# block 1

==> block_1/cell_classes.png <==
Fill, decap, tap and diode cells in grey.
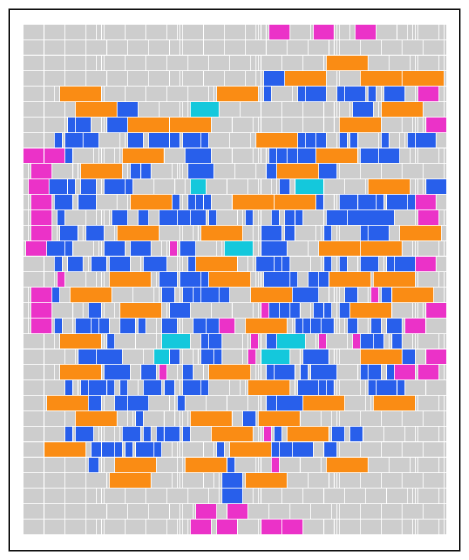

==> config.mk <==
export PLATFORM = sky130hd
export DESIGN_NAME = sync_serial_codec
export DESIGN_NICKNAME = d
export VERILOG_FILES = /design/src/rtl/sync_serial_pkg.sv /design/src/rtl/sync_serial_rx.sv /design/src/rtl/sync_serial_codec.sv
export SDC_FILE = /design/constraint.sdc
export NUM_CORES = 1
export LEC_CHECK = 0
export CAP_MARGIN = 20
export CELL_PAD_IN_SITES_DETAIL_PLACEMENT = 0
export CELL_PAD_IN_SITES_GLOBAL_PLACEMENT = 1
export CORE_AREA = 2 2 77 93
export DETAILED_ROUTE_END_ITERATION = 12
export DIE_AREA = 0 0 79 95
export GPL_TIMING_DRIVEN = 0
export PLACE_DENSITY = 0.86
export RECOVER_POWER = 100
export SLEW_MARGIN = 20
export SYNTH_ARGS = -nofsm -noshare
export SYNTH_HDL_FRONTEND = slang
export SYNTH_SLANG_ARGS = --single-unit
==> constraint.sdc <==
create_clock -name clk -period 2.6 [get_ports clk]
set_clock_uncertainty 0.15 [all_clocks]
set_input_delay 0.52 -clock clk [delete_from_list [all_inputs] [get_ports clk]]
set_output_delay 0.52 -clock clk [all_outputs]
set_load 0.01 [all_outputs]
==> src/rtl/sync_serial_pkg.sv <==
// rtl/sync_serial_pkg.sv - shared state encodings and frame-length helper for the sync serial codec
package sync_serial_pkg;

  typedef enum logic [2:0] {
    T_IDLE,
    T_START,
    T_DATA,
    T_PAR,
    T_STOP
  } tx_state_t;

  typedef enum logic [1:0] {
    R_IDLE,
    R_DATA,
    R_PAR,
    R_STOP
  } rx_state_t;

  // Bits per frame: start + payload + optional parity + stop.
  function automatic int frame_nb(input int data_w, input int parity_en);
    return data_w + parity_en + 2;
  endfunction

endpackage

==> src/rtl/sync_serial_rx.sv <==
// rtl/sync_serial_rx.sv - input select, 2-flop synchroniser, rxck edge detect and receive FSM
module sync_serial_rx
  import sync_serial_pkg::*;
#(
  parameter int DATA_W    = 8,
  parameter int PARITY_EN = 1
) (
  input  logic              clk,
  input  logic              rst_n,
  input  logic              loopback_en,
  input  logic              txsd,
  input  logic              txck,
  input  logic              rxsd,
  input  logic              rxck,
  output logic [DATA_W-1:0] rx_data,
  output logic              rx_valid,
  input  logic              rx_ready,
  output logic              rx_perr,
  output logic              rx_ferr,
  output logic              rx_ovr
);

  localparam int IDX_W = $clog2(DATA_W);

  rx_state_t         state, state_next;
  logic              sel;
  logic [1:0]        sd_s, ck_s;
  logic              ck_d;
  logic              rise, sd, done, hs;
  logic [IDX_W-1:0]  cnt;
  logic [DATA_W-1:0] shreg;
  logic              par_bit;

  assign rise = ck_s[1] & ~ck_d;
  assign sd   = sd_s[1];
  assign done = (state == R_STOP) && rise;
  assign hs   = rx_valid && rx_ready;

  // The source select only follows loopback_en between frames.
  always_ff @(posedge clk) begin
    if (!rst_n) begin
      sel  <= 1'b0;
      sd_s <= 2'b11;
      ck_s <= 2'b11;
      ck_d <= 1'b1;
    end else begin
      if (state == R_IDLE) sel <= loopback_en;
      sd_s <= {sd_s[0], sel ? txsd : rxsd};
      ck_s <= {ck_s[0], sel ? txck : rxck};
      ck_d <= ck_s[1];
    end
  end

  always_ff @(posedge clk) begin
    if (!rst_n) state <= R_IDLE;
    else        state <= state_next;
  end

  always_comb begin
    state_next = state;
    unique case (state)
      R_IDLE: if (rise && !sd) state_next = R_DATA;
      R_DATA: if (rise && cnt == '0) state_next = (PARITY_EN != 0) ? R_PAR : R_STOP;
      R_PAR:  if (rise) state_next = R_STOP;
      R_STOP: if (rise) state_next = R_IDLE;
      default: state_next = R_IDLE;
    endcase
  end

  always_ff @(posedge clk) begin
    if (!rst_n) begin
      cnt     <= '0;
      shreg   <= '0;
      par_bit <= 1'b0;
    end else if (rise) begin
      if (state == R_IDLE) cnt <= IDX_W'(DATA_W - 1);
      if (state == R_DATA) begin
        shreg <= {shreg[DATA_W-2:0], sd};
        cnt   <= cnt - 1'b1;
      end
      if (state == R_PAR) par_bit <= sd;
    end
  end

  // A completion coinciding with a handshake replaces the word cleanly.
  always_ff @(posedge clk) begin
    if (!rst_n) begin
      rx_data  <= '0;
      rx_valid <= 1'b0;
      rx_perr  <= 1'b0;
      rx_ferr  <= 1'b0;
      rx_ovr   <= 1'b0;
    end else if (done && (!rx_valid || hs)) begin
      rx_data  <= shreg;
      rx_valid <= 1'b1;
      rx_perr  <= (PARITY_EN != 0) && (par_bit != ^shreg);
      rx_ferr  <= ~sd;
      rx_ovr   <= 1'b0;
    end else if (done) begin
      rx_ovr <= 1'b1;
    end else if (hs) begin
      rx_valid <= 1'b0;
      rx_perr  <= 1'b0;
      rx_ferr  <= 1'b0;
      rx_ovr   <= 1'b0;
    end
  end

endmodule

==> src/rtl/sync_serial_codec.sv <==
// rtl/sync_serial_codec.sv - synchronous serial codec top: transmit FSM with forwarded clock plus receiver
module sync_serial_codec
  import sync_serial_pkg::*;
#(
  parameter int DATA_W    = 8,
  parameter int CLK_DIV   = 50,
  parameter int PARITY_EN = 1
) (
  input  logic              clk,
  input  logic              rst_n,
  input  logic              loopback_en,
  input  logic [DATA_W-1:0] tx_data,
  input  logic              tx_valid,
  output logic              tx_ready,
  output logic [DATA_W-1:0] rx_data,
  output logic              rx_valid,
  input  logic              rx_ready,
  output logic              rx_perr,
  output logic              rx_ferr,
  output logic              rx_ovr,
  output logic              txsd,
  output logic              txck,
  output logic              tx_busy,
  input  logic              rxsd,
  input  logic              rxck
);

  localparam int BIT_T = 2 * CLK_DIV;
  localparam int DIV_W = $clog2(BIT_T);
  localparam int IDX_W = $clog2(DATA_W);

  tx_state_t         tx_state, tx_next;
  logic [DIV_W-1:0]  div_cnt;
  logic [IDX_W-1:0]  bit_idx;
  logic [DATA_W-1:0] tx_shreg;
  logic              tx_par, bit_end, load;

  assign bit_end  = (div_cnt == DIV_W'(BIT_T - 1));
  assign tx_ready = (tx_state == T_IDLE);
  assign tx_busy  = (tx_state != T_IDLE);

  always_ff @(posedge clk) begin
    if (!rst_n) tx_state <= T_IDLE;
    else        tx_state <= tx_next;
  end

  always_comb begin
    tx_next = tx_state;
    load    = 1'b0;
    unique case (tx_state)
      T_IDLE: if (tx_valid) begin
        tx_next = T_START;
        load    = 1'b1;
      end
      T_START: if (bit_end) tx_next = T_DATA;
      T_DATA:  if (bit_end && bit_idx == '0) tx_next = (PARITY_EN != 0) ? T_PAR : T_STOP;
      T_PAR:   if (bit_end) tx_next = T_STOP;
      T_STOP:  if (bit_end) tx_next = T_IDLE;
      default: tx_next = T_IDLE;
    endcase
  end

  // txsd/txck are registered; txsd only moves at bit boundaries, where txck falls.
  always_ff @(posedge clk) begin
    if (!rst_n) begin
      div_cnt  <= '0;
      bit_idx  <= '0;
      tx_shreg <= '0;
      tx_par   <= 1'b0;
      txsd     <= 1'b1;
      txck     <= 1'b1;
    end else if (load) begin
      div_cnt  <= '0;
      bit_idx  <= IDX_W'(DATA_W - 1);
      tx_shreg <= tx_data;
      tx_par   <= ^tx_data;
      txsd     <= 1'b0;
      txck     <= 1'b0;
    end else if (tx_state != T_IDLE) begin
      if (bit_end) begin
        div_cnt <= '0;
        txck    <= (tx_next == T_IDLE);
        case (tx_next)
          T_DATA: begin
            if (tx_state == T_DATA) begin
              txsd     <= tx_shreg[DATA_W-2];
              tx_shreg <= {tx_shreg[DATA_W-2:0], 1'b0};
              bit_idx  <= bit_idx - 1'b1;
            end else begin
              txsd <= tx_shreg[DATA_W-1];
            end
          end
          T_PAR:   txsd <= tx_par;
          default: txsd <= 1'b1;
        endcase
      end else begin
        div_cnt <= div_cnt + 1'b1;
        if (div_cnt == DIV_W'(CLK_DIV - 1)) txck <= 1'b1;
      end
    end
  end

  sync_serial_rx #(
    .DATA_W   (DATA_W),
    .PARITY_EN(PARITY_EN)
  ) u_rx (
    .clk        (clk),
    .rst_n      (rst_n),
    .loopback_en(loopback_en),
    .txsd       (txsd),
    .txck       (txck),
    .rxsd       (rxsd),
    .rxck       (rxck),
    .rx_data    (rx_data),
    .rx_valid   (rx_valid),
    .rx_ready   (rx_ready),
    .rx_perr    (rx_perr),
    .rx_ferr    (rx_ferr),
    .rx_ovr     (rx_ovr)
  );

endmodule

# block 2

`src/rtl/core_ctrl_fsm.sv`:
```
`default_nettype none
// ============================================================================
// Module      : core_ctrl_fsm
// Description : Multi-cycle RV32I control sequencer FETCH/DECODE/EXEC/MEM/WB.
//               Define ILLEGAL_TRAP_EN to trap on illegal classes (else NOP).
// Revision    : 1.0 - initial release
// ============================================================================
module core_ctrl_fsm #(
    parameter int CNT_W = 64
) (
    input  logic             clk,
    input  logic             rst,
    input  logic [10:0]      op_flags,
    input  logic             branch_taken,
    input  logic             imem_ready,
    input  logic             dmem_ready,
    output logic             imem_req,
    output logic             ir_we,
    output logic             dmem_req,
    output logic             dmem_wr,
    output logic             mdr_we,
    output logic             rf_we,
    output logic             pc_we,
    output logic             pc_sel,
    output logic             retire,
    output logic             halted,
    output logic             trap,
    output logic [2:0]       state,
    output logic [CNT_W-1:0] cycle_cnt,
    output logic [CNT_W-1:0] instret_cnt
);

    localparam logic [2:0] c_FETCH  = 3'd0;
    localparam logic [2:0] c_DECODE = 3'd1;
    localparam logic [2:0] c_EXEC   = 3'd2;
    localparam logic [2:0] c_MEM    = 3'd3;
    localparam logic [2:0] c_WB     = 3'd4;
    localparam logic [2:0] c_HALT   = 3'd5;
    localparam logic [2:0] c_TRAP   = 3'd6;

    localparam int c_JAL    = 2;
    localparam int c_JALR   = 3;
    localparam int c_BRANCH = 4;
    localparam int c_LOAD   = 5;
    localparam int c_STORE  = 6;
    localparam int c_FENCE  = 9;
    localparam int c_SYSTEM = 10;

    localparam logic [CNT_W-1:0] c_CNT_ONE = {{(CNT_W-1){1'b0}}, 1'b1};

    logic [2:0]       r_state;
    logic [2:0]       w_next;
    logic [10:0]      r_class;
    logic             r_halted;
    logic [CNT_W-1:0] r_cycle_cnt;
    logic [CNT_W-1:0] r_instret_cnt;
    logic             w_illegal;
    logic             w_ld;
    logic             w_st;
    logic             w_br;
    logic             w_fence;
    logic             w_sys;
    logic             w_jump;
    logic             w_frozen;

    // A legal class has exactly one flag set, so the per-class decodes below
    // are mutually exclusive once the illegal case is masked out.
    assign w_illegal = (r_class == 11'd0) || ((r_class & (r_class - 11'd1)) != 11'd0);
    assign w_ld      = !w_illegal && r_class[c_LOAD];
    assign w_st      = !w_illegal && r_class[c_STORE];
    assign w_br      = !w_illegal && r_class[c_BRANCH];
    assign w_fence   = !w_illegal && r_class[c_FENCE];
    assign w_sys     = !w_illegal && r_class[c_SYSTEM];
    assign w_jump    = !w_illegal && (r_class[c_JAL] || r_class[c_JALR]);
    assign w_frozen  = (r_state == c_HALT) || (r_state == c_TRAP);

    always_ff @(posedge clk) begin
        if (rst) begin
            r_state <= c_FETCH;
        end else begin
            r_state <= w_next;
        end
    end

    always_comb begin
        w_next = r_state;
        case (r_state)
            c_FETCH:  if (imem_ready) w_next = c_DECODE;
            c_DECODE: w_next = c_EXEC;
            c_EXEC: begin
                if (w_illegal) begin
`ifdef ILLEGAL_TRAP_EN
                    w_next = c_TRAP;
`else
                    w_next = c_FETCH;
`endif
                end else if (w_ld || w_st) begin
                    w_next = c_MEM;
                end else if (w_br || w_fence) begin
                    w_next = c_FETCH;
                end else if (w_sys) begin
                    w_next = c_HALT;
                end else begin
                    w_next = c_WB;
                end
            end
            c_MEM:    if (dmem_ready) w_next = w_ld ? c_WB : c_FETCH;
            c_WB:     w_next = c_FETCH;
            c_HALT:   w_next = c_HALT;
            c_TRAP:   w_next = c_TRAP;
            default:  w_next = c_FETCH;
        endcase
    end

    always_comb begin
        imem_req = 1'b0;
        ir_we    = 1'b0;
        dmem_req = 1'b0;
        dmem_wr  = 1'b0;
        mdr_we   = 1'b0;
        rf_we    = 1'b0;
        pc_we    = 1'b0;
        pc_sel   = 1'b0;
        retire   = 1'b0;
        if (!rst) begin
            case (r_state)
                c_FETCH: begin
                    imem_req = 1'b1;
                    ir_we    = imem_ready;
                end
                c_EXEC: begin
                    if (w_illegal) begin
`ifndef ILLEGAL_TRAP_EN
                        pc_we  = 1'b1;
                        retire = 1'b1;
`endif
                    end else if (w_br) begin
                        pc_we  = 1'b1;
                        pc_sel = branch_taken;
                        retire = 1'b1;
                    end else if (w_fence) begin
                        pc_we  = 1'b1;
                        retire = 1'b1;
                    end else if (w_sys) begin
                        retire = 1'b1;
                    end
                end
                c_MEM: begin
                    // Class is latched, so request and direction hold until ready.
                    dmem_req = 1'b1;
                    dmem_wr  = w_st;
                    if (dmem_ready) begin
                        mdr_we = w_ld;
                        pc_we  = w_st;
                        retire = w_st;
                    end
                end
                c_WB: begin
                    rf_we  = 1'b1;
                    pc_we  = 1'b1;
                    pc_sel = w_jump;
                    retire = 1'b1;
                end
                default: ;
            endcase
        end
    end

    always_ff @(posedge clk) begin
        if (rst) begin
            r_class       <= 11'd0;
            r_halted      <= 1'b0;
            r_cycle_cnt   <= {CNT_W{1'b0}};
            r_instret_cnt <= {CNT_W{1'b0}};
        end else begin
            if (r_state == c_DECODE) r_class <= op_flags;
            if (w_next == c_HALT)    r_halted <= 1'b1;
            if (!w_frozen)           r_cycle_cnt <= r_cycle_cnt + c_CNT_ONE;
            if (retire)              r_instret_cnt <= r_instret_cnt + c_CNT_ONE;
        end
    end

`ifdef ILLEGAL_TRAP_EN
    logic r_trap;

    always_ff @(posedge clk) begin
        if (rst) begin
            r_trap <= 1'b0;
        end else if (w_next == c_TRAP) begin
            r_trap <= 1'b1;
        end
    end

    assign trap = r_trap;
`else
    assign trap = 1'b0;
`endif

    assign halted      = r_halted;
    assign state       = r_state;
    assign cycle_cnt   = r_cycle_cnt;
    assign instret_cnt = r_instret_cnt;

endmodule
`default_nettype wire
```
`config.mk`:
```
export PLATFORM = sky130hd
export DESIGN_NAME = core_ctrl_fsm
export DESIGN_NICKNAME = d
export VERILOG_FILES = /design/src/rtl/core_ctrl_fsm.sv
export SDC_FILE = /design/constraint.sdc
export NUM_CORES = 1
export LEC_CHECK = 0
export ABC_CLOCK_PERIOD_IN_PS = 2800
export CAP_MARGIN = 20
export CORE_MARGIN = 3
export CORE_UTILIZATION = 45
export DETAILED_ROUTE_END_ITERATION = 12
export GPL_TIMING_DRIVEN = 1
export HOLD_SLACK_MARGIN = 0.05
export PLACE_DENSITY = 0.75
export SYNTH_ARGS = -nofsm -noshare
export SYNTH_HDL_FRONTEND = slang
export SYNTH_SLANG_ARGS = --single-unit
```
`constraint.sdc`:
```
create_clock -name clk -period 2.8 [get_ports clk]
set_input_delay 0.42 -clock clk [delete_from_list [all_inputs] [get_ports clk]]
set_output_delay 0.42 -clock clk [all_outputs]
set_load 0.01 [all_outputs]
```
# block 3

## src/rtl/rv32i_mem_arbiter.sv

```systemverilog
`default_nettype none
// ============================================================================
// Module   : rv32i_mem_arbiter
// Purpose  : Shares one single-port memory between the rv32i fetch (I) and
//            load/store (D) ports. D has priority, I has a starvation guard.
// Revision : 1.0 - initial release
// ============================================================================
module rv32i_mem_arbiter #(
  parameter int AW         = 32,
  parameter int DW         = 32,
  parameter int MEM_LAT    = 1,
  parameter int STARVE_LIM = 4
) (
  input  logic            clk,
  input  logic            rst,
  input  logic            i_req,
  input  logic [AW-1:0]   i_addr,
  output logic            i_gnt,
  output logic            i_rvalid,
  output logic [DW-1:0]   i_rdata,
  input  logic            d_req,
  input  logic            d_we,
  input  logic [DW/8-1:0] d_be,
  input  logic [AW-1:0]   d_addr,
  input  logic [DW-1:0]   d_wdata,
  output logic            d_gnt,
  output logic            d_rvalid,
  output logic [DW-1:0]   d_rdata,
  output logic            m_en,
  output logic            m_we,
  output logic [DW/8-1:0] m_be,
  output logic [AW-1:0]   m_addr,
  output logic [DW-1:0]   m_wdata,
  input  logic [DW-1:0]   m_rdata
);

  localparam int BW = DW / 8;
  localparam int CW = (MEM_LAT > 1) ? $clog2(MEM_LAT) : 1;
  localparam int SW = $clog2(STARVE_LIM + 1);

  localparam logic [0:0]    c_st_idle    = 1'b0;
  localparam logic [0:0]    c_st_busy    = 1'b1;
  localparam logic          c_own_i      = 1'b0;
  localparam logic          c_own_d      = 1'b1;
  localparam logic [CW-1:0] c_cnt_init   = CW'(MEM_LAT - 1);
  localparam logic [SW-1:0] c_streak_max = SW'(STARVE_LIM);

  logic [0:0]    r_state;
  logic          r_owner;
  logic [CW-1:0] r_cnt;
  logic [SW-1:0] r_streak;

  logic w_idle;
  logic w_gnt_d;
  logic w_gnt_i;
  logic w_done;

  // Outputs are gated with rst so everything reads zero while reset is held.
  assign w_idle  = !rst && (r_state == c_st_idle);
  assign w_gnt_d = w_idle && d_req && !(i_req && (r_streak == c_streak_max));
  assign w_gnt_i = w_idle && i_req && !w_gnt_d;
  assign w_done  = !rst && (r_state == c_st_busy) && (r_cnt == '0);

  assign i_gnt    = w_gnt_i;
  assign d_gnt    = w_gnt_d;
  assign m_en     = w_gnt_i || w_gnt_d;
  assign m_we     = w_gnt_d ? d_we : 1'b0;
  assign m_be     = w_gnt_d ? d_be : (w_gnt_i ? {BW{1'b1}} : '0);
  assign m_addr   = w_gnt_d ? d_addr : (w_gnt_i ? i_addr : '0);
  assign m_wdata  = w_gnt_d ? d_wdata : '0;

  assign i_rvalid = w_done && (r_owner == c_own_i);
  assign d_rvalid = w_done && (r_owner == c_own_d);
  assign i_rdata  = i_rvalid ? m_rdata : '0;
  assign d_rdata  = d_rvalid ? m_rdata : '0;

  always_ff @(posedge clk or posedge rst) begin
    if (rst) begin
      r_state  <= c_st_idle;
      r_owner  <= c_own_i;
      r_cnt    <= '0;
      r_streak <= '0;
    end else begin
      case (r_state)
        c_st_idle: begin
          if (w_gnt_d || w_gnt_i) begin
            r_state <= c_st_busy;
            r_owner <= w_gnt_d ? c_own_d : c_own_i;
            r_cnt   <= c_cnt_init;
          end
          // Streak only grows while I is actually being passed over.
          if (w_gnt_i) begin
            r_streak <= '0;
          end else if (w_gnt_d) begin
            if (!i_req) begin
              r_streak <= '0;
            end else if (r_streak != c_streak_max) begin
              r_streak <= r_streak + SW'(1);
            end
          end
        end
        default: begin
          if (r_cnt == '0) begin
            r_state <= c_st_idle;
          end else begin
            r_cnt <= r_cnt - CW'(1);
          end
        end
      endcase
    end
  end

endmodule
`default_nettype wire

```

## config.mk

```make
export PLATFORM = sky130hd
export DESIGN_NAME = rv32i_mem_arbiter
export DESIGN_NICKNAME = d
export VERILOG_FILES = /design/src/rtl/rv32i_mem_arbiter.sv
export SDC_FILE = /design/constraint.sdc
export NUM_CORES = 1
export LEC_CHECK = 0
export ABC_AREA = 1
export CORE_AREA = 2 2 106 108
export CTS_BUF_LIST = sky130_fd_sc_hd__clkbuf_4
export CTS_CLUSTER_DIAMETER = 40
export DETAILED_ROUTE_END_ITERATION = 12
export DIE_AREA = 0 0 108 110
export PLACE_DENSITY = 0.64
export SLEW_MARGIN = 30
export SYNTH_ARGS = -nofsm -noshare
export SYNTH_HDL_FRONTEND = slang
export SYNTH_SLANG_ARGS = --single-unit
```

## constraint.sdc

```tcl
create_clock -name clk -period 1.6 [get_ports clk]
set_clock_uncertainty 0.05 [all_clocks]
set_input_delay 0.24 -clock clk [delete_from_list [all_inputs] [get_ports clk]]
set_output_delay 0.24 -clock clk [all_outputs]
set_load 0.02 [all_outputs]
```

==> block_3/clock_map.png <==
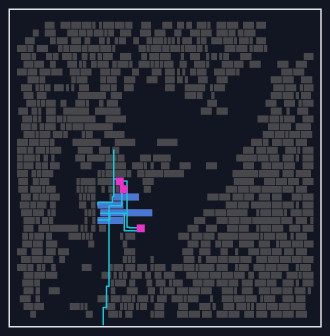
[flip-flops] blue | count: 5
[cells driving clock nets] magenta | count: 3
[clock wires] cyan | length: 131 µm
routed clock nets: 4

==> run notes, block 3 <==
fresh numbers from the pnr run: post-synth area from yosys stat=1470 µm², Seq cells post-synth=5, Commonest Layout Cell=buf_6, Worst Hold Class=in -> async, Setup crit end kind=output pin, Power Total=2.25 mW, synthesized instance count=333, Switching Power=957 µW, Mapped Nets=472, Logic pwr share=85.8%, Tcrit/Tclk final=121%, RSZ-0062 raised after global routing=yes, Synth cell types=13, Critical Path AT=1.65 ns, status=complete, but fails checks, logic share of the area=27.8%, TNS Setup=-29.84 ns, failing checks=negative setup slack, r2r endpoint=r_streak[1], final worst slack=-0.336 ns, Cell area leaders=nor2_1 25%, nand2_1 22%, inv_1 20%, Non-CTS buffers=345, Synth top area share=25.3%, gr usage total=18.9%, tool warnings=29, r2r setup slk=0.07 ns, Seq/total area=1.99%, # diodes=0, Worst Setup SP=r_state, post-route cell area=6300 µm², final setup fails=138, Hold WS=0.174 ns, yosys warns=0, Setup Crit Path Kind=reg -> out, Storage cell area=125 µm², sequential fraction of the synthesis area=8.50%, final core occ=58.9%, die span in x=108 µm, Die H=110 µm
==> block 3: timing repair <==
item,CTS,global route
setup buffers,30,20
cloned,12,3
endpoints found under the setup margin,138,141
gates resized,996,122
pin swaps,8,32
==> block 3: layer usage <==
metal | vias up | global-route usage (%) | part of all wire (%)
li1 | 1610 | - | -
met1 | 1526 | 19.6 | 33
met2 | 161 | 37.7 | 57
met3 | 24 | 3.76 | 7.1
met4 | 0 | 5.86 | 2.6
met5 | - | 0 | 0
==> block 3: kinds of logic after synthesis <==
family	share of synthesized area, %
compound gates	0.340
flops	8.50
simple gates	62.2
buf+inv	27.2
fa+ha+maj	1.70
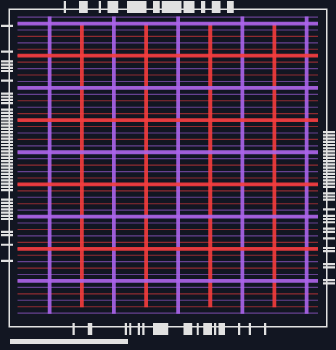
(block_2/pdn.png)
Scale bar: 50 µm. Pins as bars on the die edge.
| net | colour |
|---|---|
| VSS | purple |
| VDD | red |
met4 straps: 9
met1 rails: 47
met5 straps: 9
signal pins: 158

==> run notes, block 2 <==
fresh numbers from the pnr run: Top delay family on crit path=simple AND/OR/NAND/NOR gates, Sw Share=24.7%, Comb group=451 µW, yosys warns=0, cts repair resizes=33, P_leak=3.56 nW, Logic pwr share=9.8%, Synth top area share=39.1%, pin count of the biggest net entering global routing=124, min Tclk post-route=2.77 ns, asr flop ratio synth=0%, Worst Setup EP=retire, CTS H-tree lvls=4, CTS Buf Count=17, DR top layer=met4, TritonRoute pass-1 iters=5, Hold Path End=instret_cnt[5], post-CTS setup repair buffer count=1, status=finished clean, M2 GR Usage=34.3%, logic share of the area=42.5%, Comb area=4270 µm², synth cell count leaders=143 x dfxtp_1, 100 x nor2_1, 84 x nand2_1, 64 x nand3_1, 52 x xor2_1, antenna violation net count after detailed routing=0
block 2: stage by stage:
step / hold slack, ns / area, µm² / instances / util [%] / setup slack (ns)
global placement: 0.461 / 9360 / 1260 / 58.9 / -0.0248
global route: 0.230 / 10100 / 1294 / 63.3 / -0.0884
finish: 0.233 / 10100 / 1294 / 63.3 / 0.0266
CTS: 0.225 / 9960 / 1293 / 62.7 / 0.00625
detailed placement: 0.468 / 9360 / 1260 / 58.9 / -0.132
floorplan: 0.446 / 7320 / 888 / - / 0.266
==> block_1/pdn.png <==
Scale bar: 20 µm. Pins as bars on the die edge.
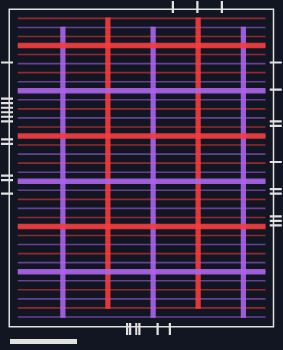
| net | colour |
|---|---|
| VDD | red |
| VSS | purple |
met4 straps: 5
rows: 33
signal pins: 31
met1 rails: 34

==> block_1/clock_map.png <==
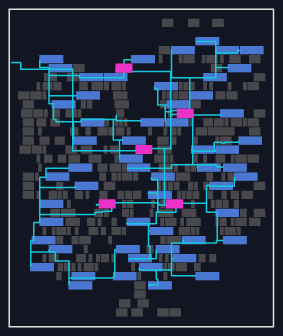
[clock wires] cyan | length: 704 µm
[cells driving clock nets] magenta | count: 5
[flip-flops] blue | count: 56
routed clock nets: 6

## Picture notes: block_1/cell_classes.png
| class | colour | cells | share of their area |
|---|---|---|---|
| all other logic | blue | 213 | 47% |
| flops | orange | 56 | 38% |
| other buffers and delay cells | magenta | 42 | 12% |
| clock drivers and dummy loads | cyan | 8 | 3.3% |

==> run notes, block 1 <==
fresh numbers from the pnr run: Clk Latency, worst-skew pair=0.32 ns, TritonRoute pass-1 iters=4, # rows=33, critical path, cell by cell=or3_1 > buf_4 > clkdlybuf4s50_1, max-slew violation count=0, final core occ=45.5%, yosys cell count=281, Layout area overhead=19.0%, Crit path required time=1.93 ns, Comb group=260 µW, grt ovf=0, Setup Crit Path Kind=reg -> out, final worst slack=0.199 ns, DR vias/cell=4.94, Peak VDD IR=0.264 mV, Inst Count DP=398, Final Hold Viols=0, Hold Startpoint=u_rx.ck_s[0], P per Cell Area=557 nW/µm², placer congestion estimate=0.760, Setup crit end kind=output pin, TAP cells=87, Final nets=343, Worst slew margin=57.2%, r2r endpoint=txsd, FA/HA/MAJ Cells, Area Fraction=4.89%, Seq/total area=36.8%, logic share of the area=43.1%, yosys warns=0, status=finished clean, clk slew on worst S/H paths=0.11 ns, met3 Usage GRT=3.25%, Data buffer area share=11.5%, delay of the slowest critical-path stage=0.48 ns, comb area leader=simple AND/OR/NAND/NOR gates, # clk buffers=6, die area=7510 µm², Buffers & Inverters on Critical Path=2, vias in the first global route=1867, post-synth area from yosys stat=2560 µm², Clock-cell share=3.20%, post-route cell area=3050 µm², Power Total=1.70 mW
block 1: timing repair:
item / 4_1_cts / 5_1_grt
setup buffers: 0 / 0
gates resized: 0 / 1
endpoints found under the setup margin: 0 / 1
block 1: state kept, by name, indices dropped and copies added, names as in the netlist, 2 cells and up:
| name | count |
|---|---|
| u_rx.sd_s | 2 |
| u_rx.shreg | 8 |
| bit_idx | 3 |
| tx_shreg | 8 |
| u_rx.state | 2 |
| u_rx.cnt | 3 |
| u_rx.ck_s | 2 |
| u_rx.rx_data | 8 |
| tx_state | 3 |
| div_cnt | 7 |

# block 4

==> block_4/pdn.png <==
Scale bar: 20 µm. Pins as bars on the die edge.
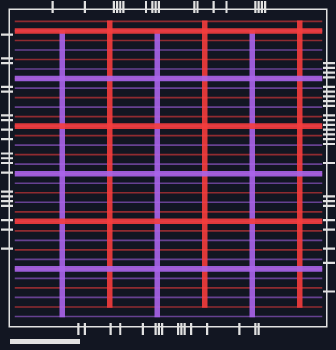

===== src/rtl/channel_data_xfer.sv =====
// ---------------------------------------------------------------------------
// channel_data_xfer
//   Channel-side data-phase engine for the parallel channel "A" bus. Moves a
//   counted run of bytes over the interlocked service_in/service_out tag
//   handshake, channel-to-device (write) or device-to-channel (read). The data
//   phase ends on status_in; once the count is exhausted the next service_in
//   is answered with command_out (stop).
//
// Ports
//   aclk, reset          clock, synchronous active-high reset
//   start/write/count    transfer request (start is a one-cycle pulse)
//   busy/done            transfer in progress / one-cycle end pulse
//   residual/stopped     remaining count and stop flag, valid from done
//   wr_t*                write-direction byte stream (consumed)
//   rd_t*                read-direction byte stream (produced)
//   bus_in, service_in,
//   status_in            asynchronous device-side bus and tags
//   bus_out, service_out,
//   command_out          channel-side bus and tags
// ---------------------------------------------------------------------------
module channel_data_xfer #(
    parameter int SYNC_STAGES = 2
) (
    input  logic        aclk,
    input  logic        reset,
    input  logic        start,
    input  logic        write,
    input  logic [15:0] count,
    output logic        busy,
    output logic        done,
    output logic [15:0] residual,
    output logic        stopped,
    input  logic [7:0]  wr_tdata,
    input  logic        wr_tvalid,
    output logic        wr_tready,
    output logic [7:0]  rd_tdata,
    output logic        rd_tvalid,
    input  logic        rd_tready,
    input  logic [7:0]  bus_in,
    input  logic        service_in,
    input  logic        status_in,
    output logic [7:0]  bus_out,
    output logic        service_out,
    output logic        command_out
);

    generate
        if (SYNC_STAGES < 2) begin : g_bad_sync
            $error("SYNC_STAGES must be at least 2");
        end
    endgenerate

    typedef enum logic [2:0] {
        S_IDLE,
        S_WAIT,
        S_WFETCH,
        S_WDRIVE,
        S_RHOLD,
        S_DROP,
        S_STOP,
        S_FIN
    } state_t;

    // -----------------------------------------------------------------------
    // Synchronisers. bus_in goes through a plain multi-bit chain of the same
    // depth as service_in: the device holds the bus stable before raising
    // service_in and until service_out answers, so bus_s is settled whenever
    // svc_s is seen high.
    // -----------------------------------------------------------------------
    logic [SYNC_STAGES-1:0]      svc_sync_q;
    logic [SYNC_STAGES-1:0]      sts_sync_q;
    logic [SYNC_STAGES-1:0][7:0] bus_sync_q;
    logic                        svc_s;
    logic                        sts_s;
    logic [7:0]                  bus_s;

    // NOTE: sequential state uses non-blocking (<=) so every flop samples
    // the pre-edge value of its neighbours; blocking here would collapse the
    // synchroniser chain into a single stage.
    always_ff @(posedge aclk) begin
        if (reset) begin
            svc_sync_q <= '0;
            sts_sync_q <= '0;
            bus_sync_q <= '0;
        end else begin
            svc_sync_q <= {svc_sync_q[SYNC_STAGES-2:0], service_in};
            sts_sync_q <= {sts_sync_q[SYNC_STAGES-2:0], status_in};
            bus_sync_q <= {bus_sync_q[SYNC_STAGES-2:0], bus_in};
        end
    end

    assign svc_s = svc_sync_q[SYNC_STAGES-1];
    assign sts_s = sts_sync_q[SYNC_STAGES-1];
    assign bus_s = bus_sync_q[SYNC_STAGES-1];

    // -----------------------------------------------------------------------
    // Data-phase FSM with registered outputs
    // -----------------------------------------------------------------------
    state_t      state_q;
    logic        write_q;
    logic [15:0] cnt_q;
    logic        busy_q;
    logic        done_q;
    logic [15:0] residual_q;
    logic        stopped_q;
    logic [7:0]  rd_tdata_q;
    logic        rd_tvalid_q;
    logic [7:0]  bus_out_q;
    logic        service_q;
    logic        command_q;

    always_ff @(posedge aclk) begin
        if (reset) begin
            state_q     <= S_IDLE;
            write_q     <= 1'b0;
            cnt_q       <= '0;
            busy_q      <= 1'b0;
            done_q      <= 1'b0;
            residual_q  <= '0;
            stopped_q   <= 1'b0;
            rd_tdata_q  <= '0;
            rd_tvalid_q <= 1'b0;
            bus_out_q   <= '0;
            service_q   <= 1'b0;
            command_q   <= 1'b0;
        end else begin
            done_q <= 1'b0;
            case (state_q)
                S_IDLE: begin
                    if (start) begin
                        write_q   <= write;
                        cnt_q     <= count;
                        busy_q    <= 1'b1;
                        stopped_q <= 1'b0;
                        state_q   <= S_WAIT;
                    end
                end
                S_WAIT: begin
                    // Status wins over a simultaneous service request.
                    if (sts_s) begin
                        state_q <= S_FIN;
                    end else if (svc_s) begin
                        if (cnt_q == '0) begin
                            command_q <= 1'b1;
                            stopped_q <= 1'b1;
                            state_q   <= S_STOP;
                        end else if (write_q) begin
                            state_q <= S_WFETCH;
                        end else begin
                            rd_tdata_q  <= bus_s;
                            rd_tvalid_q <= 1'b1;
                            state_q     <= S_RHOLD;
                        end
                    end
                end
                S_WFETCH: begin
                    if (wr_tvalid) begin
                        bus_out_q <= wr_tdata;
                        cnt_q     <= cnt_q - 16'd1;
                        state_q   <= S_WDRIVE;
                    end
                end
                S_WDRIVE: begin
                    // One cycle of bus setup before the tag rises.
                    service_q <= 1'b1;
                    state_q   <= S_DROP;
                end
                S_RHOLD: begin
                    if (rd_tready) begin
                        rd_tvalid_q <= 1'b0;
                        cnt_q       <= cnt_q - 16'd1;
                        service_q   <= 1'b1;
                        state_q     <= S_DROP;
                    end
                end
                S_DROP: begin
                    if (!svc_s) begin
                        service_q <= 1'b0;
                        bus_out_q <= '0;
                        state_q   <= S_WAIT;
                    end
                end
                S_STOP: begin
                    if (!svc_s) begin
                        command_q <= 1'b0;
                        state_q   <= S_WAIT;
                    end
                end
                S_FIN: begin
                    residual_q <= cnt_q;
                    done_q     <= 1'b1;
                    busy_q     <= 1'b0;
                    state_q    <= S_IDLE;
                end
                default: state_q <= S_IDLE;
            endcase
        end
    end

    // Combinational accept: only while fetching a write byte.
    assign wr_tready   = (state_q == S_WFETCH) && wr_tvalid;

    assign busy        = busy_q;
    assign done        = done_q;
    assign residual    = residual_q;
    assign stopped     = stopped_q;
    assign rd_tdata    = rd_tdata_q;
    assign rd_tvalid   = rd_tvalid_q;
    assign bus_out     = bus_out_q;
    assign service_out = service_q;
    assign command_out = command_q;

endmodule


===== config.mk =====
export PLATFORM = sky130hd
export DESIGN_NAME = channel_data_xfer
export DESIGN_NICKNAME = d
export VERILOG_FILES = /design/src/rtl/channel_data_xfer.sv
export SDC_FILE = /design/constraint.sdc
export NUM_CORES = 1
export LEC_CHECK = 0
export ABC_AREA = 1
export CORE_UTILIZATION = 45
export CTS_BUF_LIST = sky130_fd_sc_hd__clkbuf_4 sky130_fd_sc_hd__clkbuf_8 sky130_fd_sc_hd__clkbuf_16
export CTS_CLUSTER_SIZE = 40
export DETAILED_ROUTE_END_ITERATION = 12
export PLACE_DENSITY_LB_ADDON = 0.15
export SLEW_MARGIN = 10
export SYNTH_ARGS = -nofsm -noshare
export SYNTH_HDL_FRONTEND = slang
export SYNTH_SLANG_ARGS = --single-unit

===== constraint.sdc =====
create_clock -name aclk -period 1.9 [get_ports aclk]
set_input_delay 0.19 -clock aclk [delete_from_list [all_inputs] [get_ports aclk]]
set_output_delay 0.19 -clock aclk [all_outputs]
set_load 0.01 [all_outputs]

# block 5

### config.mk
export PLATFORM = sky130hd
export DESIGN_NAME = ofmap_out_ctrl
export DESIGN_NICKNAME = d
export VERILOG_FILES = /design/src/rtl/ofmap_out_ctrl.sv
export SDC_FILE = /design/constraint.sdc
export NUM_CORES = 1
export LEC_CHECK = 0
export CAP_MARGIN = 20
export CORE_MARGIN = 1
export CORE_UTILIZATION = 40
export CTS_CLUSTER_DIAMETER = 50
export DETAILED_ROUTE_END_ITERATION = 16
export GPL_TIMING_DRIVEN = 0
export PLACE_DENSITY = 0.66
export SYNTH_ARGS = -nofsm -noshare
export SYNTH_HDL_FRONTEND = slang
export SYNTH_SLANG_ARGS = --single-unit
### constraint.sdc
create_clock -name CLK -period 18.1 [get_ports CLK]
set_clock_uncertainty 0.1 [all_clocks]
set_input_delay 1.81 -clock CLK [delete_from_list [all_inputs] [get_ports CLK]]
set_output_delay 1.81 -clock CLK [all_outputs]
set_load 0.005 [all_outputs]
### src/rtl/ofmap_out_ctrl.sv
// Output-feature-map controller: requantizes accumulator lanes to int8, packs them into words and queues them in a FWFT FIFO.
// Optional build macro OUT_RELU_EN clamps requantized bytes to [0,127].
module ofmap_out_ctrl #(
    parameter int OUTPUT_WIDTH = 32,
    parameter int ACC_WIDTH    = 32,
    parameter int FIFO_DEPTH   = 16,
    parameter int NUM_LANES    = 5
) (
    input  logic                    CLK,
    input  logic                    RESETN,
    input  logic                    CLEAR_FIFO,
    input  logic                    FLUSH,
    input  logic [4:0]              PARAM_SHIFT,
    input  logic [2:0]              PARAM_LANES,
    input  logic                    RES_VALID,
    output logic                    RES_READY,
    input  logic [ACC_WIDTH-1:0]    RES_DATA_0,
    input  logic [ACC_WIDTH-1:0]    RES_DATA_1,
    input  logic [ACC_WIDTH-1:0]    RES_DATA_2,
    input  logic [ACC_WIDTH-1:0]    RES_DATA_3,
    input  logic [ACC_WIDTH-1:0]    RES_DATA_4,
    input  logic                    FIFO_RD_CMD,
    output logic [OUTPUT_WIDTH-1:0] FIFO_RD_DATA,
    output logic                    FIFO_EMPTY,
    output logic                    FIFO_FULL,
    output logic                    PACK_BUSY,
    output logic [15:0]             WORD_COUNT
);

    localparam int BYTES = OUTPUT_WIDTH / 8;
    localparam int BW    = $clog2(BYTES);
    localparam int PW    = $clog2(FIFO_DEPTH);
    localparam int CW    = $clog2(FIFO_DEPTH + 1);

    localparam logic [BW-1:0]          LAST_BYTE = BW'(BYTES - 1);
    localparam logic [PW-1:0]          LAST_PTR  = PW'(FIFO_DEPTH - 1);
    localparam logic signed [ACC_WIDTH:0] Q_MAX  = (ACC_WIDTH+1)'(127);
    localparam logic signed [ACC_WIDTH:0] Q_MIN  = -(ACC_WIDTH+1)'(128);

    typedef enum logic {
        ST_IDLE      = 1'b0,
        ST_SERIALIZE = 1'b1
    } state_t;

    state_t                  r_state;
    state_t                  w_state_nxt;

    logic                    r_clear_d;
    logic                    r_flush_d;
    logic                    r_flush_pending;
    logic [BW-1:0]           r_byte_cnt;
    logic [OUTPUT_WIDTH-1:0] r_pack;
    logic [2:0]              r_lane_idx;
    logic [2:0]              r_eff_lanes;
    logic [4:0]              r_shift;
    logic [15:0]             r_word_count;
    logic [ACC_WIDTH-1:0]    r_lane [5];

    logic [OUTPUT_WIDTH-1:0] r_mem [FIFO_DEPTH];
    logic [PW-1:0]           r_wptr;
    logic [PW-1:0]           r_rptr;
    logic [CW-1:0]           r_count;

    logic                    w_clear;
    logic                    w_flush_edge;
    logic                    w_accept;
    logic                    w_ser_step;
    logic                    w_push;
    logic                    w_pop;
    logic                    w_flush_clr;
    logic                    w_empty;
    logic                    w_full;
    logic [2:0]              w_eff_lanes;
    logic [OUTPUT_WIDTH-1:0] w_pack_new;
    logic [OUTPUT_WIDTH-1:0] w_push_data;
    logic [ACC_WIDTH-1:0]    w_lane_sel;
    logic signed [ACC_WIDTH:0] w_x;
    logic signed [ACC_WIDTH:0] w_rnd;
    logic signed [ACC_WIDTH:0] w_v;
    logic [7:0]              w_q;

    assign w_clear      = CLEAR_FIFO & ~r_clear_d;
    assign w_flush_edge = FLUSH & ~r_flush_d;
    assign w_empty      = (r_count == '0);
    assign w_full       = (r_count == CW'(FIFO_DEPTH));
    assign w_pop        = FIFO_RD_CMD & ~w_empty;

    assign RES_READY    = RESETN & (r_state == ST_IDLE) & ~w_clear & ~r_flush_pending;
    assign w_accept     = RES_VALID & RES_READY;

    assign w_eff_lanes  = (PARAM_LANES == 3'd0)              ? 3'd1 :
                          (PARAM_LANES > 3'(NUM_LANES))      ? 3'(NUM_LANES) : PARAM_LANES;

    assign FIFO_EMPTY   = w_empty;
    assign FIFO_FULL    = w_full;
    assign FIFO_RD_DATA = w_empty ? '0 : r_mem[r_rptr];
    assign PACK_BUSY    = (r_state != ST_IDLE) | (r_byte_cnt != '0) | r_flush_pending;
    assign WORD_COUNT   = r_word_count;

    // Round-half-up arithmetic shift in one guard bit wider than the accumulator, then saturate.
    always_comb begin
        w_lane_sel = r_lane[r_lane_idx];
        w_x        = {w_lane_sel[ACC_WIDTH-1], w_lane_sel};
        w_rnd      = '0;
        if (r_shift != 5'd0) begin
            w_rnd = (ACC_WIDTH+1)'(1) << (r_shift - 5'd1);
        end
        w_v = (w_x + w_rnd) >>> r_shift;
        if (w_v > Q_MAX) begin
            w_q = 8'h7F;
        end else if (w_v < Q_MIN) begin
            w_q = 8'h80;
        end else begin
            w_q = w_v[7:0];
        end
`ifdef OUT_RELU_EN
        if (w_q[7]) begin
            w_q = 8'h00;
        end
`endif
        w_pack_new = r_pack;
        w_pack_new[{r_byte_cnt, 3'b000} +: 8] = w_q;
    end

    always_comb begin
        w_state_nxt = r_state;
        w_ser_step  = 1'b0;
        w_push      = 1'b0;
        w_push_data = r_pack;
        w_flush_clr = 1'b0;
        case (r_state)
            ST_IDLE: begin
                if (w_accept) begin
                    w_state_nxt = ST_SERIALIZE;
                end else if (r_flush_pending) begin
                    if (r_byte_cnt == '0) begin
                        w_flush_clr = 1'b1;
                    end else if (!w_full) begin
                        w_push      = 1'b1;
                        w_flush_clr = 1'b1;
                    end
                end
            end
            ST_SERIALIZE: begin
                if (!((r_byte_cnt == LAST_BYTE) && w_full)) begin
                    w_ser_step  = 1'b1;
                    w_push_data = w_pack_new;
                    if (r_byte_cnt == LAST_BYTE) begin
                        w_push = 1'b1;
                    end
                    if (r_lane_idx == r_eff_lanes - 3'd1) begin
                        w_state_nxt = ST_IDLE;
                    end
                end
            end
            default: w_state_nxt = ST_IDLE;
        endcase
        if (w_clear) begin
            w_state_nxt = ST_IDLE;
        end
    end

    always_ff @(posedge CLK) begin
        if (!RESETN) begin
            r_state <= ST_IDLE;
        end else begin
            r_state <= w_state_nxt;
        end
    end

    always_ff @(posedge CLK) begin
        if (!RESETN) begin
            r_clear_d       <= 1'b0;
            r_flush_d       <= 1'b0;
            r_flush_pending <= 1'b0;
            r_byte_cnt      <= '0;
            r_pack          <= '0;
            r_lane_idx      <= '0;
            r_eff_lanes     <= 3'd1;
            r_shift         <= '0;
            r_word_count    <= '0;
            r_wptr          <= '0;
            r_rptr          <= '0;
            r_count         <= '0;
        end else begin
            r_clear_d <= CLEAR_FIFO;
            r_flush_d <= FLUSH;
            if (w_clear) begin
                r_flush_pending <= 1'b0;
                r_byte_cnt      <= '0;
                r_pack          <= '0;
                r_lane_idx      <= '0;
                r_word_count    <= '0;
                r_wptr          <= '0;
                r_rptr          <= '0;
                r_count         <= '0;
            end else begin
                if (w_flush_edge) begin
                    r_flush_pending <= 1'b1;
                end else if (w_flush_clr) begin
                    r_flush_pending <= 1'b0;
                end
                if (w_accept) begin
                    r_lane_idx  <= '0;
                    r_eff_lanes <= w_eff_lanes;
                    r_shift     <= PARAM_SHIFT;
                end else if (w_ser_step) begin
                    r_lane_idx  <= r_lane_idx + 3'd1;
                end
                // Clearing the pack register on every push keeps a flushed partial word zero-padded.
                if (w_push) begin
                    r_pack       <= '0;
                    r_byte_cnt   <= '0;
                    r_word_count <= r_word_count + 16'd1;
                    r_wptr       <= (r_wptr == LAST_PTR) ? '0 : r_wptr + PW'(1);
                end else if (w_ser_step) begin
                    r_pack     <= w_pack_new;
                    r_byte_cnt <= r_byte_cnt + BW'(1);
                end
                if (w_pop) begin
                    r_rptr <= (r_rptr == LAST_PTR) ? '0 : r_rptr + PW'(1);
                end
                r_count <= r_count + CW'(w_push) - CW'(w_pop);
            end
        end
    end

    always_ff @(posedge CLK) begin
        if (w_accept) begin
            r_lane[0] <= RES_DATA_0;
            r_lane[1] <= RES_DATA_1;
            r_lane[2] <= RES_DATA_2;
            r_lane[3] <= RES_DATA_3;
            r_lane[4] <= RES_DATA_4;
        end
        if (w_push) begin
            r_mem[r_wptr] <= w_push_data;
        end
    end

endmodule

==> block_4/metal_stack.png <==
Scale bar: 20 µm. Only two layers are drawn.
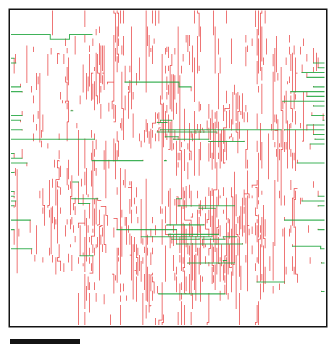
| layer | colour | wire length |
|---|---|---|
| met3 | green | 501 µm |
| met2 | red | 3600 µm |

Notes on block_4/pdn.png above:
| net | colour |
|---|---|
| VDD | red |
| VSS | purple |
met1 rails: 32
rows: 31
met4 straps: 6
signal pins: 79
met5 straps: 6

==> run notes, block 4 <==
fresh numbers from the pnr run: FA/HA/MAJ Cells, Area Fraction=0.713%, XOR Share, Synth=0%, Switching Power=2.68 mW, Crit-path slowest cell=dfxtp_1, yosys warns=0, Clk Latency, worst-skew pair=0.35 ns, Crit path required time=2.15 ns, Setup Crit Path Kind=reg -> reg, CTS Buf Count=9, Power Total=6.13 mW, delay of the slowest critical-path stage=0.50 ns, routed vias=3337, pin count of the biggest net entering global routing=55, Core Region=7410 µm², comb area leader=simple AND/OR/NAND/NOR gates, Final nets=609, P_leak=1.92 nW, post-synth area from yosys stat=3510 µm², Mux area share=0%, sequential fraction of the synthesis area=44.5%, # clock sinks=78, Worst Setup SP=state_q[2], Clock Skew=0.0101 ns, Data buffer area share=18.2%, placer congestion estimate=0.875, post-route cell area=4580 µm², P per Cell Area=1340 nW/µm², synthesized instance count=486, Fill cells=693, WHS Path Cells=5, status=finished clean, final setup fails=0, Storage cell area=1560 µm², initial DRC count=198, r2r endpoint=cnt_q[7], max-slew violation count=0, sequential share of power=35.4%, dpl cell area=4370 µm², critical path, cell by cell=nand3_2 > nand2_4 > buf_4 > o21ai_0 > a21oi_1 > nor2_1, # IOs=79, Top delay family on crit path=flip-flops
block 4: cells in the mapped netlist, drive strengths merged:
cell	instances	area, µm²
nand2	109	482
a21oi	53	299
o2111ai	1	8.76
ha	2	25.0
nand4	2	12.5
nor2	82	335
dfxtp	78	1560
nand3b	1	7.51
o31ai	1	7.51
o22ai	1	6.26
o211ai	3	27.5
clkbuf	8	31.3
nand3	39	205
buf	7	62.6
inv	61	229
o21ai	37	204
nor3	1	5.00
block 4: per-layer routing:
layer | track usage (%) | wire length (µm)
met1 | 26.6 | 3870
met2 | 32.8 | 3600
met3 | 5.30 | 501
met4 | 7.26 | 98
met5 | 0 | 0
==> block_5/clock_map.png <==
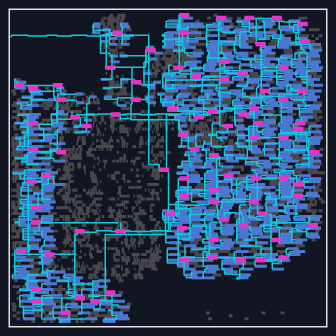
[clock wires] cyan | length: 8870 µm
[flip-flops] blue | count: 757
[cells driving clock nets] magenta | count: 85
flops lie: widely spread
routed clock nets: 86

==> run notes, block 5 <==
fresh numbers from the pnr run: Final Hold Viols=0, Crit path required time=18.26 ns, status=finished clean, DR vias/cell=5.73, Clk Tree Root Cell=clkbuf_16, syn_area_per_cell=15.4 µm², registers=757, cts repair resizes=0, Worst Setup SP=r_shift[3], yosys warns=0, highest-power group=registers, Commonest Layout Cell=edfxtp_1, TNS Setup=0 ns, yosys cell count=2226, # clk buffers=104, Mapped Nets=2453, WHS Path Cells=2, Top delay family on crit path=AND-OR/OR-AND gates, final worst slack=7.88 ns, DRC=0, Switching Power=1.05 mW, Worst slew margin=22.9%, Comb area=11700 µm², die span in x=294 µm, Worst Setup EP=r_mem[0][27], Yosys top cell by area=edfxtp_1, post-synth area from yosys stat=34200 µm², drt total wl=94900 µm, Synth cell types=96, Seq cells post-synth=757
block 5: per-layer routing:
| metal | routed length [µm] | global-route usage, % | vias up |
|---|---|---|---|
| li1 | - | - | 9594 |
| met2 | 47000 | 37.6 | 912 |
| met1 | 39300 | 28.3 | 11015 |
| met3 | 6000 | 4.06 | 159 |
| met4 | 2670 | 6.55 | 8 |
| met5 | 47 | 0 | - |

==> gallery <==
Cells coloured by class.
Fill, decap, tap and diode cells in grey.
(a)
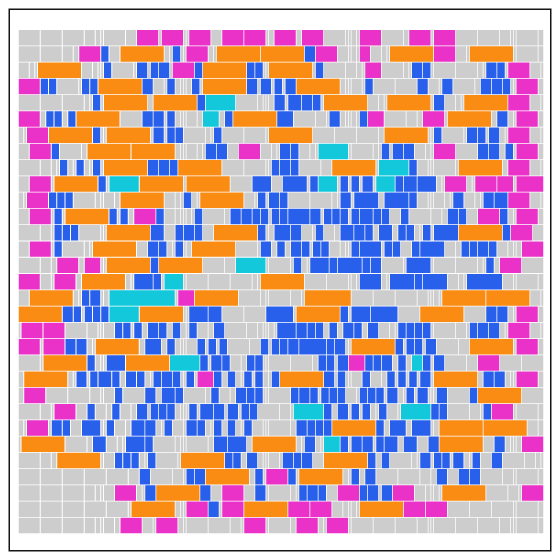
(b)
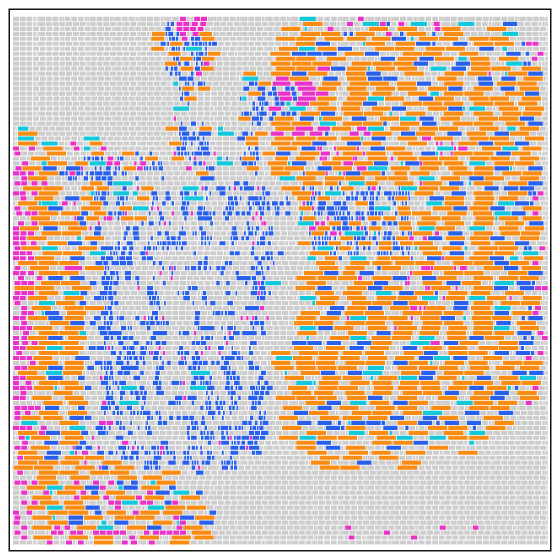
For block 4, see (a).
For block 5, see (b).

Key to (a):
| class | colour | cells | share of their area |
|---|---|---|---|
| clock drivers and dummy loads | cyan | 16 | 4.5% |
| other buffers and delay cells | magenta | 85 | 19% |
| all other logic | blue | 393 | 42% |
| flops | orange | 78 | 35% |


# block 6

==> block_6/cell_classes.png <==
Fill, decap, tap and diode cells in grey.
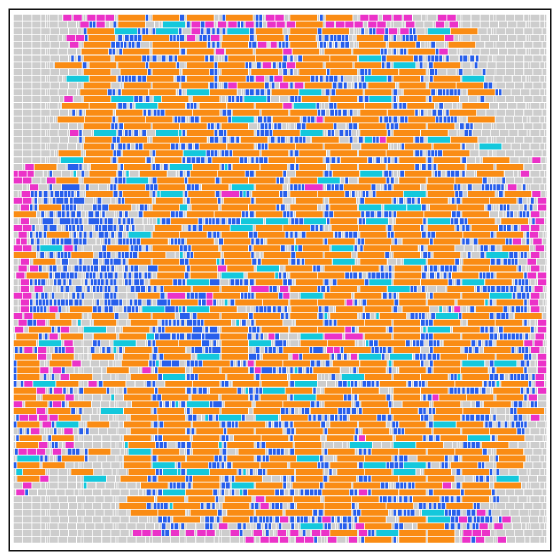

--- src/rtl/idi_pkt_rx.sv ---
// idi_pkt_rx: IDI receive framer. Tracks long packets against their header word count,
// buffers payload beats in a small FWFT queue with sop/eop markers and reports short
// packets, length errors, stray beats and buffer overflow as registered one-cycle pulses.
module idi_pkt_rx #(
  parameter int unsigned CSI2_HOST_IDI_CSIDATA_SIZE = 64,
  parameter int unsigned CSI2_HOST_BYTES_EN_SIZE    = 3,
  parameter int unsigned CSI2_HOST_VC_WIDTH         = 4,
  parameter int unsigned FIFO_DEPTH                 = 8
) (
  input  logic                                  clk_data,
  input  logic                                  rst_n,
  input  logic                                  header_en,
  input  logic                                  data_en,
  input  logic [CSI2_HOST_IDI_CSIDATA_SIZE-1:0] csi_data,
  input  logic [CSI2_HOST_BYTES_EN_SIZE-1:0]    byte_en,
  input  logic [5:0]                            data_type,
  input  logic [CSI2_HOST_VC_WIDTH-1:0]         virtual_channel,
  input  logic [15:0]                           world_count,
  output logic [CSI2_HOST_IDI_CSIDATA_SIZE-1:0] out_data,
  output logic [3:0]                            out_nbytes,
  output logic                                  out_sop,
  output logic                                  out_eop,
  output logic [CSI2_HOST_VC_WIDTH-1:0]         out_vc,
  output logic [5:0]                            out_dt,
  output logic                                  out_valid,
  input  logic                                  out_ready,
  output logic                                  sp_valid,
  output logic [CSI2_HOST_VC_WIDTH-1:0]         sp_vc,
  output logic [5:0]                            sp_dt,
  output logic [15:0]                           sp_data,
  output logic                                  len_err,
  output logic                                  stray_err,
  output logic                                  ovf,
  output logic                                  ovf_sticky,
  input  logic                                  ovf_clr
);

  localparam int unsigned DW = CSI2_HOST_IDI_CSIDATA_SIZE;
  localparam int unsigned VW = CSI2_HOST_VC_WIDTH;
  localparam int unsigned AW = $clog2(FIFO_DEPTH);
  // Entry layout: {data, nbytes, sop, eop, vc, dt}
  localparam int unsigned EW = DW + 4 + 2 + VW + 6;

  typedef enum logic [0:0] {StIdle, StPayload} state_e;

  state_e          r_state, w_state_nxt;
  logic [VW-1:0]   r_cur_vc, w_vc_nxt;
  logic [5:0]      r_cur_dt, w_dt_nxt;
  logic [15:0]     r_remaining, w_rem_nxt;
  logic            r_first_beat, w_first_nxt;

  logic            w_push, w_push_sop, w_push_eop;
  logic [DW-1:0]   w_push_data;
  logic [3:0]      w_push_nbytes;
  logic            w_sp_valid, w_len_err, w_stray_err;
  logic [VW-1:0]   w_sp_vc;
  logic [5:0]      w_sp_dt;
  logic [15:0]     w_sp_data;
  logic [3:0]      w_bytes;

  logic [EW-1:0]   r_mem [FIFO_DEPTH];
  logic [AW:0]     r_wptr, r_rptr;
  logic            w_empty, w_full, w_pop, w_wr, w_drop;
  logic [EW-1:0]   w_entry;

  logic            r_sp_valid, r_len_err, r_stray_err, r_ovf, r_ovf_sticky;
  logic [VW-1:0]   r_sp_vc;
  logic [5:0]      r_sp_dt;
  logic [15:0]     r_sp_data;

  assign w_bytes = 4'(byte_en) + 4'd1;

  // Framing: next state, counters, buffer push request and status pulse requests
  always_comb begin
    w_state_nxt   = r_state;
    w_vc_nxt      = r_cur_vc;
    w_dt_nxt      = r_cur_dt;
    w_rem_nxt     = r_remaining;
    w_first_nxt   = r_first_beat;
    w_push        = 1'b0;
    w_push_data   = '0;
    w_push_nbytes = 4'd0;
    w_push_sop    = 1'b0;
    w_push_eop    = 1'b0;
    w_sp_valid    = 1'b0;
    w_sp_vc       = '0;
    w_sp_dt       = '0;
    w_sp_data     = '0;
    w_len_err     = 1'b0;
    w_stray_err   = 1'b0;
    if (header_en) begin
      // A header inside a packet closes it with an empty eop marker
      if (r_state == StPayload) begin
        w_len_err   = 1'b1;
        w_push      = 1'b1;
        w_push_sop  = r_first_beat;
        w_push_eop  = 1'b1;
        w_state_nxt = StIdle;
        w_rem_nxt   = 16'd0;
      end
      if (data_en) w_stray_err = 1'b1;
      if (world_count == 16'd0) begin
        w_sp_valid = 1'b1;
        w_sp_vc    = virtual_channel;
        w_sp_dt    = data_type;
        w_sp_data  = world_count;
      end else begin
        w_vc_nxt    = virtual_channel;
        w_dt_nxt    = data_type;
        w_rem_nxt   = world_count;
        w_first_nxt = 1'b1;
        w_state_nxt = StPayload;
      end
    end else if (data_en) begin
      if (r_state == StPayload) begin
        w_push      = 1'b1;
        w_push_data = csi_data;
        w_push_sop  = r_first_beat;
        if (16'(w_bytes) < r_remaining) begin
          w_push_nbytes = w_bytes;
          w_rem_nxt     = r_remaining - 16'(w_bytes);
          w_first_nxt   = 1'b0;
        end else begin
          // remaining <= 8 here, so it fits the nbytes field
          w_push_nbytes = r_remaining[3:0];
          w_push_eop    = 1'b1;
          w_rem_nxt     = 16'd0;
          w_state_nxt   = StIdle;
          w_len_err     = (16'(w_bytes) > r_remaining);
        end
      end else begin
        w_stray_err = 1'b1;
      end
    end
  end

  assign w_empty = (r_wptr == r_rptr);
  assign w_full  = (r_wptr[AW] != r_rptr[AW]) && (r_wptr[AW-1:0] == r_rptr[AW-1:0]);
  assign w_pop   = out_ready & ~w_empty;
  // A pop in the same cycle frees the slot, so a full buffer still accepts the push
  assign w_wr    = w_push & (~w_full | w_pop);
  assign w_drop  = w_push & w_full & ~w_pop;
  assign w_entry = {w_push_data, w_push_nbytes, w_push_sop, w_push_eop, r_cur_vc, r_cur_dt};

  // Buffer storage; contents are only observed through the non-empty gate below
  always_ff @(posedge clk_data) begin
    if (w_wr) r_mem[r_wptr[AW-1:0]] <= w_entry;
  end

  // State, counters, buffer pointers and registered status pulses
  always_ff @(posedge clk_data or negedge rst_n) begin
    if (!rst_n) begin
      r_state      <= StIdle;
      r_cur_vc     <= '0;
      r_cur_dt     <= '0;
      r_remaining  <= 16'd0;
      r_first_beat <= 1'b0;
      r_wptr       <= '0;
      r_rptr       <= '0;
      r_sp_valid   <= 1'b0;
      r_sp_vc      <= '0;
      r_sp_dt      <= '0;
      r_sp_data    <= '0;
      r_len_err    <= 1'b0;
      r_stray_err  <= 1'b0;
      r_ovf        <= 1'b0;
      r_ovf_sticky <= 1'b0;
    end else begin
      r_state      <= w_state_nxt;
      r_cur_vc     <= w_vc_nxt;
      r_cur_dt     <= w_dt_nxt;
      r_remaining  <= w_rem_nxt;
      r_first_beat <= w_first_nxt;
      if (w_wr)  r_wptr <= r_wptr + 1'b1;
      if (w_pop) r_rptr <= r_rptr + 1'b1;
      r_sp_valid   <= w_sp_valid;
      r_sp_vc      <= w_sp_vc;
      r_sp_dt      <= w_sp_dt;
      r_sp_data    <= w_sp_data;
      r_len_err    <= w_len_err;
      r_stray_err  <= w_stray_err;
      r_ovf        <= w_drop;
      if (w_drop)       r_ovf_sticky <= 1'b1;
      else if (ovf_clr) r_ovf_sticky <= 1'b0;
    end
  end

  assign out_valid = ~w_empty;
  assign {out_data, out_nbytes, out_sop, out_eop, out_vc, out_dt} =
      w_empty ? '0 : r_mem[r_rptr[AW-1:0]];
  assign sp_valid   = r_sp_valid;
  assign sp_vc      = r_sp_vc;
  assign sp_dt      = r_sp_dt;
  assign sp_data    = r_sp_data;
  assign len_err    = r_len_err;
  assign stray_err  = r_stray_err;
  assign ovf        = r_ovf;
  assign ovf_sticky = r_ovf_sticky;

endmodule

--- config.mk ---
export PLATFORM = sky130hd
export DESIGN_NAME = idi_pkt_rx
export DESIGN_NICKNAME = d
export VERILOG_FILES = /design/src/rtl/idi_pkt_rx.sv
export SDC_FILE = /design/constraint.sdc
export NUM_CORES = 1
export LEC_CHECK = 0
export ABC_AREA = 1
export CORE_UTILIZATION = 63
export CTS_BUF_LIST = sky130_fd_sc_hd__clkbuf_16
export CTS_CLUSTER_DIAMETER = 60
export CTS_CLUSTER_SIZE = 8
export DETAILED_ROUTE_END_ITERATION = 6
export PLACE_DENSITY = 0.85
export SYNTH_ARGS = -nofsm -noshare
export SYNTH_HDL_FRONTEND = slang
export SYNTH_SLANG_ARGS = --single-unit
--- constraint.sdc ---
create_clock -name clk_data -period 7.5 [get_ports clk_data]
set_clock_uncertainty 0.05 [all_clocks]
set_input_delay 1.5 -clock clk_data [delete_from_list [all_inputs] [get_ports clk_data]]
set_output_delay 1.5 -clock clk_data [all_outputs]
set_load 0.03 [all_outputs]
# block 7

`config.mk`:
```
export PLATFORM = sky130hd
export DESIGN_NAME = ppl_fb_writer
export DESIGN_NICKNAME = d
export VERILOG_FILES = /design/src/rtl/ppl_fb_writer.sv
export SDC_FILE = /design/constraint.sdc
export NUM_CORES = 1
export LEC_CHECK = 0
export CAP_MARGIN = 20
export CORE_ASPECT_RATIO = 0.75
export CORE_MARGIN = 2
export CORE_UTILIZATION = 63
export DETAILED_ROUTE_END_ITERATION = 7
export PLACE_DENSITY_LB_ADDON = 0.05
export RECOVER_POWER = 50
export SLEW_MARGIN = 10
export SYNTH_ARGS = -nofsm -noshare
export SYNTH_HDL_FRONTEND = slang
export SYNTH_SLANG_ARGS = --single-unit
```
`constraint.sdc`:
```
create_clock -name clk -period 8.5 [get_ports clk]
set_clock_uncertainty 0.15 [all_clocks]
set_input_delay 1.7 -clock clk [delete_from_list [all_inputs] [get_ports clk]]
set_output_delay 1.7 -clock clk [all_outputs]
set_load 0.02 [all_outputs]
```
`src/rtl/ppl_fb_writer.sv`:
```
// Framebuffer writer at the tail of the ray-cast pipeline: texel fetch, pixel FIFO and
// valid/ready framebuffer write port with drop accounting and end-of-frame pulse.
module ppl_fb_writer #(
    parameter int unsigned H_DISP     = 1280,
    parameter int unsigned V_DISP     = 720,
    parameter int unsigned FIFO_DEPTH = 16,
    parameter int unsigned COLOR_W    = 16
) (
    input  logic                          clk,
    input  logic                          rst,
    input  logic                          in_valid,
    input  logic [19:0]                   in_pixel_addr,
    input  logic [12:0]                   in_texture_addr,
    output logic [12:0]                   tex_addr,
    input  logic [COLOR_W-1:0]            tex_data,
    output logic                          fb_wr_en,
    output logic [19:0]                   fb_wr_addr,
    output logic [COLOR_W-1:0]            fb_wr_data,
    input  logic                          fb_wr_ready,
    input  logic                          ovf_clr,
    output logic                          frame_done,
    output logic                          overflow,
    output logic [15:0]                   drop_cnt,
    output logic [$clog2(FIFO_DEPTH):0]   fifo_level
);

    localparam int unsigned NumPix   = H_DISP * V_DISP;
    localparam int unsigned PtrW     = $clog2(FIFO_DEPTH);
    localparam logic [19:0] LastAddr = 20'(NumPix - 1);
    localparam logic [PtrW:0] FullLvl = (PtrW + 1)'(FIFO_DEPTH);

    typedef enum logic [0:0] {StIdle, StPend} state_e;

    state_e               state_q, state_d;
    logic                 s1_valid_q, s1_valid_d;
    logic [19:0]          s1_pix_q, s1_pix_d;
    logic [12:0]          tex_addr_q, tex_addr_d;
    logic                 s2_valid_q;
    logic [19:0]          s2_pix_q;
    logic [PtrW-1:0]      wr_ptr_q, wr_ptr_d, rd_ptr_q, rd_ptr_d;
    logic [PtrW:0]        level_q, level_d;
    logic [19:0]          wr_addr_q, wr_addr_d;
    logic [COLOR_W-1:0]   wr_data_q, wr_data_d;
    logic                 frame_done_q, frame_done_d;
    logic                 overflow_q, overflow_d;
    logic [15:0]          drop_cnt_q, drop_cnt_d;

    logic [19:0]          mem_addr [FIFO_DEPTH];
    logic [COLOR_W-1:0]   mem_data [FIFO_DEPTH];

    logic in_range, range_drop, slot_free, fifo_empty, fifo_full;
    logic pop, push, bypass, fifo_drop, fire;
    logic [1:0]  drop_inc;
    logic [16:0] drop_sum;

    always_comb begin
        in_range   = ({12'd0, in_pixel_addr} < NumPix);
        range_drop = in_valid && !in_range;
        s1_valid_d = in_valid && in_range;
        s1_pix_d   = s1_valid_d ? in_pixel_addr : s1_pix_q;
        tex_addr_d = s1_valid_d ? in_texture_addr : tex_addr_q;

        // The output slot frees when idle or when the pending write transfers this cycle.
        // An empty FIFO lets stage 2 load the slot directly, giving the N+3 first write.
        slot_free  = (state_q == StIdle) || fb_wr_ready;
        fifo_empty = (level_q == '0);
        fifo_full  = (level_q == FullLvl);
        fire       = (state_q == StPend) && fb_wr_ready;
        pop        = slot_free && !fifo_empty;
        bypass     = slot_free && fifo_empty && s2_valid_q;
        push       = s2_valid_q && !bypass && (!fifo_full || pop);
        fifo_drop  = s2_valid_q && !bypass && fifo_full && !pop;

        wr_ptr_d = push ? wr_ptr_q + PtrW'(1) : wr_ptr_q;
        rd_ptr_d = pop ? rd_ptr_q + PtrW'(1) : rd_ptr_q;
        level_d  = level_q;
        if (push && !pop) begin
            level_d = level_q + (PtrW + 1)'(1);
        end else if (pop && !push) begin
            level_d = level_q - (PtrW + 1)'(1);
        end

        state_d   = state_q;
        wr_addr_d = wr_addr_q;
        wr_data_d = wr_data_q;
        unique case (state_q)
            StIdle, StPend: begin
                if (pop) begin
                    state_d   = StPend;
                    wr_addr_d = mem_addr[rd_ptr_q];
                    wr_data_d = mem_data[rd_ptr_q];
                end else if (bypass) begin
                    state_d   = StPend;
                    wr_addr_d = s2_pix_q;
                    wr_data_d = tex_data;
                end else if (fire) begin
                    state_d = StIdle;
                end
            end
            default: state_d = StIdle;
        endcase

        frame_done_d = fire && (wr_addr_q == LastAddr);

        drop_inc = {1'b0, range_drop} + {1'b0, fifo_drop};
        drop_sum = {1'b0, drop_cnt_q} + {15'd0, drop_inc};
        if (ovf_clr) begin
            overflow_d = 1'b0;
            drop_cnt_d = '0;
        end else begin
            overflow_d = overflow_q || range_drop || fifo_drop;
            drop_cnt_d = drop_sum[16] ? 16'hFFFF : drop_sum[15:0];
        end
    end

    always_ff @(posedge clk) begin
        if (rst) begin
            state_q      <= StIdle;
            s1_valid_q   <= 1'b0;
            s1_pix_q     <= '0;
            tex_addr_q   <= '0;
            s2_valid_q   <= 1'b0;
            s2_pix_q     <= '0;
            wr_ptr_q     <= '0;
            rd_ptr_q     <= '0;
            level_q      <= '0;
            wr_addr_q    <= '0;
            wr_data_q    <= '0;
            frame_done_q <= 1'b0;
            overflow_q   <= 1'b0;
            drop_cnt_q   <= '0;
        end else begin
            state_q      <= state_d;
            s1_valid_q   <= s1_valid_d;
            s1_pix_q     <= s1_pix_d;
            tex_addr_q   <= tex_addr_d;
            s2_valid_q   <= s1_valid_q;
            s2_pix_q     <= s1_pix_q;
            wr_ptr_q     <= wr_ptr_d;
            rd_ptr_q     <= rd_ptr_d;
            level_q      <= level_d;
            wr_addr_q    <= wr_addr_d;
            wr_data_q    <= wr_data_d;
            frame_done_q <= frame_done_d;
            overflow_q   <= overflow_d;
            drop_cnt_q   <= drop_cnt_d;
        end
    end

    always_ff @(posedge clk) begin
        if (push) begin
            mem_addr[wr_ptr_q] <= s2_pix_q;
            mem_data[wr_ptr_q] <= tex_data;
        end
    end

    assign tex_addr   = tex_addr_q;
    assign fb_wr_en   = (state_q == StPend);
    assign fb_wr_addr = wr_addr_q;
    assign fb_wr_data = wr_data_q;
    assign frame_done = frame_done_q;
    assign overflow   = overflow_q;
    assign drop_cnt   = drop_cnt_q;
    assign fifo_level = level_q;

endmodule

```
# block 8

<file path="config.mk">
export PLATFORM = sky130hd
export DESIGN_NAME = vx_pe_reorder_switch_flat
export DESIGN_NICKNAME = d
export VERILOG_FILES = /design/src/rtl/vx_pe_reorder_switch_if.sv /design/src/rtl/vx_pe_reorder_switch.sv /design/src/flat_wrapper.sv
export SDC_FILE = /design/constraint.sdc
export NUM_CORES = 1
export LEC_CHECK = 0
export CELL_PAD_IN_SITES_DETAIL_PLACEMENT = 0
export CELL_PAD_IN_SITES_GLOBAL_PLACEMENT = 1
export CORE_MARGIN = 2
export CORE_UTILIZATION = 37
export CTS_BUF_LIST = sky130_fd_sc_hd__clkbuf_16
export DETAILED_ROUTE_END_ITERATION = 16
export PLACE_DENSITY = 0.75
export REMOVE_ABC_BUFFERS = 1
export SYNTH_ARGS = -nofsm -noshare
export SYNTH_HDL_FRONTEND = slang
export SYNTH_SLANG_ARGS = --single-unit
export TNS_END_PERCENT = 30
</file>
<file path="constraint.sdc">
create_clock -name clk -period 7.77 [get_ports clk]
set_clock_uncertainty 0.05 [all_clocks]
set_input_delay 1.554 -clock clk [delete_from_list [all_inputs] [get_ports clk]]
set_output_delay 1.554 -clock clk [all_outputs]
set_load 0.05 [all_outputs]
</file>
<file path="src/rtl/vx_pe_reorder_switch_if.sv">
// Bundle of the dispatch-side request stream, the per-PE request/response buses
// and the in-order result stream of vx_pe_reorder_switch.
interface vx_pe_reorder_switch_if #(
  parameter int PE_COUNT   = 3,
  parameter int DATA_WIDTH = 64,
  parameter int RES_WIDTH  = 64,
  parameter int DEPTH      = 8
);
  localparam int SEL_W = (PE_COUNT > 1) ? $clog2(PE_COUNT) : 1;
  localparam int TAG_W = $clog2(DEPTH);

  // Every stream here uses strict valid/ready: a transfer happens on a rising
  // clk edge where valid & ready are both 1; valid never waits on ready.
  logic                          in_valid;
  logic [DATA_WIDTH-1:0]         in_data;
  logic [SEL_W-1:0]              in_sel;
  logic                          in_ready;
  logic [PE_COUNT-1:0]           pe_req_valid;
  logic [PE_COUNT*DATA_WIDTH-1:0] pe_req_data;
  logic [PE_COUNT*TAG_W-1:0]     pe_req_tag;
  logic [PE_COUNT-1:0]           pe_req_ready;
  logic [PE_COUNT-1:0]           pe_rsp_valid;
  logic [PE_COUNT*RES_WIDTH-1:0] pe_rsp_data;
  logic [PE_COUNT*TAG_W-1:0]     pe_rsp_tag;
  logic [PE_COUNT-1:0]           pe_rsp_ready;
  logic                          out_valid;
  logic [RES_WIDTH-1:0]          out_data;
  logic [TAG_W-1:0]              out_tag;
  logic                          out_ready;
  logic                          sel_err;

  modport master (
    output in_valid, in_data, in_sel, pe_req_ready,
    output pe_rsp_valid, pe_rsp_data, pe_rsp_tag, out_ready,
    input  in_ready, pe_req_valid, pe_req_data, pe_req_tag,
    input  pe_rsp_ready, out_valid, out_data, out_tag, sel_err
  );

  modport slave (
    input  in_valid, in_data, in_sel, pe_req_ready,
    input  pe_rsp_valid, pe_rsp_data, pe_rsp_tag, out_ready,
    output in_ready, pe_req_valid, pe_req_data, pe_req_tag,
    output pe_rsp_ready, out_valid, out_data, out_tag, sel_err
  );
endinterface

</file>
<file path="src/rtl/vx_pe_reorder_switch.sv">
// Reorder switch: issues requests to PE_COUNT PEs with ROB tags and releases results in
// issue order. Define VX_PE_REORDER_PERF_EN to add the saturating perf counter outputs.
module vx_pe_reorder_switch #(
  parameter int PE_COUNT   = 3,
  parameter int DATA_WIDTH = 64,
  parameter int RES_WIDTH  = 64,
  parameter int DEPTH      = 8,
  localparam int SEL_W = (PE_COUNT > 1) ? $clog2(PE_COUNT) : 1,
  localparam int TAG_W = $clog2(DEPTH)
) (
  input  logic                 clk,
  input  logic                 reset_n,
  vx_pe_reorder_switch_if.slave bus,
  output logic [TAG_W:0]       dbg_count,
  output logic [SEL_W-1:0]     dbg_rr_ptr
`ifdef VX_PE_REORDER_PERF_EN
  ,
  output logic [31:0]          perf_full_stalls,
  output logic [31:0]          perf_rsp_conflicts
`endif
);
  localparam logic [TAG_W:0]   DEPTH_C    = (TAG_W+1)'(DEPTH);
  localparam logic [SEL_W:0]   PE_COUNT_C = (SEL_W+1)'(PE_COUNT);
  localparam logic [SEL_W-1:0] LAST_PE    = SEL_W'(PE_COUNT-1);

  logic [TAG_W-1:0]     alloc_ptr;
  logic [TAG_W-1:0]     head_ptr;
  logic [TAG_W:0]       count;
  logic [DEPTH-1:0]     busy;
  logic [DEPTH-1:0]     done;
  logic [RES_WIDTH-1:0] data_q [DEPTH];
  logic [SEL_W-1:0]     rr_ptr;

  logic                 full;
  logic                 sel_ok;
  logic                 sel_ready;
  logic                 in_fire;
  logic                 out_fire;
  logic                 rsp_fire;
  logic                 rsp_ok;
  logic [PE_COUNT-1:0]  grant;
  logic [SEL_W-1:0]     grant_idx;
  logic [TAG_W-1:0]     rsp_tag;
  logic [RES_WIDTH-1:0] rsp_data;

  assign full   = (count == DEPTH_C);
  assign sel_ok = ({1'b0, bus.in_sel} < PE_COUNT_C);

  always_comb begin
    sel_ready = 1'b0;
    for (int i = 0; i < PE_COUNT; i++)
      if (bus.in_sel == SEL_W'(i)) sel_ready = bus.pe_req_ready[i];
  end

  // reset_n gates the combinational handshakes so nothing is offered while held in reset
  assign bus.in_ready = reset_n & ~full & sel_ok & sel_ready;
  assign in_fire      = bus.in_valid & bus.in_ready;

  always_comb begin
    bus.pe_req_valid = '0;
    for (int i = 0; i < PE_COUNT; i++)
      bus.pe_req_valid[i] = reset_n & bus.in_valid & ~full & (bus.in_sel == SEL_W'(i));
  end

  assign bus.pe_req_data = {PE_COUNT{bus.in_data}};
  assign bus.pe_req_tag  = {PE_COUNT{alloc_ptr}};

  // Round-robin: first pass covers rr_ptr..PE_COUNT-1, second pass wraps to 0..rr_ptr-1
  always_comb begin
    grant     = '0;
    grant_idx = '0;
    rsp_fire  = 1'b0;
    for (int i = 0; i < PE_COUNT; i++)
      if (!rsp_fire && bus.pe_rsp_valid[i] && (SEL_W'(i) >= rr_ptr)) begin
        rsp_fire  = 1'b1;
        grant[i]  = 1'b1;
        grant_idx = SEL_W'(i);
      end
    for (int i = 0; i < PE_COUNT; i++)
      if (!rsp_fire && bus.pe_rsp_valid[i] && (SEL_W'(i) < rr_ptr)) begin
        rsp_fire  = 1'b1;
        grant[i]  = 1'b1;
        grant_idx = SEL_W'(i);
      end
    if (!reset_n) begin
      grant    = '0;
      rsp_fire = 1'b0;
    end
  end

  assign bus.pe_rsp_ready = grant;

  always_comb begin
    rsp_tag  = '0;
    rsp_data = '0;
    for (int i = 0; i < PE_COUNT; i++)
      if (grant[i]) begin
        rsp_tag  = bus.pe_rsp_tag[i*TAG_W +: TAG_W];
        rsp_data = bus.pe_rsp_data[i*RES_WIDTH +: RES_WIDTH];
      end
  end

  // Stray or duplicate responses are still acknowledged so a PE can never wedge
  assign rsp_ok = busy[rsp_tag] & ~done[rsp_tag];

  assign bus.out_valid = busy[head_ptr] & done[head_ptr];
  assign bus.out_data  = data_q[head_ptr];
  assign bus.out_tag   = head_ptr;
  assign out_fire      = bus.out_valid & bus.out_ready;

  always_ff @(posedge clk or negedge reset_n) begin
    if (!reset_n) begin
      alloc_ptr   <= '0;
      head_ptr    <= '0;
      count       <= '0;
      busy        <= '0;
      done        <= '0;
      rr_ptr      <= '0;
      bus.sel_err <= 1'b0;
    end else begin
      bus.sel_err <= bus.in_valid & ~sel_ok;
      if (in_fire) begin
        busy[alloc_ptr] <= 1'b1;
        done[alloc_ptr] <= 1'b0;
        alloc_ptr       <= alloc_ptr + 1'b1;
      end
      if (rsp_fire && rsp_ok) done[rsp_tag] <= 1'b1;
      if (out_fire) begin
        busy[head_ptr] <= 1'b0;
        done[head_ptr] <= 1'b0;
        head_ptr       <= head_ptr + 1'b1;
      end
      if (rsp_fire) rr_ptr <= (grant_idx == LAST_PE) ? '0 : grant_idx + 1'b1;
      case ({in_fire, out_fire})
        2'b10:   count <= count + 1'b1;
        2'b01:   count <= count - 1'b1;
        default: count <= count;
      endcase
    end
  end

  always_ff @(posedge clk) begin
    if (rsp_fire && rsp_ok) data_q[rsp_tag] <= rsp_data;
  end

  rsp_tag_outstanding: assert property (@(posedge clk) disable iff (!reset_n) rsp_fire |-> rsp_ok)
    else $error("vx_pe_reorder_switch: dropped response for tag %0d (not outstanding)", rsp_tag);

  assign dbg_count  = count;
  assign dbg_rr_ptr = rr_ptr;

`ifdef VX_PE_REORDER_PERF_EN
  always_ff @(posedge clk or negedge reset_n) begin
    if (!reset_n) begin
      perf_full_stalls   <= '0;
      perf_rsp_conflicts <= '0;
    end else begin
      if (bus.in_valid && full && !(&perf_full_stalls))
        perf_full_stalls <= perf_full_stalls + 1'b1;
      if (($countones(bus.pe_rsp_valid) > 1) && !(&perf_rsp_conflicts))
        perf_rsp_conflicts <= perf_rsp_conflicts + 1'b1;
    end
  end
`endif
endmodule

</file>
<file path="src/flat_wrapper.sv">
// flat-port wrapper written by rule: the top's interface ports become plain ports
module vx_pe_reorder_switch_flat 
#(
  parameter int PE_COUNT   = 3,
  parameter int DATA_WIDTH = 64,
  parameter int RES_WIDTH  = 64,
  parameter int DEPTH      = 8,
  localparam int SEL_W = (PE_COUNT > 1) ? $clog2(PE_COUNT) : 1,
  localparam int TAG_W = $clog2(DEPTH)
)
  (clk, reset_n, dbg_count, dbg_rr_ptr, bus_in_valid, bus_in_data, bus_in_sel, bus_pe_req_ready, bus_pe_rsp_valid, bus_pe_rsp_data, bus_pe_rsp_tag, bus_out_ready, bus_in_ready, bus_pe_req_valid, bus_pe_req_data, bus_pe_req_tag, bus_pe_rsp_ready, bus_out_valid, bus_out_data, bus_out_tag, bus_sel_err);
  vx_pe_reorder_switch_if #(.PE_COUNT(PE_COUNT), .DATA_WIDTH(DATA_WIDTH), .RES_WIDTH(RES_WIDTH), .DEPTH(DEPTH)) bus_i ();
  input  logic clk;
  input  logic reset_n;
  output logic [TAG_W:0] dbg_count;
  output logic [SEL_W-1:0] dbg_rr_ptr;
  input wire logic [$bits(bus_i.in_valid)-1:0] bus_in_valid;
  input wire logic [$bits(bus_i.in_data)-1:0] bus_in_data;
  input wire logic [$bits(bus_i.in_sel)-1:0] bus_in_sel;
  input wire logic [$bits(bus_i.pe_req_ready)-1:0] bus_pe_req_ready;
  input wire logic [$bits(bus_i.pe_rsp_valid)-1:0] bus_pe_rsp_valid;
  input wire logic [$bits(bus_i.pe_rsp_data)-1:0] bus_pe_rsp_data;
  input wire logic [$bits(bus_i.pe_rsp_tag)-1:0] bus_pe_rsp_tag;
  input wire logic [$bits(bus_i.out_ready)-1:0] bus_out_ready;
  output wire logic [$bits(bus_i.in_ready)-1:0] bus_in_ready;
  output wire logic [$bits(bus_i.pe_req_valid)-1:0] bus_pe_req_valid;
  output wire logic [$bits(bus_i.pe_req_data)-1:0] bus_pe_req_data;
  output wire logic [$bits(bus_i.pe_req_tag)-1:0] bus_pe_req_tag;
  output wire logic [$bits(bus_i.pe_rsp_ready)-1:0] bus_pe_rsp_ready;
  output wire logic [$bits(bus_i.out_valid)-1:0] bus_out_valid;
  output wire logic [$bits(bus_i.out_data)-1:0] bus_out_data;
  output wire logic [$bits(bus_i.out_tag)-1:0] bus_out_tag;
  output wire logic [$bits(bus_i.sel_err)-1:0] bus_sel_err;
  assign bus_i.in_valid = bus_in_valid;
  assign bus_i.in_data = bus_in_data;
  assign bus_i.in_sel = bus_in_sel;
  assign bus_i.pe_req_ready = bus_pe_req_ready;
  assign bus_i.pe_rsp_valid = bus_pe_rsp_valid;
  assign bus_i.pe_rsp_data = bus_pe_rsp_data;
  assign bus_i.pe_rsp_tag = bus_pe_rsp_tag;
  assign bus_i.out_ready = bus_out_ready;
  assign bus_in_ready = bus_i.in_ready;
  assign bus_pe_req_valid = bus_i.pe_req_valid;
  assign bus_pe_req_data = bus_i.pe_req_data;
  assign bus_pe_req_tag = bus_i.pe_req_tag;
  assign bus_pe_rsp_ready = bus_i.pe_rsp_ready;
  assign bus_out_valid = bus_i.out_valid;
  assign bus_out_data = bus_i.out_data;
  assign bus_out_tag = bus_i.out_tag;
  assign bus_sel_err = bus_i.sel_err;
  vx_pe_reorder_switch #(.PE_COUNT(PE_COUNT), .DATA_WIDTH(DATA_WIDTH), .RES_WIDTH(RES_WIDTH), .DEPTH(DEPTH)) u_core (.clk(clk), .reset_n(reset_n), .bus(bus_i), .dbg_count(dbg_count), .dbg_rr_ptr(dbg_rr_ptr));
endmodule
</file>
==> block_6/pdn.png <==
Scale bar: 50 µm. Pins as bars on the die edge.
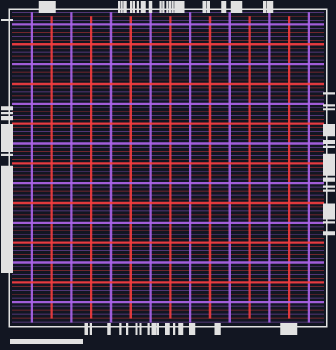
| net | colour |
|---|---|
| VSS | purple |
| VDD | red |
signal pins: 211
rows: 78
met4 straps: 15
met1 rails: 79
met5 straps: 15

Notes on block_6/cell_classes.png above:
| class | colour | cells | share of their area |
|---|---|---|---|
| other buffers and delay cells | magenta | 236 | 7.1% |
| flops | orange | 707 | 63% |
| all other logic | blue | 1699 | 22% |
| clock drivers and dummy loads | cyan | 145 | 8.1% |

==> run notes, block 6 <==
fresh numbers from the pnr run: routed vias=20698, die span in x=217 µm, Die H=217 µm, DRC=0, min Tclk post-route=6.25 ns, max_cap viols=0, Cell area leaders=edfxtp_1 66%, nor2_1 9.8%, o21ai_0 6.6%, gr usage total=30.7%, Buffers & Inverters on Critical Path=2, CTS tree=built, clk pwr=3.88 mW, vias in the first global route=20818, Critical Path AT=4.70 ns, status=finished clean, DR top layer=met4
[block 6: final cells by class]
class / instances / area (µm²) / share of cell area (%)
Timing Repair Buffer: 236 / 2360 / 6.91
Clock inverter: 46 / 221 / 0.648
Clock buffer: 99 / 2480 / 7.25
Sequential cell: 707 / 20900 / 61.2
Multi-Input combinational cell: 1643 / 7240 / 21.2
Inverter: 56 / 218 / 0.637
Tap cell: 600 / 751 / 2.20
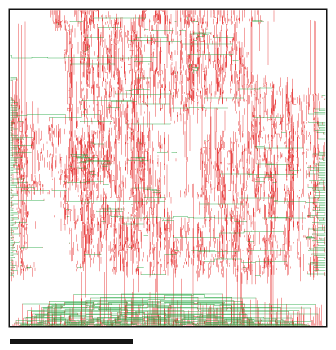
(block_8/metal_stack.png)
Scale bar: 100 µm. Only two layers are drawn.
| layer | colour | wire length |
|---|---|---|
| met2 | red | 30.2 mm |
| met3 | green | 8200 µm |

==> block_8/cell_classes.png <==
Fill, decap, tap and diode cells in grey.
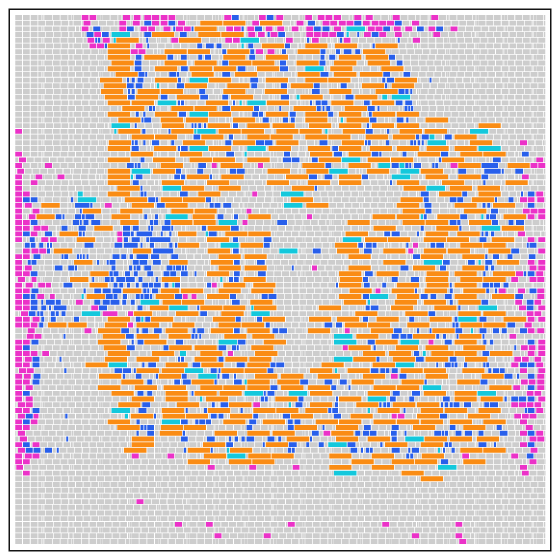
| class | colour | cells | share of their area |
|---|---|---|---|
| all other logic | blue | 770 | 22% |
| flops | orange | 541 | 60% |
| other buffers and delay cells | magenta | 330 | 12% |
| clock drivers and dummy loads | cyan | 99 | 6.4% |

==> run notes, block 8 <==
fresh numbers from the pnr run: synthesized instance count=1608, Switching Power=2.35 mW, TritonRoute pass-1 iters=6, grt ovf=0, pin slew with the least headroom to its limit=1.17 ns, Crit Path Max Fanout=66, P_leak=9.90 nW, min Tclk post-route=6.61 ns, yosys warns=0, Top delay family on crit path=buffers and inverters, post-route cell area=28100 µm², Clock power frac=32.2%, Clk Tree Root Cell=clkbuf_16, Largest area class, layout=registers, delay of the slowest critical-path stage=1.06 ns, reg2reg start=u_core.bus.out_tag[1], Cell area leaders=edfxtp_1 64%, buf_4 6.4%, mux2_2 4.1%, Mux area share=7.86%, Setup crit end kind=output pin, Crit path depth=7, status=finished clean, Max Fclk=151 MHz, Largest regs=u_core.data_q x512, u_core.busy x8, u_core.done x8, final setup fails=0, asr flop ratio synth=5.36%, Critical Path AT=5.01 ns, Port Buf Inserts=303, pin count of the biggest net entering global routing=78, Hold Path End=u_core.dbg_count[3], Logic pwr share=22.6%, R2R cell count=12, Hold WS=0.446 ns, WHS Path Cells=1, met3 Usage GRT=9.93%, antenna violation net count after detailed routing=0, die area=66500 µm²
-- block 8: layout by cell type (no fill, tap or decap), types with 42 or more instances in the layout --
| master | instances |
|---|---|
| mux2i_1 | 86 |
| clkdlybuf4s50_1 | 303 |
| inv_1 | 85 |
| a21oi_1 | 48 |
| a222oi_1 | 64 |
| edfxtp_1 | 512 |
| nor2_1 | 69 |
| clkbuf_16 | 56 |
| o21ai_0 | 42 |
| a22oi_1 | 56 |
| mux2_2 | 86 |
==> block_7/pdn.png <==
Scale bar: 50 µm. Pins as bars on the die edge.
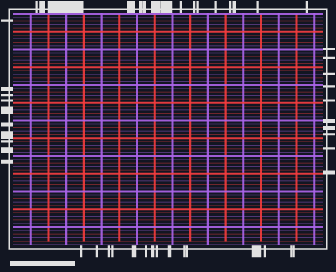
| net | colour |
|---|---|
| VSS | purple |
| VDD | red |
signal pins: 127
met5 straps: 13

==> block_7/final_clocks.png <==
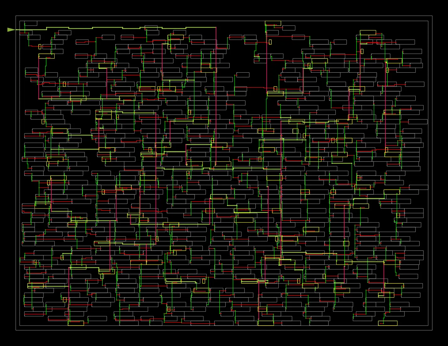
# clock sinks: 703
clk pwr: 2.88 mW
# clk buffers: 100
registers: 703
CTS Buf Count: 66

==> run notes, block 7 <==
fresh numbers from the pnr run: status=complete, but fails checks, failing checks=max-capacitance violations, max-slew violations, Synth top area share=64.6%, Data buffer area share=4.87%, Mux area share=13.2%, Clock-cell share=6.89%, inverters=13, Layout Cells excl Fill=2193, antenna violation net count after detailed routing=0, max-slew violation count=129, initial antenna violation count=0, Sw Share=26.8%, Logic pwr share=19.3%, Largest area class, layout=registers, final core occ=73.0%, clk slew on worst S/H paths=0.06 ns, synth cell count leaders=576 x edfxtp_1, 127 x dfxtp_1, 113 x mux4_2, 70 x mux2i_1, 68 x nand2_1, pin slew with the least headroom to its limit=3.26 ns, Non-CTS buffers=157, Worst Setup EP=fifo_level[4], Cell area leaders=edfxtp_1 65%, mux4_2 9.5%, dfxtp_1 9.5%, yosys warns=0, Worst Hold Class=reg -> reg, max_cap viols=3, DP HPWL=32500 µm, Final Hold Viols=0, met2 WL=28300 µm, AND-OR/OR-AND share of the synthesized area=5.55%, Power Total=8.65 mW, Crit Path Max Fanout=37, Inst Count DP=2073, fp util=63.8%, DRC=0, first-pass GRT wire length=90300 µm, logic share of the area=20.9%, # IOs=127, DR vias/cell=6.49
-- block 7: registers in the layout, indices dropped and copies added, names as in the netlist, 4 cells and up, named ones only --
| signal | flops |
|---|---|
| mem_data | 256 |
| rd_ptr_q | 4 |
| fb_wr_addr | 20 |
| s2_pix_q | 20 |
| mem_addr | 320 |
| s1_pix_q | 20 |
| fb_wr_data | 16 |
| fifo_level | 5 |
| tex_addr | 13 |
| drop_cnt | 16 |
| wr_ptr_q | 4 |

# block 9

==> block_9/pdn.png <==
Scale bar: 50 µm. Pins as bars on the die edge.
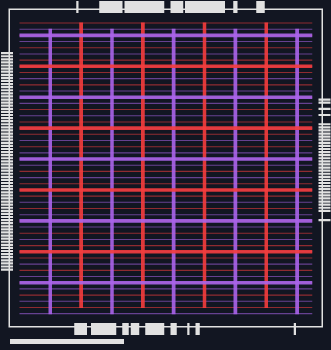

### src/rtl/data_mem_responder_pkg.sv
// Shared definitions for the data memory responder: funct3 size/sign
// encodings, FSM states, write-back select codes and small lane helpers.
package data_mem_responder_pkg;

  localparam logic [2:0] F3_B  = 3'b000;
  localparam logic [2:0] F3_H  = 3'b001;
  localparam logic [2:0] F3_W  = 3'b010;
  localparam logic [2:0] F3_BU = 3'b100;
  localparam logic [2:0] F3_HU = 3'b101;

  // Write-back mux selects; loads return through MEM_TO_REG_MEM.
  localparam logic [1:0] MEM_TO_REG_ALU = 2'b00;
  localparam logic [1:0] MEM_TO_REG_MEM = 2'b01;
  localparam logic [1:0] MEM_TO_REG_PC4 = 2'b10;

  typedef enum logic [1:0] {
    ST_IDLE   = 2'b00,
    ST_ACCESS = 2'b01,
    ST_DONE   = 2'b10
  } state_e;

  function automatic logic f3_legal(input logic [2:0] f3, input logic is_store);
    if (is_store) return (f3 == F3_B) || (f3 == F3_H) || (f3 == F3_W);
    return (f3 == F3_B) || (f3 == F3_H) || (f3 == F3_W) || (f3 == F3_BU) || (f3 == F3_HU);
  endfunction

  function automatic logic misaligned(input logic [2:0] f3, input logic [1:0] off);
    case (f3[1:0])
      2'b01:   return off[0];
      2'b10:   return off != 2'b00;
      default: return 1'b0;
    endcase
  endfunction

  // Halfwords only look at addr[1]; words always use the whole bus.
  function automatic logic [3:0] byte_en(input logic [2:0] f3, input logic [1:0] off);
    case (f3[1:0])
      2'b00:   return 4'b0001 << off;
      2'b01:   return off[1] ? 4'b1100 : 4'b0011;
      default: return 4'b1111;
    endcase
  endfunction

  function automatic logic [31:0] lane_repl(input logic [2:0] f3, input logic [31:0] data);
    case (f3[1:0])
      2'b00:   return {4{data[7:0]}};
      2'b01:   return {2{data[15:0]}};
      default: return data;
    endcase
  endfunction

endpackage

### src/rtl/data_mem_responder_load_extend.sv
// Load lane selection and sign/zero extension. Purely combinational so a
// pipelined core can drop it into its memory stage unchanged.
module data_mem_responder_load_extend
  import data_mem_responder_pkg::*;
(
  input  logic [31:0] raw,
  input  logic [2:0]  funct3,
  input  logic [1:0]  offset,
  output logic [31:0] data
);

  logic [7:0]  lane_b;
  logic [15:0] lane_h;

  // Pick the addressed byte/halfword, then extend according to funct3.
  always_comb begin
    case (offset)
      2'd0:    lane_b = raw[7:0];
      2'd1:    lane_b = raw[15:8];
      2'd2:    lane_b = raw[23:16];
      default: lane_b = raw[31:24];
    endcase
    lane_h = offset[1] ? raw[31:16] : raw[15:0];
    data   = '0;
    case (funct3)
      F3_B:    data = {{24{lane_b[7]}}, lane_b};
      F3_H:    data = {{16{lane_h[15]}}, lane_h};
      F3_W:    data = raw;
      F3_BU:   data = {24'd0, lane_b};
      F3_HU:   data = {16'd0, lane_h};
      default: data = '0;
    endcase
  end

endmodule

### src/rtl/data_mem_responder.sv
// Data memory responder: turns single-cycle core load/store requests into a
// req/ready bus transaction and stalls the core until it completes.
// Optional build macro MISALIGN_TRAP_EN: misaligned H/W accesses are refused
// with a bus_err pulse instead of being issued with low address bits ignored.
//
// state     | meaning
// ST_IDLE   | waiting for mem_read/mem_write; latches the request
// ST_ACCESS | dmem_req held, waiting for dmem_ready or timeout
// ST_DONE   | one cycle with stall low so the core retires the instruction
module data_mem_responder
  import data_mem_responder_pkg::*;
#(
  parameter int TIMEOUT_CYCLES = 256,
  parameter int ADDR_W         = 32
) (
  input  logic              clk,
  input  logic              rst,
  input  logic              mem_read,
  input  logic              mem_write,
  input  logic [2:0]        funct3,
  input  logic [ADDR_W-1:0] addr,
  input  logic [31:0]       wdata,
  output logic [31:0]       rdata,
  output logic              stall,
  output logic              bus_err,
  output logic              dmem_req,
  output logic              dmem_we,
  output logic [3:0]        dmem_be,
  output logic [ADDR_W-1:0] dmem_addr,
  output logic [31:0]       dmem_wdata,
  input  logic [31:0]       dmem_rdata,
  input  logic              dmem_ready
);

  localparam int TW = (TIMEOUT_CYCLES > 1) ? $clog2(TIMEOUT_CYCLES) : 1;
  localparam logic [TW-1:0] TIMER_LAST = TW'(TIMEOUT_CYCLES - 1);

  state_e          state_q, state_d;
  logic [TW-1:0]   timer_q;
  logic [2:0]      f3_q;
  logic [1:0]      off_q;
  logic [31:0]     load_data;
  logic            req, trap_misalign;
  logic            start_access, complete, raise_err;

  // A simultaneous read and write is served as a write.
  assign req = mem_read | mem_write;

`ifdef MISALIGN_TRAP_EN
  assign trap_misalign = misaligned(funct3, addr[1:0]);
`else
  assign trap_misalign = 1'b0;
`endif

  data_mem_responder_load_extend u_load_extend (
    .raw    (dmem_rdata),
    .funct3 (f3_q),
    .offset (off_q),
    .data   (load_data)
  );

  // State register.
  always_ff @(posedge clk or posedge rst) begin
    if (rst) state_q <= ST_IDLE;
    else     state_q <= state_d;
  end

  // Next state, stall and bus request; refused requests skip the bus entirely.
  always_comb begin
    state_d      = state_q;
    start_access = 1'b0;
    complete     = 1'b0;
    raise_err    = 1'b0;
    stall        = 1'b0;
    dmem_req     = 1'b0;
    case (state_q)
      ST_IDLE: begin
        if (req) begin
          stall = 1'b1;
          if (!f3_legal(funct3, mem_write) || trap_misalign) begin
            raise_err = 1'b1;
            state_d   = ST_DONE;
          end else begin
            start_access = 1'b1;
            state_d      = ST_ACCESS;
          end
        end
      end
      ST_ACCESS: begin
        stall    = 1'b1;
        dmem_req = 1'b1;
        // A completion on the final timer cycle still wins over the timeout.
        if (dmem_ready) begin
          complete = 1'b1;
          state_d  = ST_DONE;
        end else if (timer_q == TIMER_LAST) begin
          raise_err = 1'b1;
          state_d   = ST_DONE;
        end
      end
      ST_DONE: state_d = ST_IDLE;
      default: state_d = ST_IDLE;
    endcase
  end

  // Request latch, access timer, load capture and error pulse.
  always_ff @(posedge clk or posedge rst) begin
    if (rst) begin
      timer_q    <= '0;
      f3_q       <= '0;
      off_q      <= '0;
      dmem_we    <= 1'b0;
      dmem_be    <= '0;
      dmem_addr  <= '0;
      dmem_wdata <= '0;
      rdata      <= '0;
      bus_err    <= 1'b0;
    end else begin
      bus_err <= raise_err;
      if (start_access) begin
        timer_q    <= '0;
        f3_q       <= funct3;
        off_q      <= addr[1:0];
        dmem_we    <= mem_write;
        dmem_be    <= byte_en(funct3, addr[1:0]);
        dmem_addr  <= {addr[ADDR_W-1:2], 2'b00};
        dmem_wdata <= lane_repl(funct3, wdata);
      end else if (state_q == ST_ACCESS && !dmem_ready) begin
        timer_q <= timer_q + 1'b1;
      end
      if (complete && !dmem_we) rdata <= load_data;
      else if (raise_err)       rdata <= '0;
    end
  end

endmodule

### config.mk
export PLATFORM = sky130hd
export DESIGN_NAME = data_mem_responder
export DESIGN_NICKNAME = d
export VERILOG_FILES = /design/src/rtl/data_mem_responder_pkg.sv /design/src/rtl/data_mem_responder_load_extend.sv /design/src/rtl/data_mem_responder.sv
export SDC_FILE = /design/constraint.sdc
export NUM_CORES = 1
export LEC_CHECK = 0
export ABC_AREA = 0
export CAP_MARGIN = 20
export CELL_PAD_IN_SITES_DETAIL_PLACEMENT = 0
export CELL_PAD_IN_SITES_GLOBAL_PLACEMENT = 1
export CORE_AREA = 4 4 133 135
export CTS_CLUSTER_SIZE = 10
export DETAILED_ROUTE_END_ITERATION = 12
export DIE_AREA = 0 0 137 139
export PLACE_DENSITY = 0.84
export SETUP_SLACK_MARGIN = 0.2
export SYNTH_ARGS = -nofsm -noshare
export SYNTH_HDL_FRONTEND = slang
export SYNTH_SLANG_ARGS = --single-unit
export TNS_END_PERCENT = 30
### constraint.sdc
create_clock -name clk -period 3.7 [get_ports clk]
set_input_delay 0.37 -clock clk [delete_from_list [all_inputs] [get_ports clk]]
set_output_delay 0.37 -clock clk [all_outputs]
set_load 0.03 [all_outputs]
# block 10

`src/rtl/labs_energy_unit.sv`:
```
// LABS energy evaluator: accepts a +/-1 sequence and accumulates the squared
// aperiodic autocorrelation C_k^2 for k=1..N-1, one lag per clock.
module labs_energy_unit #(
  parameter int SEQ_WIDTH = 16,
  parameter int E_WIDTH   = 16
) (
  input  logic                 wb_clk_i,
  input  logic                 wb_rst_i,
  input  logic                 in_valid,
  output logic                 in_ready,
  input  logic [SEQ_WIDTH-1:0] in_seq,
  output logic                 out_valid,
  input  logic                 out_ready,
  output logic [SEQ_WIDTH-1:0] out_seq,
  output logic [E_WIDTH-1:0]   out_energy,
  output logic                 busy
);

  localparam int N       = SEQ_WIDTH;
  localparam int ACC_MAX = N * (N - 1) * (2 * N - 1) / 6;
  localparam int ACC_W   = ($clog2(ACC_MAX + 1) > 11) ? $clog2(ACC_MAX + 1) : 11;
  localparam int KW      = $clog2(N);
  localparam int CW      = KW + 2;
  localparam int SW      = (ACC_W > E_WIDTH) ? ACC_W : E_WIDTH;

  typedef enum logic [1:0] {S_IDLE, S_CALC, S_DONE} state_t;

  state_t           state_q, state_d;
  logic [N-1:0]     seq_q, seq_d;
  logic [ACC_W-1:0] acc_q, acc_d;
  logic [KW-1:0]    k_q, k_d;

  // Lag datapath: mismatching pairs (s_i != s_{i+k}) over the N-k overlapping positions.
  logic [N-1:0] shifted;
  logic [N-1:0] diff;
  assign shifted = seq_q >> k_q;

  for (genvar gi = 0; gi < N; gi++) begin : g_diff
    assign diff[gi] = (seq_q[gi] ^ shifted[gi]) & ((gi + int'(k_q)) < N);
  end

  logic [KW:0]              pop;
  logic [CW-1:0]            n_minus_k;
  logic [CW-1:0]            two_pop;
  logic signed [CW-1:0]     c_k;
  logic signed [2*CW-1:0]   c_ext;
  logic [2*CW-1:0]          c_sq;

  always_comb begin
    pop = '0;
    for (int i = 0; i < N; i++) begin
      pop = pop + (KW + 1)'(diff[i]);
    end
  end

  assign n_minus_k = CW'(N) - CW'(k_q);
  assign two_pop   = {pop, 1'b0};
  assign c_k       = signed'(n_minus_k - two_pop);
  assign c_ext     = (2 * CW)'(c_k);
  assign c_sq      = unsigned'(c_ext * c_ext);

  logic accept;
  assign in_ready = (state_q == S_IDLE) | ((state_q == S_DONE) & out_ready);
  assign accept   = in_valid & in_ready;

  always_comb begin
    state_d = state_q;
    seq_d   = seq_q;
    acc_d   = acc_q;
    k_d     = k_q;
    case (state_q)
      S_IDLE: begin
        if (accept) begin
          seq_d   = in_seq;
          acc_d   = '0;
          k_d     = KW'(1);
          state_d = S_CALC;
        end
      end
      S_CALC: begin
        acc_d = acc_q + ACC_W'(c_sq);
        if (k_q == KW'(N - 1)) begin
          state_d = S_DONE;
        end else begin
          k_d = k_q + KW'(1);
        end
      end
      S_DONE: begin
        // Result and a new candidate can hand over on the same edge.
        if (out_ready) begin
          if (in_valid) begin
            seq_d   = in_seq;
            acc_d   = '0;
            k_d     = KW'(1);
            state_d = S_CALC;
          end else begin
            state_d = S_IDLE;
          end
        end
      end
      default: state_d = S_IDLE;
    endcase
  end

  always_ff @(posedge wb_clk_i) begin
    if (wb_rst_i) begin
      state_q <= S_IDLE;
      seq_q   <= '0;
      acc_q   <= '0;
      k_q     <= '0;
    end else begin
      state_q <= state_d;
      seq_q   <= seq_d;
      acc_q   <= acc_d;
      k_q     <= k_d;
    end
  end

  logic [SW-1:0] acc_wide;
  logic [SW-1:0] e_max;
  assign acc_wide = SW'(acc_q);
  assign e_max    = SW'({E_WIDTH{1'b1}});

  assign out_valid  = (state_q == S_DONE);
  assign busy       = (state_q != S_IDLE);
  assign out_seq    = seq_q;
  assign out_energy = (acc_wide > e_max) ? {E_WIDTH{1'b1}} : E_WIDTH'(acc_wide);

endmodule

```
`config.mk`:
```
export PLATFORM = sky130hd
export DESIGN_NAME = labs_energy_unit
export DESIGN_NICKNAME = d
export VERILOG_FILES = /design/src/rtl/labs_energy_unit.sv
export SDC_FILE = /design/constraint.sdc
export NUM_CORES = 1
export LEC_CHECK = 0
export ABC_CLOCK_PERIOD_IN_PS = 30900
export CAP_MARGIN = 30
export CORE_MARGIN = 2
export CORE_UTILIZATION = 55
export DETAILED_ROUTE_END_ITERATION = 10
export PLACE_DENSITY = 0.8
export SYNTH_ARGS = -nofsm -noshare
export SYNTH_HDL_FRONTEND = slang
export SYNTH_SLANG_ARGS = --single-unit
```
`constraint.sdc`:
```
create_clock -name wb_clk_i -period 30.9 [get_ports wb_clk_i]
set_input_delay 7.725 -clock wb_clk_i [delete_from_list [all_inputs] [get_ports wb_clk_i]]
set_output_delay 7.725 -clock wb_clk_i [all_outputs]
set_load 0.05 [all_outputs]
```
# block 11

==> src/rtl/vga_pkg.sv <==
// Shared timing constants, coordinate type and colour constants for the VGA
// raster generator and the pattern generator that consumes its outputs.
package vga_pkg;

   localparam int COORD_W = 11;

   localparam int DEF_CLK_DIV   = 2;
   localparam int DEF_H_VISIBLE = 640;
   localparam int DEF_H_FRONT   = 16;
   localparam int DEF_H_SYNC    = 96;
   localparam int DEF_H_BACK    = 48;
   localparam int DEF_V_VISIBLE = 480;
   localparam int DEF_V_FRONT   = 10;
   localparam int DEF_V_SYNC    = 2;
   localparam int DEF_V_BACK    = 33;

   localparam int H_TOTAL = DEF_H_VISIBLE + DEF_H_FRONT + DEF_H_SYNC + DEF_H_BACK;
   localparam int V_TOTAL = DEF_V_VISIBLE + DEF_V_FRONT + DEF_V_SYNC + DEF_V_BACK;

   typedef logic [COORD_W-1:0] coord_t;

   typedef struct packed {
      logic [7:0] r;
      logic [7:0] g;
      logic [7:0] b;
   } rgb_t;

   localparam rgb_t RGB_WHITE = '{r: 8'hFF, g: 8'hFF, b: 8'hFF};
   localparam rgb_t RGB_BLACK = '{r: 8'h00, g: 8'h00, b: 8'h00};
   localparam rgb_t RGB_BLUE  = '{r: 8'h00, g: 8'h00, b: 8'hFF};

   // True when lo <= v < lo + len.
   function automatic logic in_window(input coord_t v, input int lo, input int len);
      return (int'(v) >= lo) && (int'(v) < lo + len);
   endfunction

endpackage

==> src/rtl/vga_clk_div_tick.sv <==
// Free-running clock-enable divider: tick is high for one clk in every CLK_DIV.
// With CLK_DIV = 1 the counter stays at zero and tick is permanently high.
module clk_div_tick #(
   parameter int CLK_DIV = 2
) (
   input  logic clk,
   input  logic rst_n,
   output logic tick
);

   localparam int CNT_W = (CLK_DIV > 1) ? $clog2(CLK_DIV) : 1;
   localparam logic [CNT_W-1:0] LAST = CNT_W'(CLK_DIV - 1);

   logic [CNT_W-1:0] cnt_q;
   logic [CNT_W-1:0] cnt_d;

   always_comb begin
      cnt_d = (cnt_q == LAST) ? '0 : cnt_q + 1'b1;
   end

   always_ff @(posedge clk or negedge rst_n) begin
      if (!rst_n) begin
         cnt_q <= '0;
      end else begin
         cnt_q <= cnt_d;
      end
   end

   assign tick = (cnt_q == LAST);

endmodule

==> src/rtl/vga_timing.sv <==
// 640x480@60 raster timing: pixel counters plus registered blank/sync decode,
// all loaded from the next counter values so every output describes one pixel.
module vga_timing
   import vga_pkg::*;
#(
   parameter int CLK_DIV     = DEF_CLK_DIV,
   parameter int H_VISIBLE   = DEF_H_VISIBLE,
   parameter int H_FRONT     = DEF_H_FRONT,
   parameter int H_SYNC      = DEF_H_SYNC,
   parameter int H_BACK      = DEF_H_BACK,
   parameter int V_VISIBLE   = DEF_V_VISIBLE,
   parameter int V_FRONT     = DEF_V_FRONT,
   parameter int V_SYNC      = DEF_V_SYNC,
   parameter int V_BACK      = DEF_V_BACK,
   parameter bit SYNC_ACTIVE = 1'b0
) (
   input  logic               clk,
   input  logic               rst_n,
   output logic [COORD_W-1:0] hcount,
   output logic [COORD_W-1:0] vcount,
   output logic               blank,
   output logic               hsync,
   output logic               vsync,
   output logic               pix_tick,
   output logic               frame_start
);

   localparam int H_TOT = H_VISIBLE + H_FRONT + H_SYNC + H_BACK;
   localparam int V_TOT = V_VISIBLE + V_FRONT + V_SYNC + V_BACK;
   localparam coord_t H_LAST = coord_t'(H_TOT - 1);
   localparam coord_t V_LAST = coord_t'(V_TOT - 1);

   logic   adv;
   coord_t hcount_q, hcount_d;
   coord_t vcount_q, vcount_d;
   logic   blank_q, blank_d;
   logic   hsync_q, hsync_d;
   logic   vsync_q, vsync_d;
   logic   pix_tick_q;
   logic   frame_start_q, frame_start_d;

   clk_div_tick #(
      .CLK_DIV(CLK_DIV)
   ) u_div (
      .clk  (clk),
      .rst_n(rst_n),
      .tick (adv)
   );

   always_comb begin
      hcount_d = hcount_q;
      vcount_d = vcount_q;
      if (adv) begin
         if (hcount_q == H_LAST) begin
            hcount_d = '0;
            vcount_d = (vcount_q == V_LAST) ? '0 : vcount_q + 1'b1;
         end else begin
            hcount_d = hcount_q + 1'b1;
         end
      end
      // Decode from the next counts so the flags land in the same cycle as the counters.
      blank_d       = (int'(hcount_d) >= H_VISIBLE) || (int'(vcount_d) >= V_VISIBLE);
      hsync_d       = in_window(hcount_d, H_VISIBLE + H_FRONT, H_SYNC) ? SYNC_ACTIVE : ~SYNC_ACTIVE;
      vsync_d       = in_window(vcount_d, V_VISIBLE + V_FRONT, V_SYNC) ? SYNC_ACTIVE : ~SYNC_ACTIVE;
      frame_start_d = adv && (hcount_d == '0) && (vcount_d == '0);
   end

   always_ff @(posedge clk or negedge rst_n) begin
      if (!rst_n) begin
         hcount_q      <= '0;
         vcount_q      <= '0;
         blank_q       <= 1'b0;
         hsync_q       <= ~SYNC_ACTIVE;
         vsync_q       <= ~SYNC_ACTIVE;
         pix_tick_q    <= 1'b0;
         frame_start_q <= 1'b0;
      end else begin
         hcount_q      <= hcount_d;
         vcount_q      <= vcount_d;
         blank_q       <= blank_d;
         hsync_q       <= hsync_d;
         vsync_q       <= vsync_d;
         pix_tick_q    <= adv;
         frame_start_q <= frame_start_d;
      end
   end

   assign hcount      = hcount_q;
   assign vcount      = vcount_q;
   assign blank       = blank_q;
   assign hsync       = hsync_q;
   assign vsync       = vsync_q;
   assign pix_tick    = pix_tick_q;
   assign frame_start = frame_start_q;

endmodule

==> config.mk <==
export PLATFORM = sky130hd
export DESIGN_NAME = vga_timing
export DESIGN_NICKNAME = d
export VERILOG_FILES = /design/src/rtl/vga_pkg.sv /design/src/rtl/vga_clk_div_tick.sv /design/src/rtl/vga_timing.sv
export SDC_FILE = /design/constraint.sdc
export NUM_CORES = 1
export LEC_CHECK = 0
export ABC_AREA = 1
export CAP_MARGIN = 40
export CORE_UTILIZATION = 52
export DETAILED_ROUTE_END_ITERATION = 16
export PLACE_DENSITY_LB_ADDON = 0.25
export SETUP_SLACK_MARGIN = 0.2
export SYNTH_ARGS = -nofsm -noshare
export SYNTH_HDL_FRONTEND = slang
export SYNTH_SLANG_ARGS = --single-unit
==> constraint.sdc <==
create_clock -name clk -period 2.35 [get_ports clk]
set_input_delay 0.3525 -clock clk [delete_from_list [all_inputs] [get_ports clk]]
set_output_delay 0.3525 -clock clk [all_outputs]
set_load 0.02 [all_outputs]
==> block_11/metal_stack.png <==
Scale bar: 20 µm. Only two layers are drawn.
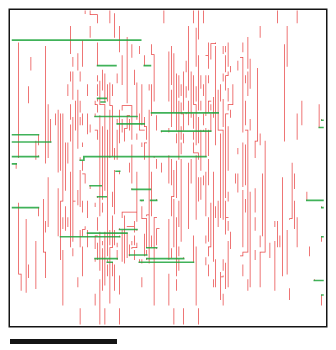
| layer | colour | wire length |
|---|---|---|
| met2 | red | 1760 µm |
| met3 | green | 176 µm |

==> run notes, block 11 <==
fresh numbers from the pnr run: status=finished clean, die area=3480 µm², placer congestion estimate=0.915, CTS tree=built, Clock-cell share=1.06%, CP Launch Type=register, hold_buf cts=0, yosys warns=0, pin slew with the least headroom to its limit=0.410 ns, Critical Path AT=2.29 ns, # IOs=29, routed len/inst=12.2 µm, post-synth area from yosys stat=1690 µm², Crit-path slowest cell=dfrtp_1, r2r endpoint=frame_start, busiest layer in global routing=met2, reg2reg start=hcount[0], Port Buf Inserts=28, Synth Cell Area=1690 µm², final setup fails=0, Layout Cells excl Fill=321, Tcrit/Tclk final=86.2%, fraction of layout cells with a size suffix above 1=10.1%, Setup Crit Path Kind=reg -> reg, count leader, synth=nand2_1, Final Hold Viols=0, Non-CTS buffers=35, TritonRoute pass-1 iters=4, Worst slew margin=72.6%, Hold WS=0.374 ns, Final nets=284, synth cell count leaders=64 x nand2_1, 47 x inv_1, 32 x nand3_1, 30 x nor2_1, 26 x dfrtp_1, AND-OR/OR-AND share of the synthesized area=4.22%, vias in the first global route=1428, final worst slack=0.324 ns, Commonest Layout Cell=nand2_1
block 11: worst max-delay path by stage:
stage,from,end,slack [ns],cells past startpoint
after floorplan,hcount[0],frame_start,0.52,11
after global placement,hcount[0],frame_start,0.37,11
after detailed placement,hcount[0],frame_start,0.36,11
after CTS,hcount[0],frame_start,0.32,11
after global routing,hcount[0],frame_start,0.16,13
final,hcount[0],frame_start,0.32,13
block 11: repair_timing:
item,CTS,global route
resized,0,5
endpoints found under the hold margin,0,0
buffers inserted,0,5
endpoints found under the setup margin,0,3
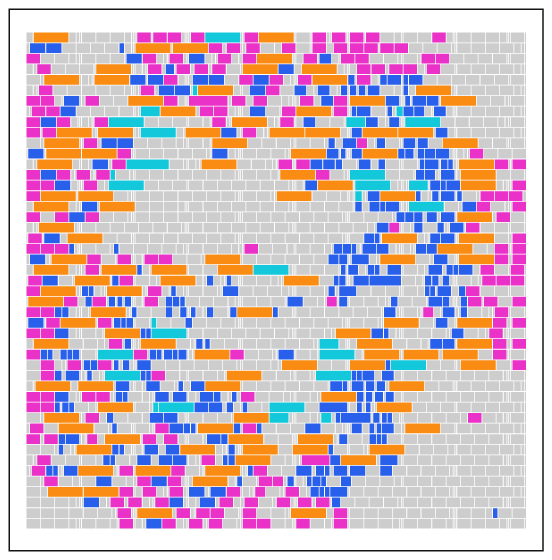
(block_9/cell_classes.png)
Fill, decap, tap and diode cells in grey.
| class | colour | cells | share of their area |
|---|---|---|---|
| other buffers and delay cells | magenta | 214 | 27% |
| clock drivers and dummy loads | cyan | 30 | 7.0% |
| flops | orange | 115 | 36% |
| all other logic | blue | 328 | 30% |

Notes on block_9/pdn.png above:
| net | colour |
|---|---|
| VSS | purple |
| VDD | red |
met5 straps: 9
met1 rails: 48
rows: 47
met4 straps: 9

==> run notes, block 9 <==
fresh numbers from the pnr run: simple share=9.45%, reg2reg start=timer_q[0], max-slew violation count=0, met3 wire len=1360 µm, XOR Share, Synth=1.15%, Data buffer area share=26.2%, critical path, cell by cell=clkdlybuf4s50_1 > buf_4 > o21ai_0 > nand2_1 > a211oi_4 > buf_4 > o2bb2ai_1, met2 WL=7850 µm, Fill cells=1474, CP Launch Type=input pin, Clk Latency, worst-skew pair=0.42 ns, gr usage total=17.0%, Layout area overhead=53.3%, synth cell count leaders=115 x dfrtp_1, 55 x nand2_1, 44 x mux2_2, 40 x mux2i_1, 39 x o21ai_0, CTS tree=built, # clock sinks=115, # rows=47, min Tclk post-route=2.37 ns, Worst Setup SP=funct3[0], Die H=139 µm, r2r endpoint=rdata[24], Buffers & Inverters on Critical Path=3, Seq/total area=35.1%, inverters=4, Clock Skew=0.0130 ns, status=finished clean, Storage cell area=2880 µm², wire length on met1=6490 µm, Worst path most repeated cell=buf_4
block 9: stage by stage:
step	hold slack, ns	cell area, µm²	std cells	utilization [%]
after floorplan	0.505	5350	476	-
after global placement	0.465	7620	876	46.3
after detailed placement	0.470	7620	876	46.3
after CTS	0.482	8170	906	49.6
after global routing	0.293	8200	907	49.8
final	0.261	8200	907	49.8
==> block_10/cell_classes.png <==
Fill, decap, tap and diode cells in grey.
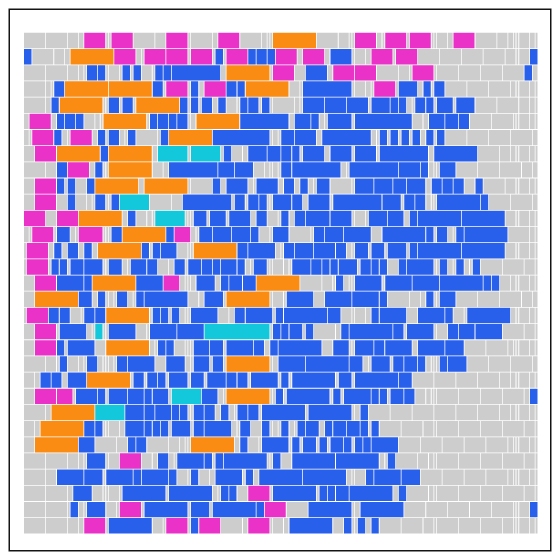
| class | colour | cells | share of their area |
|---|---|---|---|
| clock drivers and dummy loads | cyan | 8 | 2.5% |
| other buffers and delay cells | magenta | 53 | 11% |
| all other logic | blue | 424 | 72% |
| flops | orange | 33 | 14% |

==> run notes, block 10 <==
fresh numbers from the pnr run: Worst path most repeated cell=clkdlybuf4s50_1, Hold WS=0.499 ns, Clk Latency, worst-skew pair=0.28 ns, fp util=56.8%, Final nets=609, Die H=90.8 µm, DR top layer=met4, Fill cells=637, pre-CTS setup slack=13.89 ns, Crit path required time=23.18 ns, status=finished clean, min Tclk post-route=17.00 ns, CP Launch Type=input pin, Top Layout Cells=67 x inv_1, 59 x nand2_1, 49 x clkdlybuf4s50_1, synth cell count leaders=67 x inv_1, 59 x nand2_1, 40 x a21oi_1, 37 x ha_1, 35 x fa_1, reg2reg start=k_q[2], syn_area_per_cell=8.53 µm², busiest layer in global routing=met2


==> notes/layouts.md <==
Pictures saved along the way, in no particular order.

Clock nets.
image #1
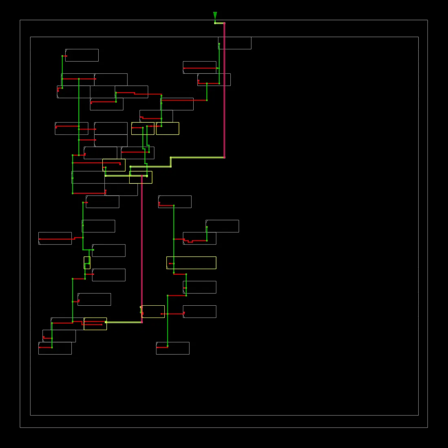
image #2
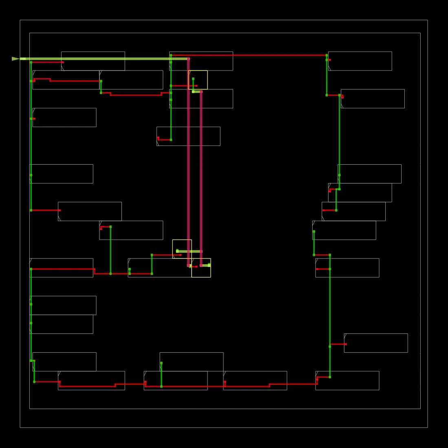
image #3
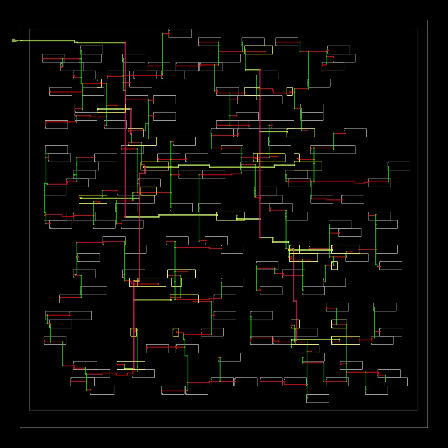
image #4
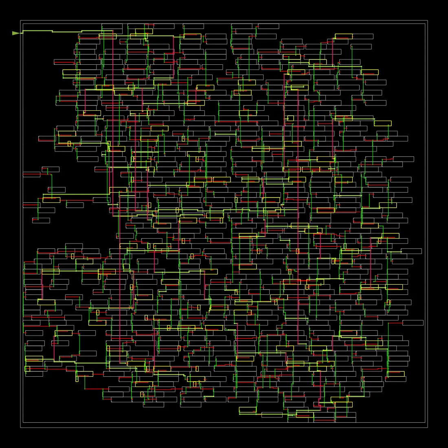
image #5
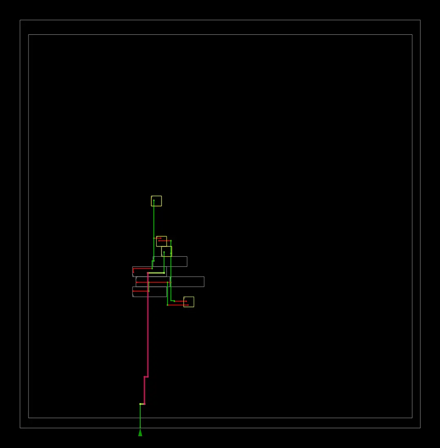
image #6
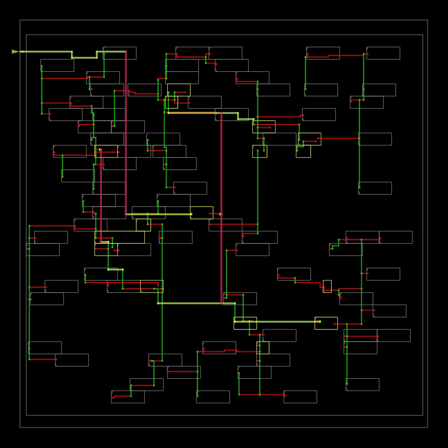
image #2: block 11
image #4: block 6
image #5: block 3
image #3: block 2
image #6: block 4
image #1: block 10
- fewest sequential cells: image #5
- most sequential cells: image #4


==> layout pictures side by side <==
Wiring by layer.
shot_01.png
Scale bar: 20 µm. Only two layers are drawn.
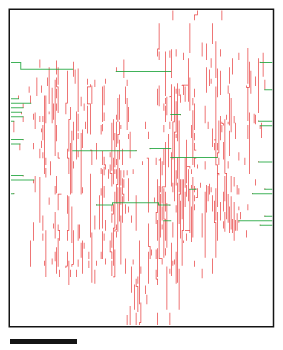
shot_02.png
Scale bar: 20 µm. Only two layers are drawn.
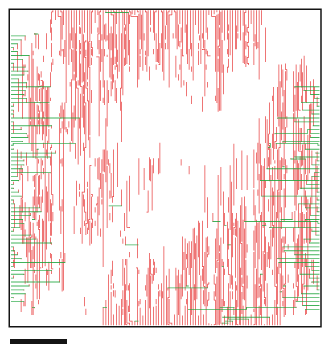
shot_03.png
Scale bar: 50 µm. Only two layers are drawn.
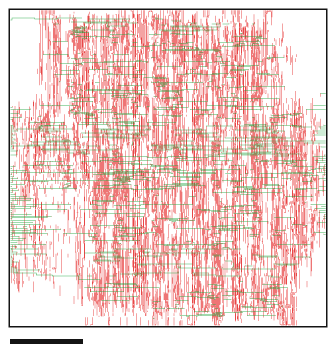
shot_04.png
Scale bar: 100 µm. Only two layers are drawn.
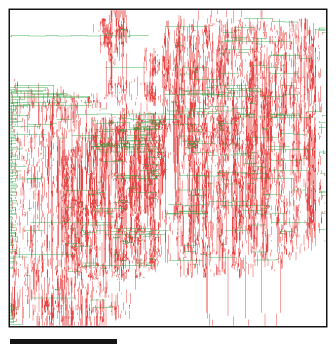
shot_05.png
Scale bar: 50 µm. Only two layers are drawn.
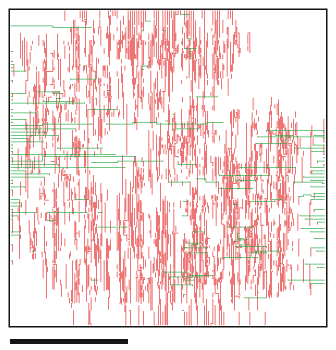
shot_06.png
Scale bar: 50 µm. Only two layers are drawn.
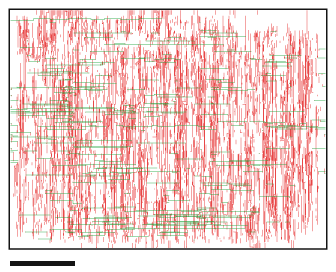
shot_01.png is block 1.
shot_05.png is block 2.
shot_03.png is block 6.
shot_02.png is block 3.
shot_04.png is block 5.
shot_06.png is block 7.

Power and IR drop assume default switching activity.
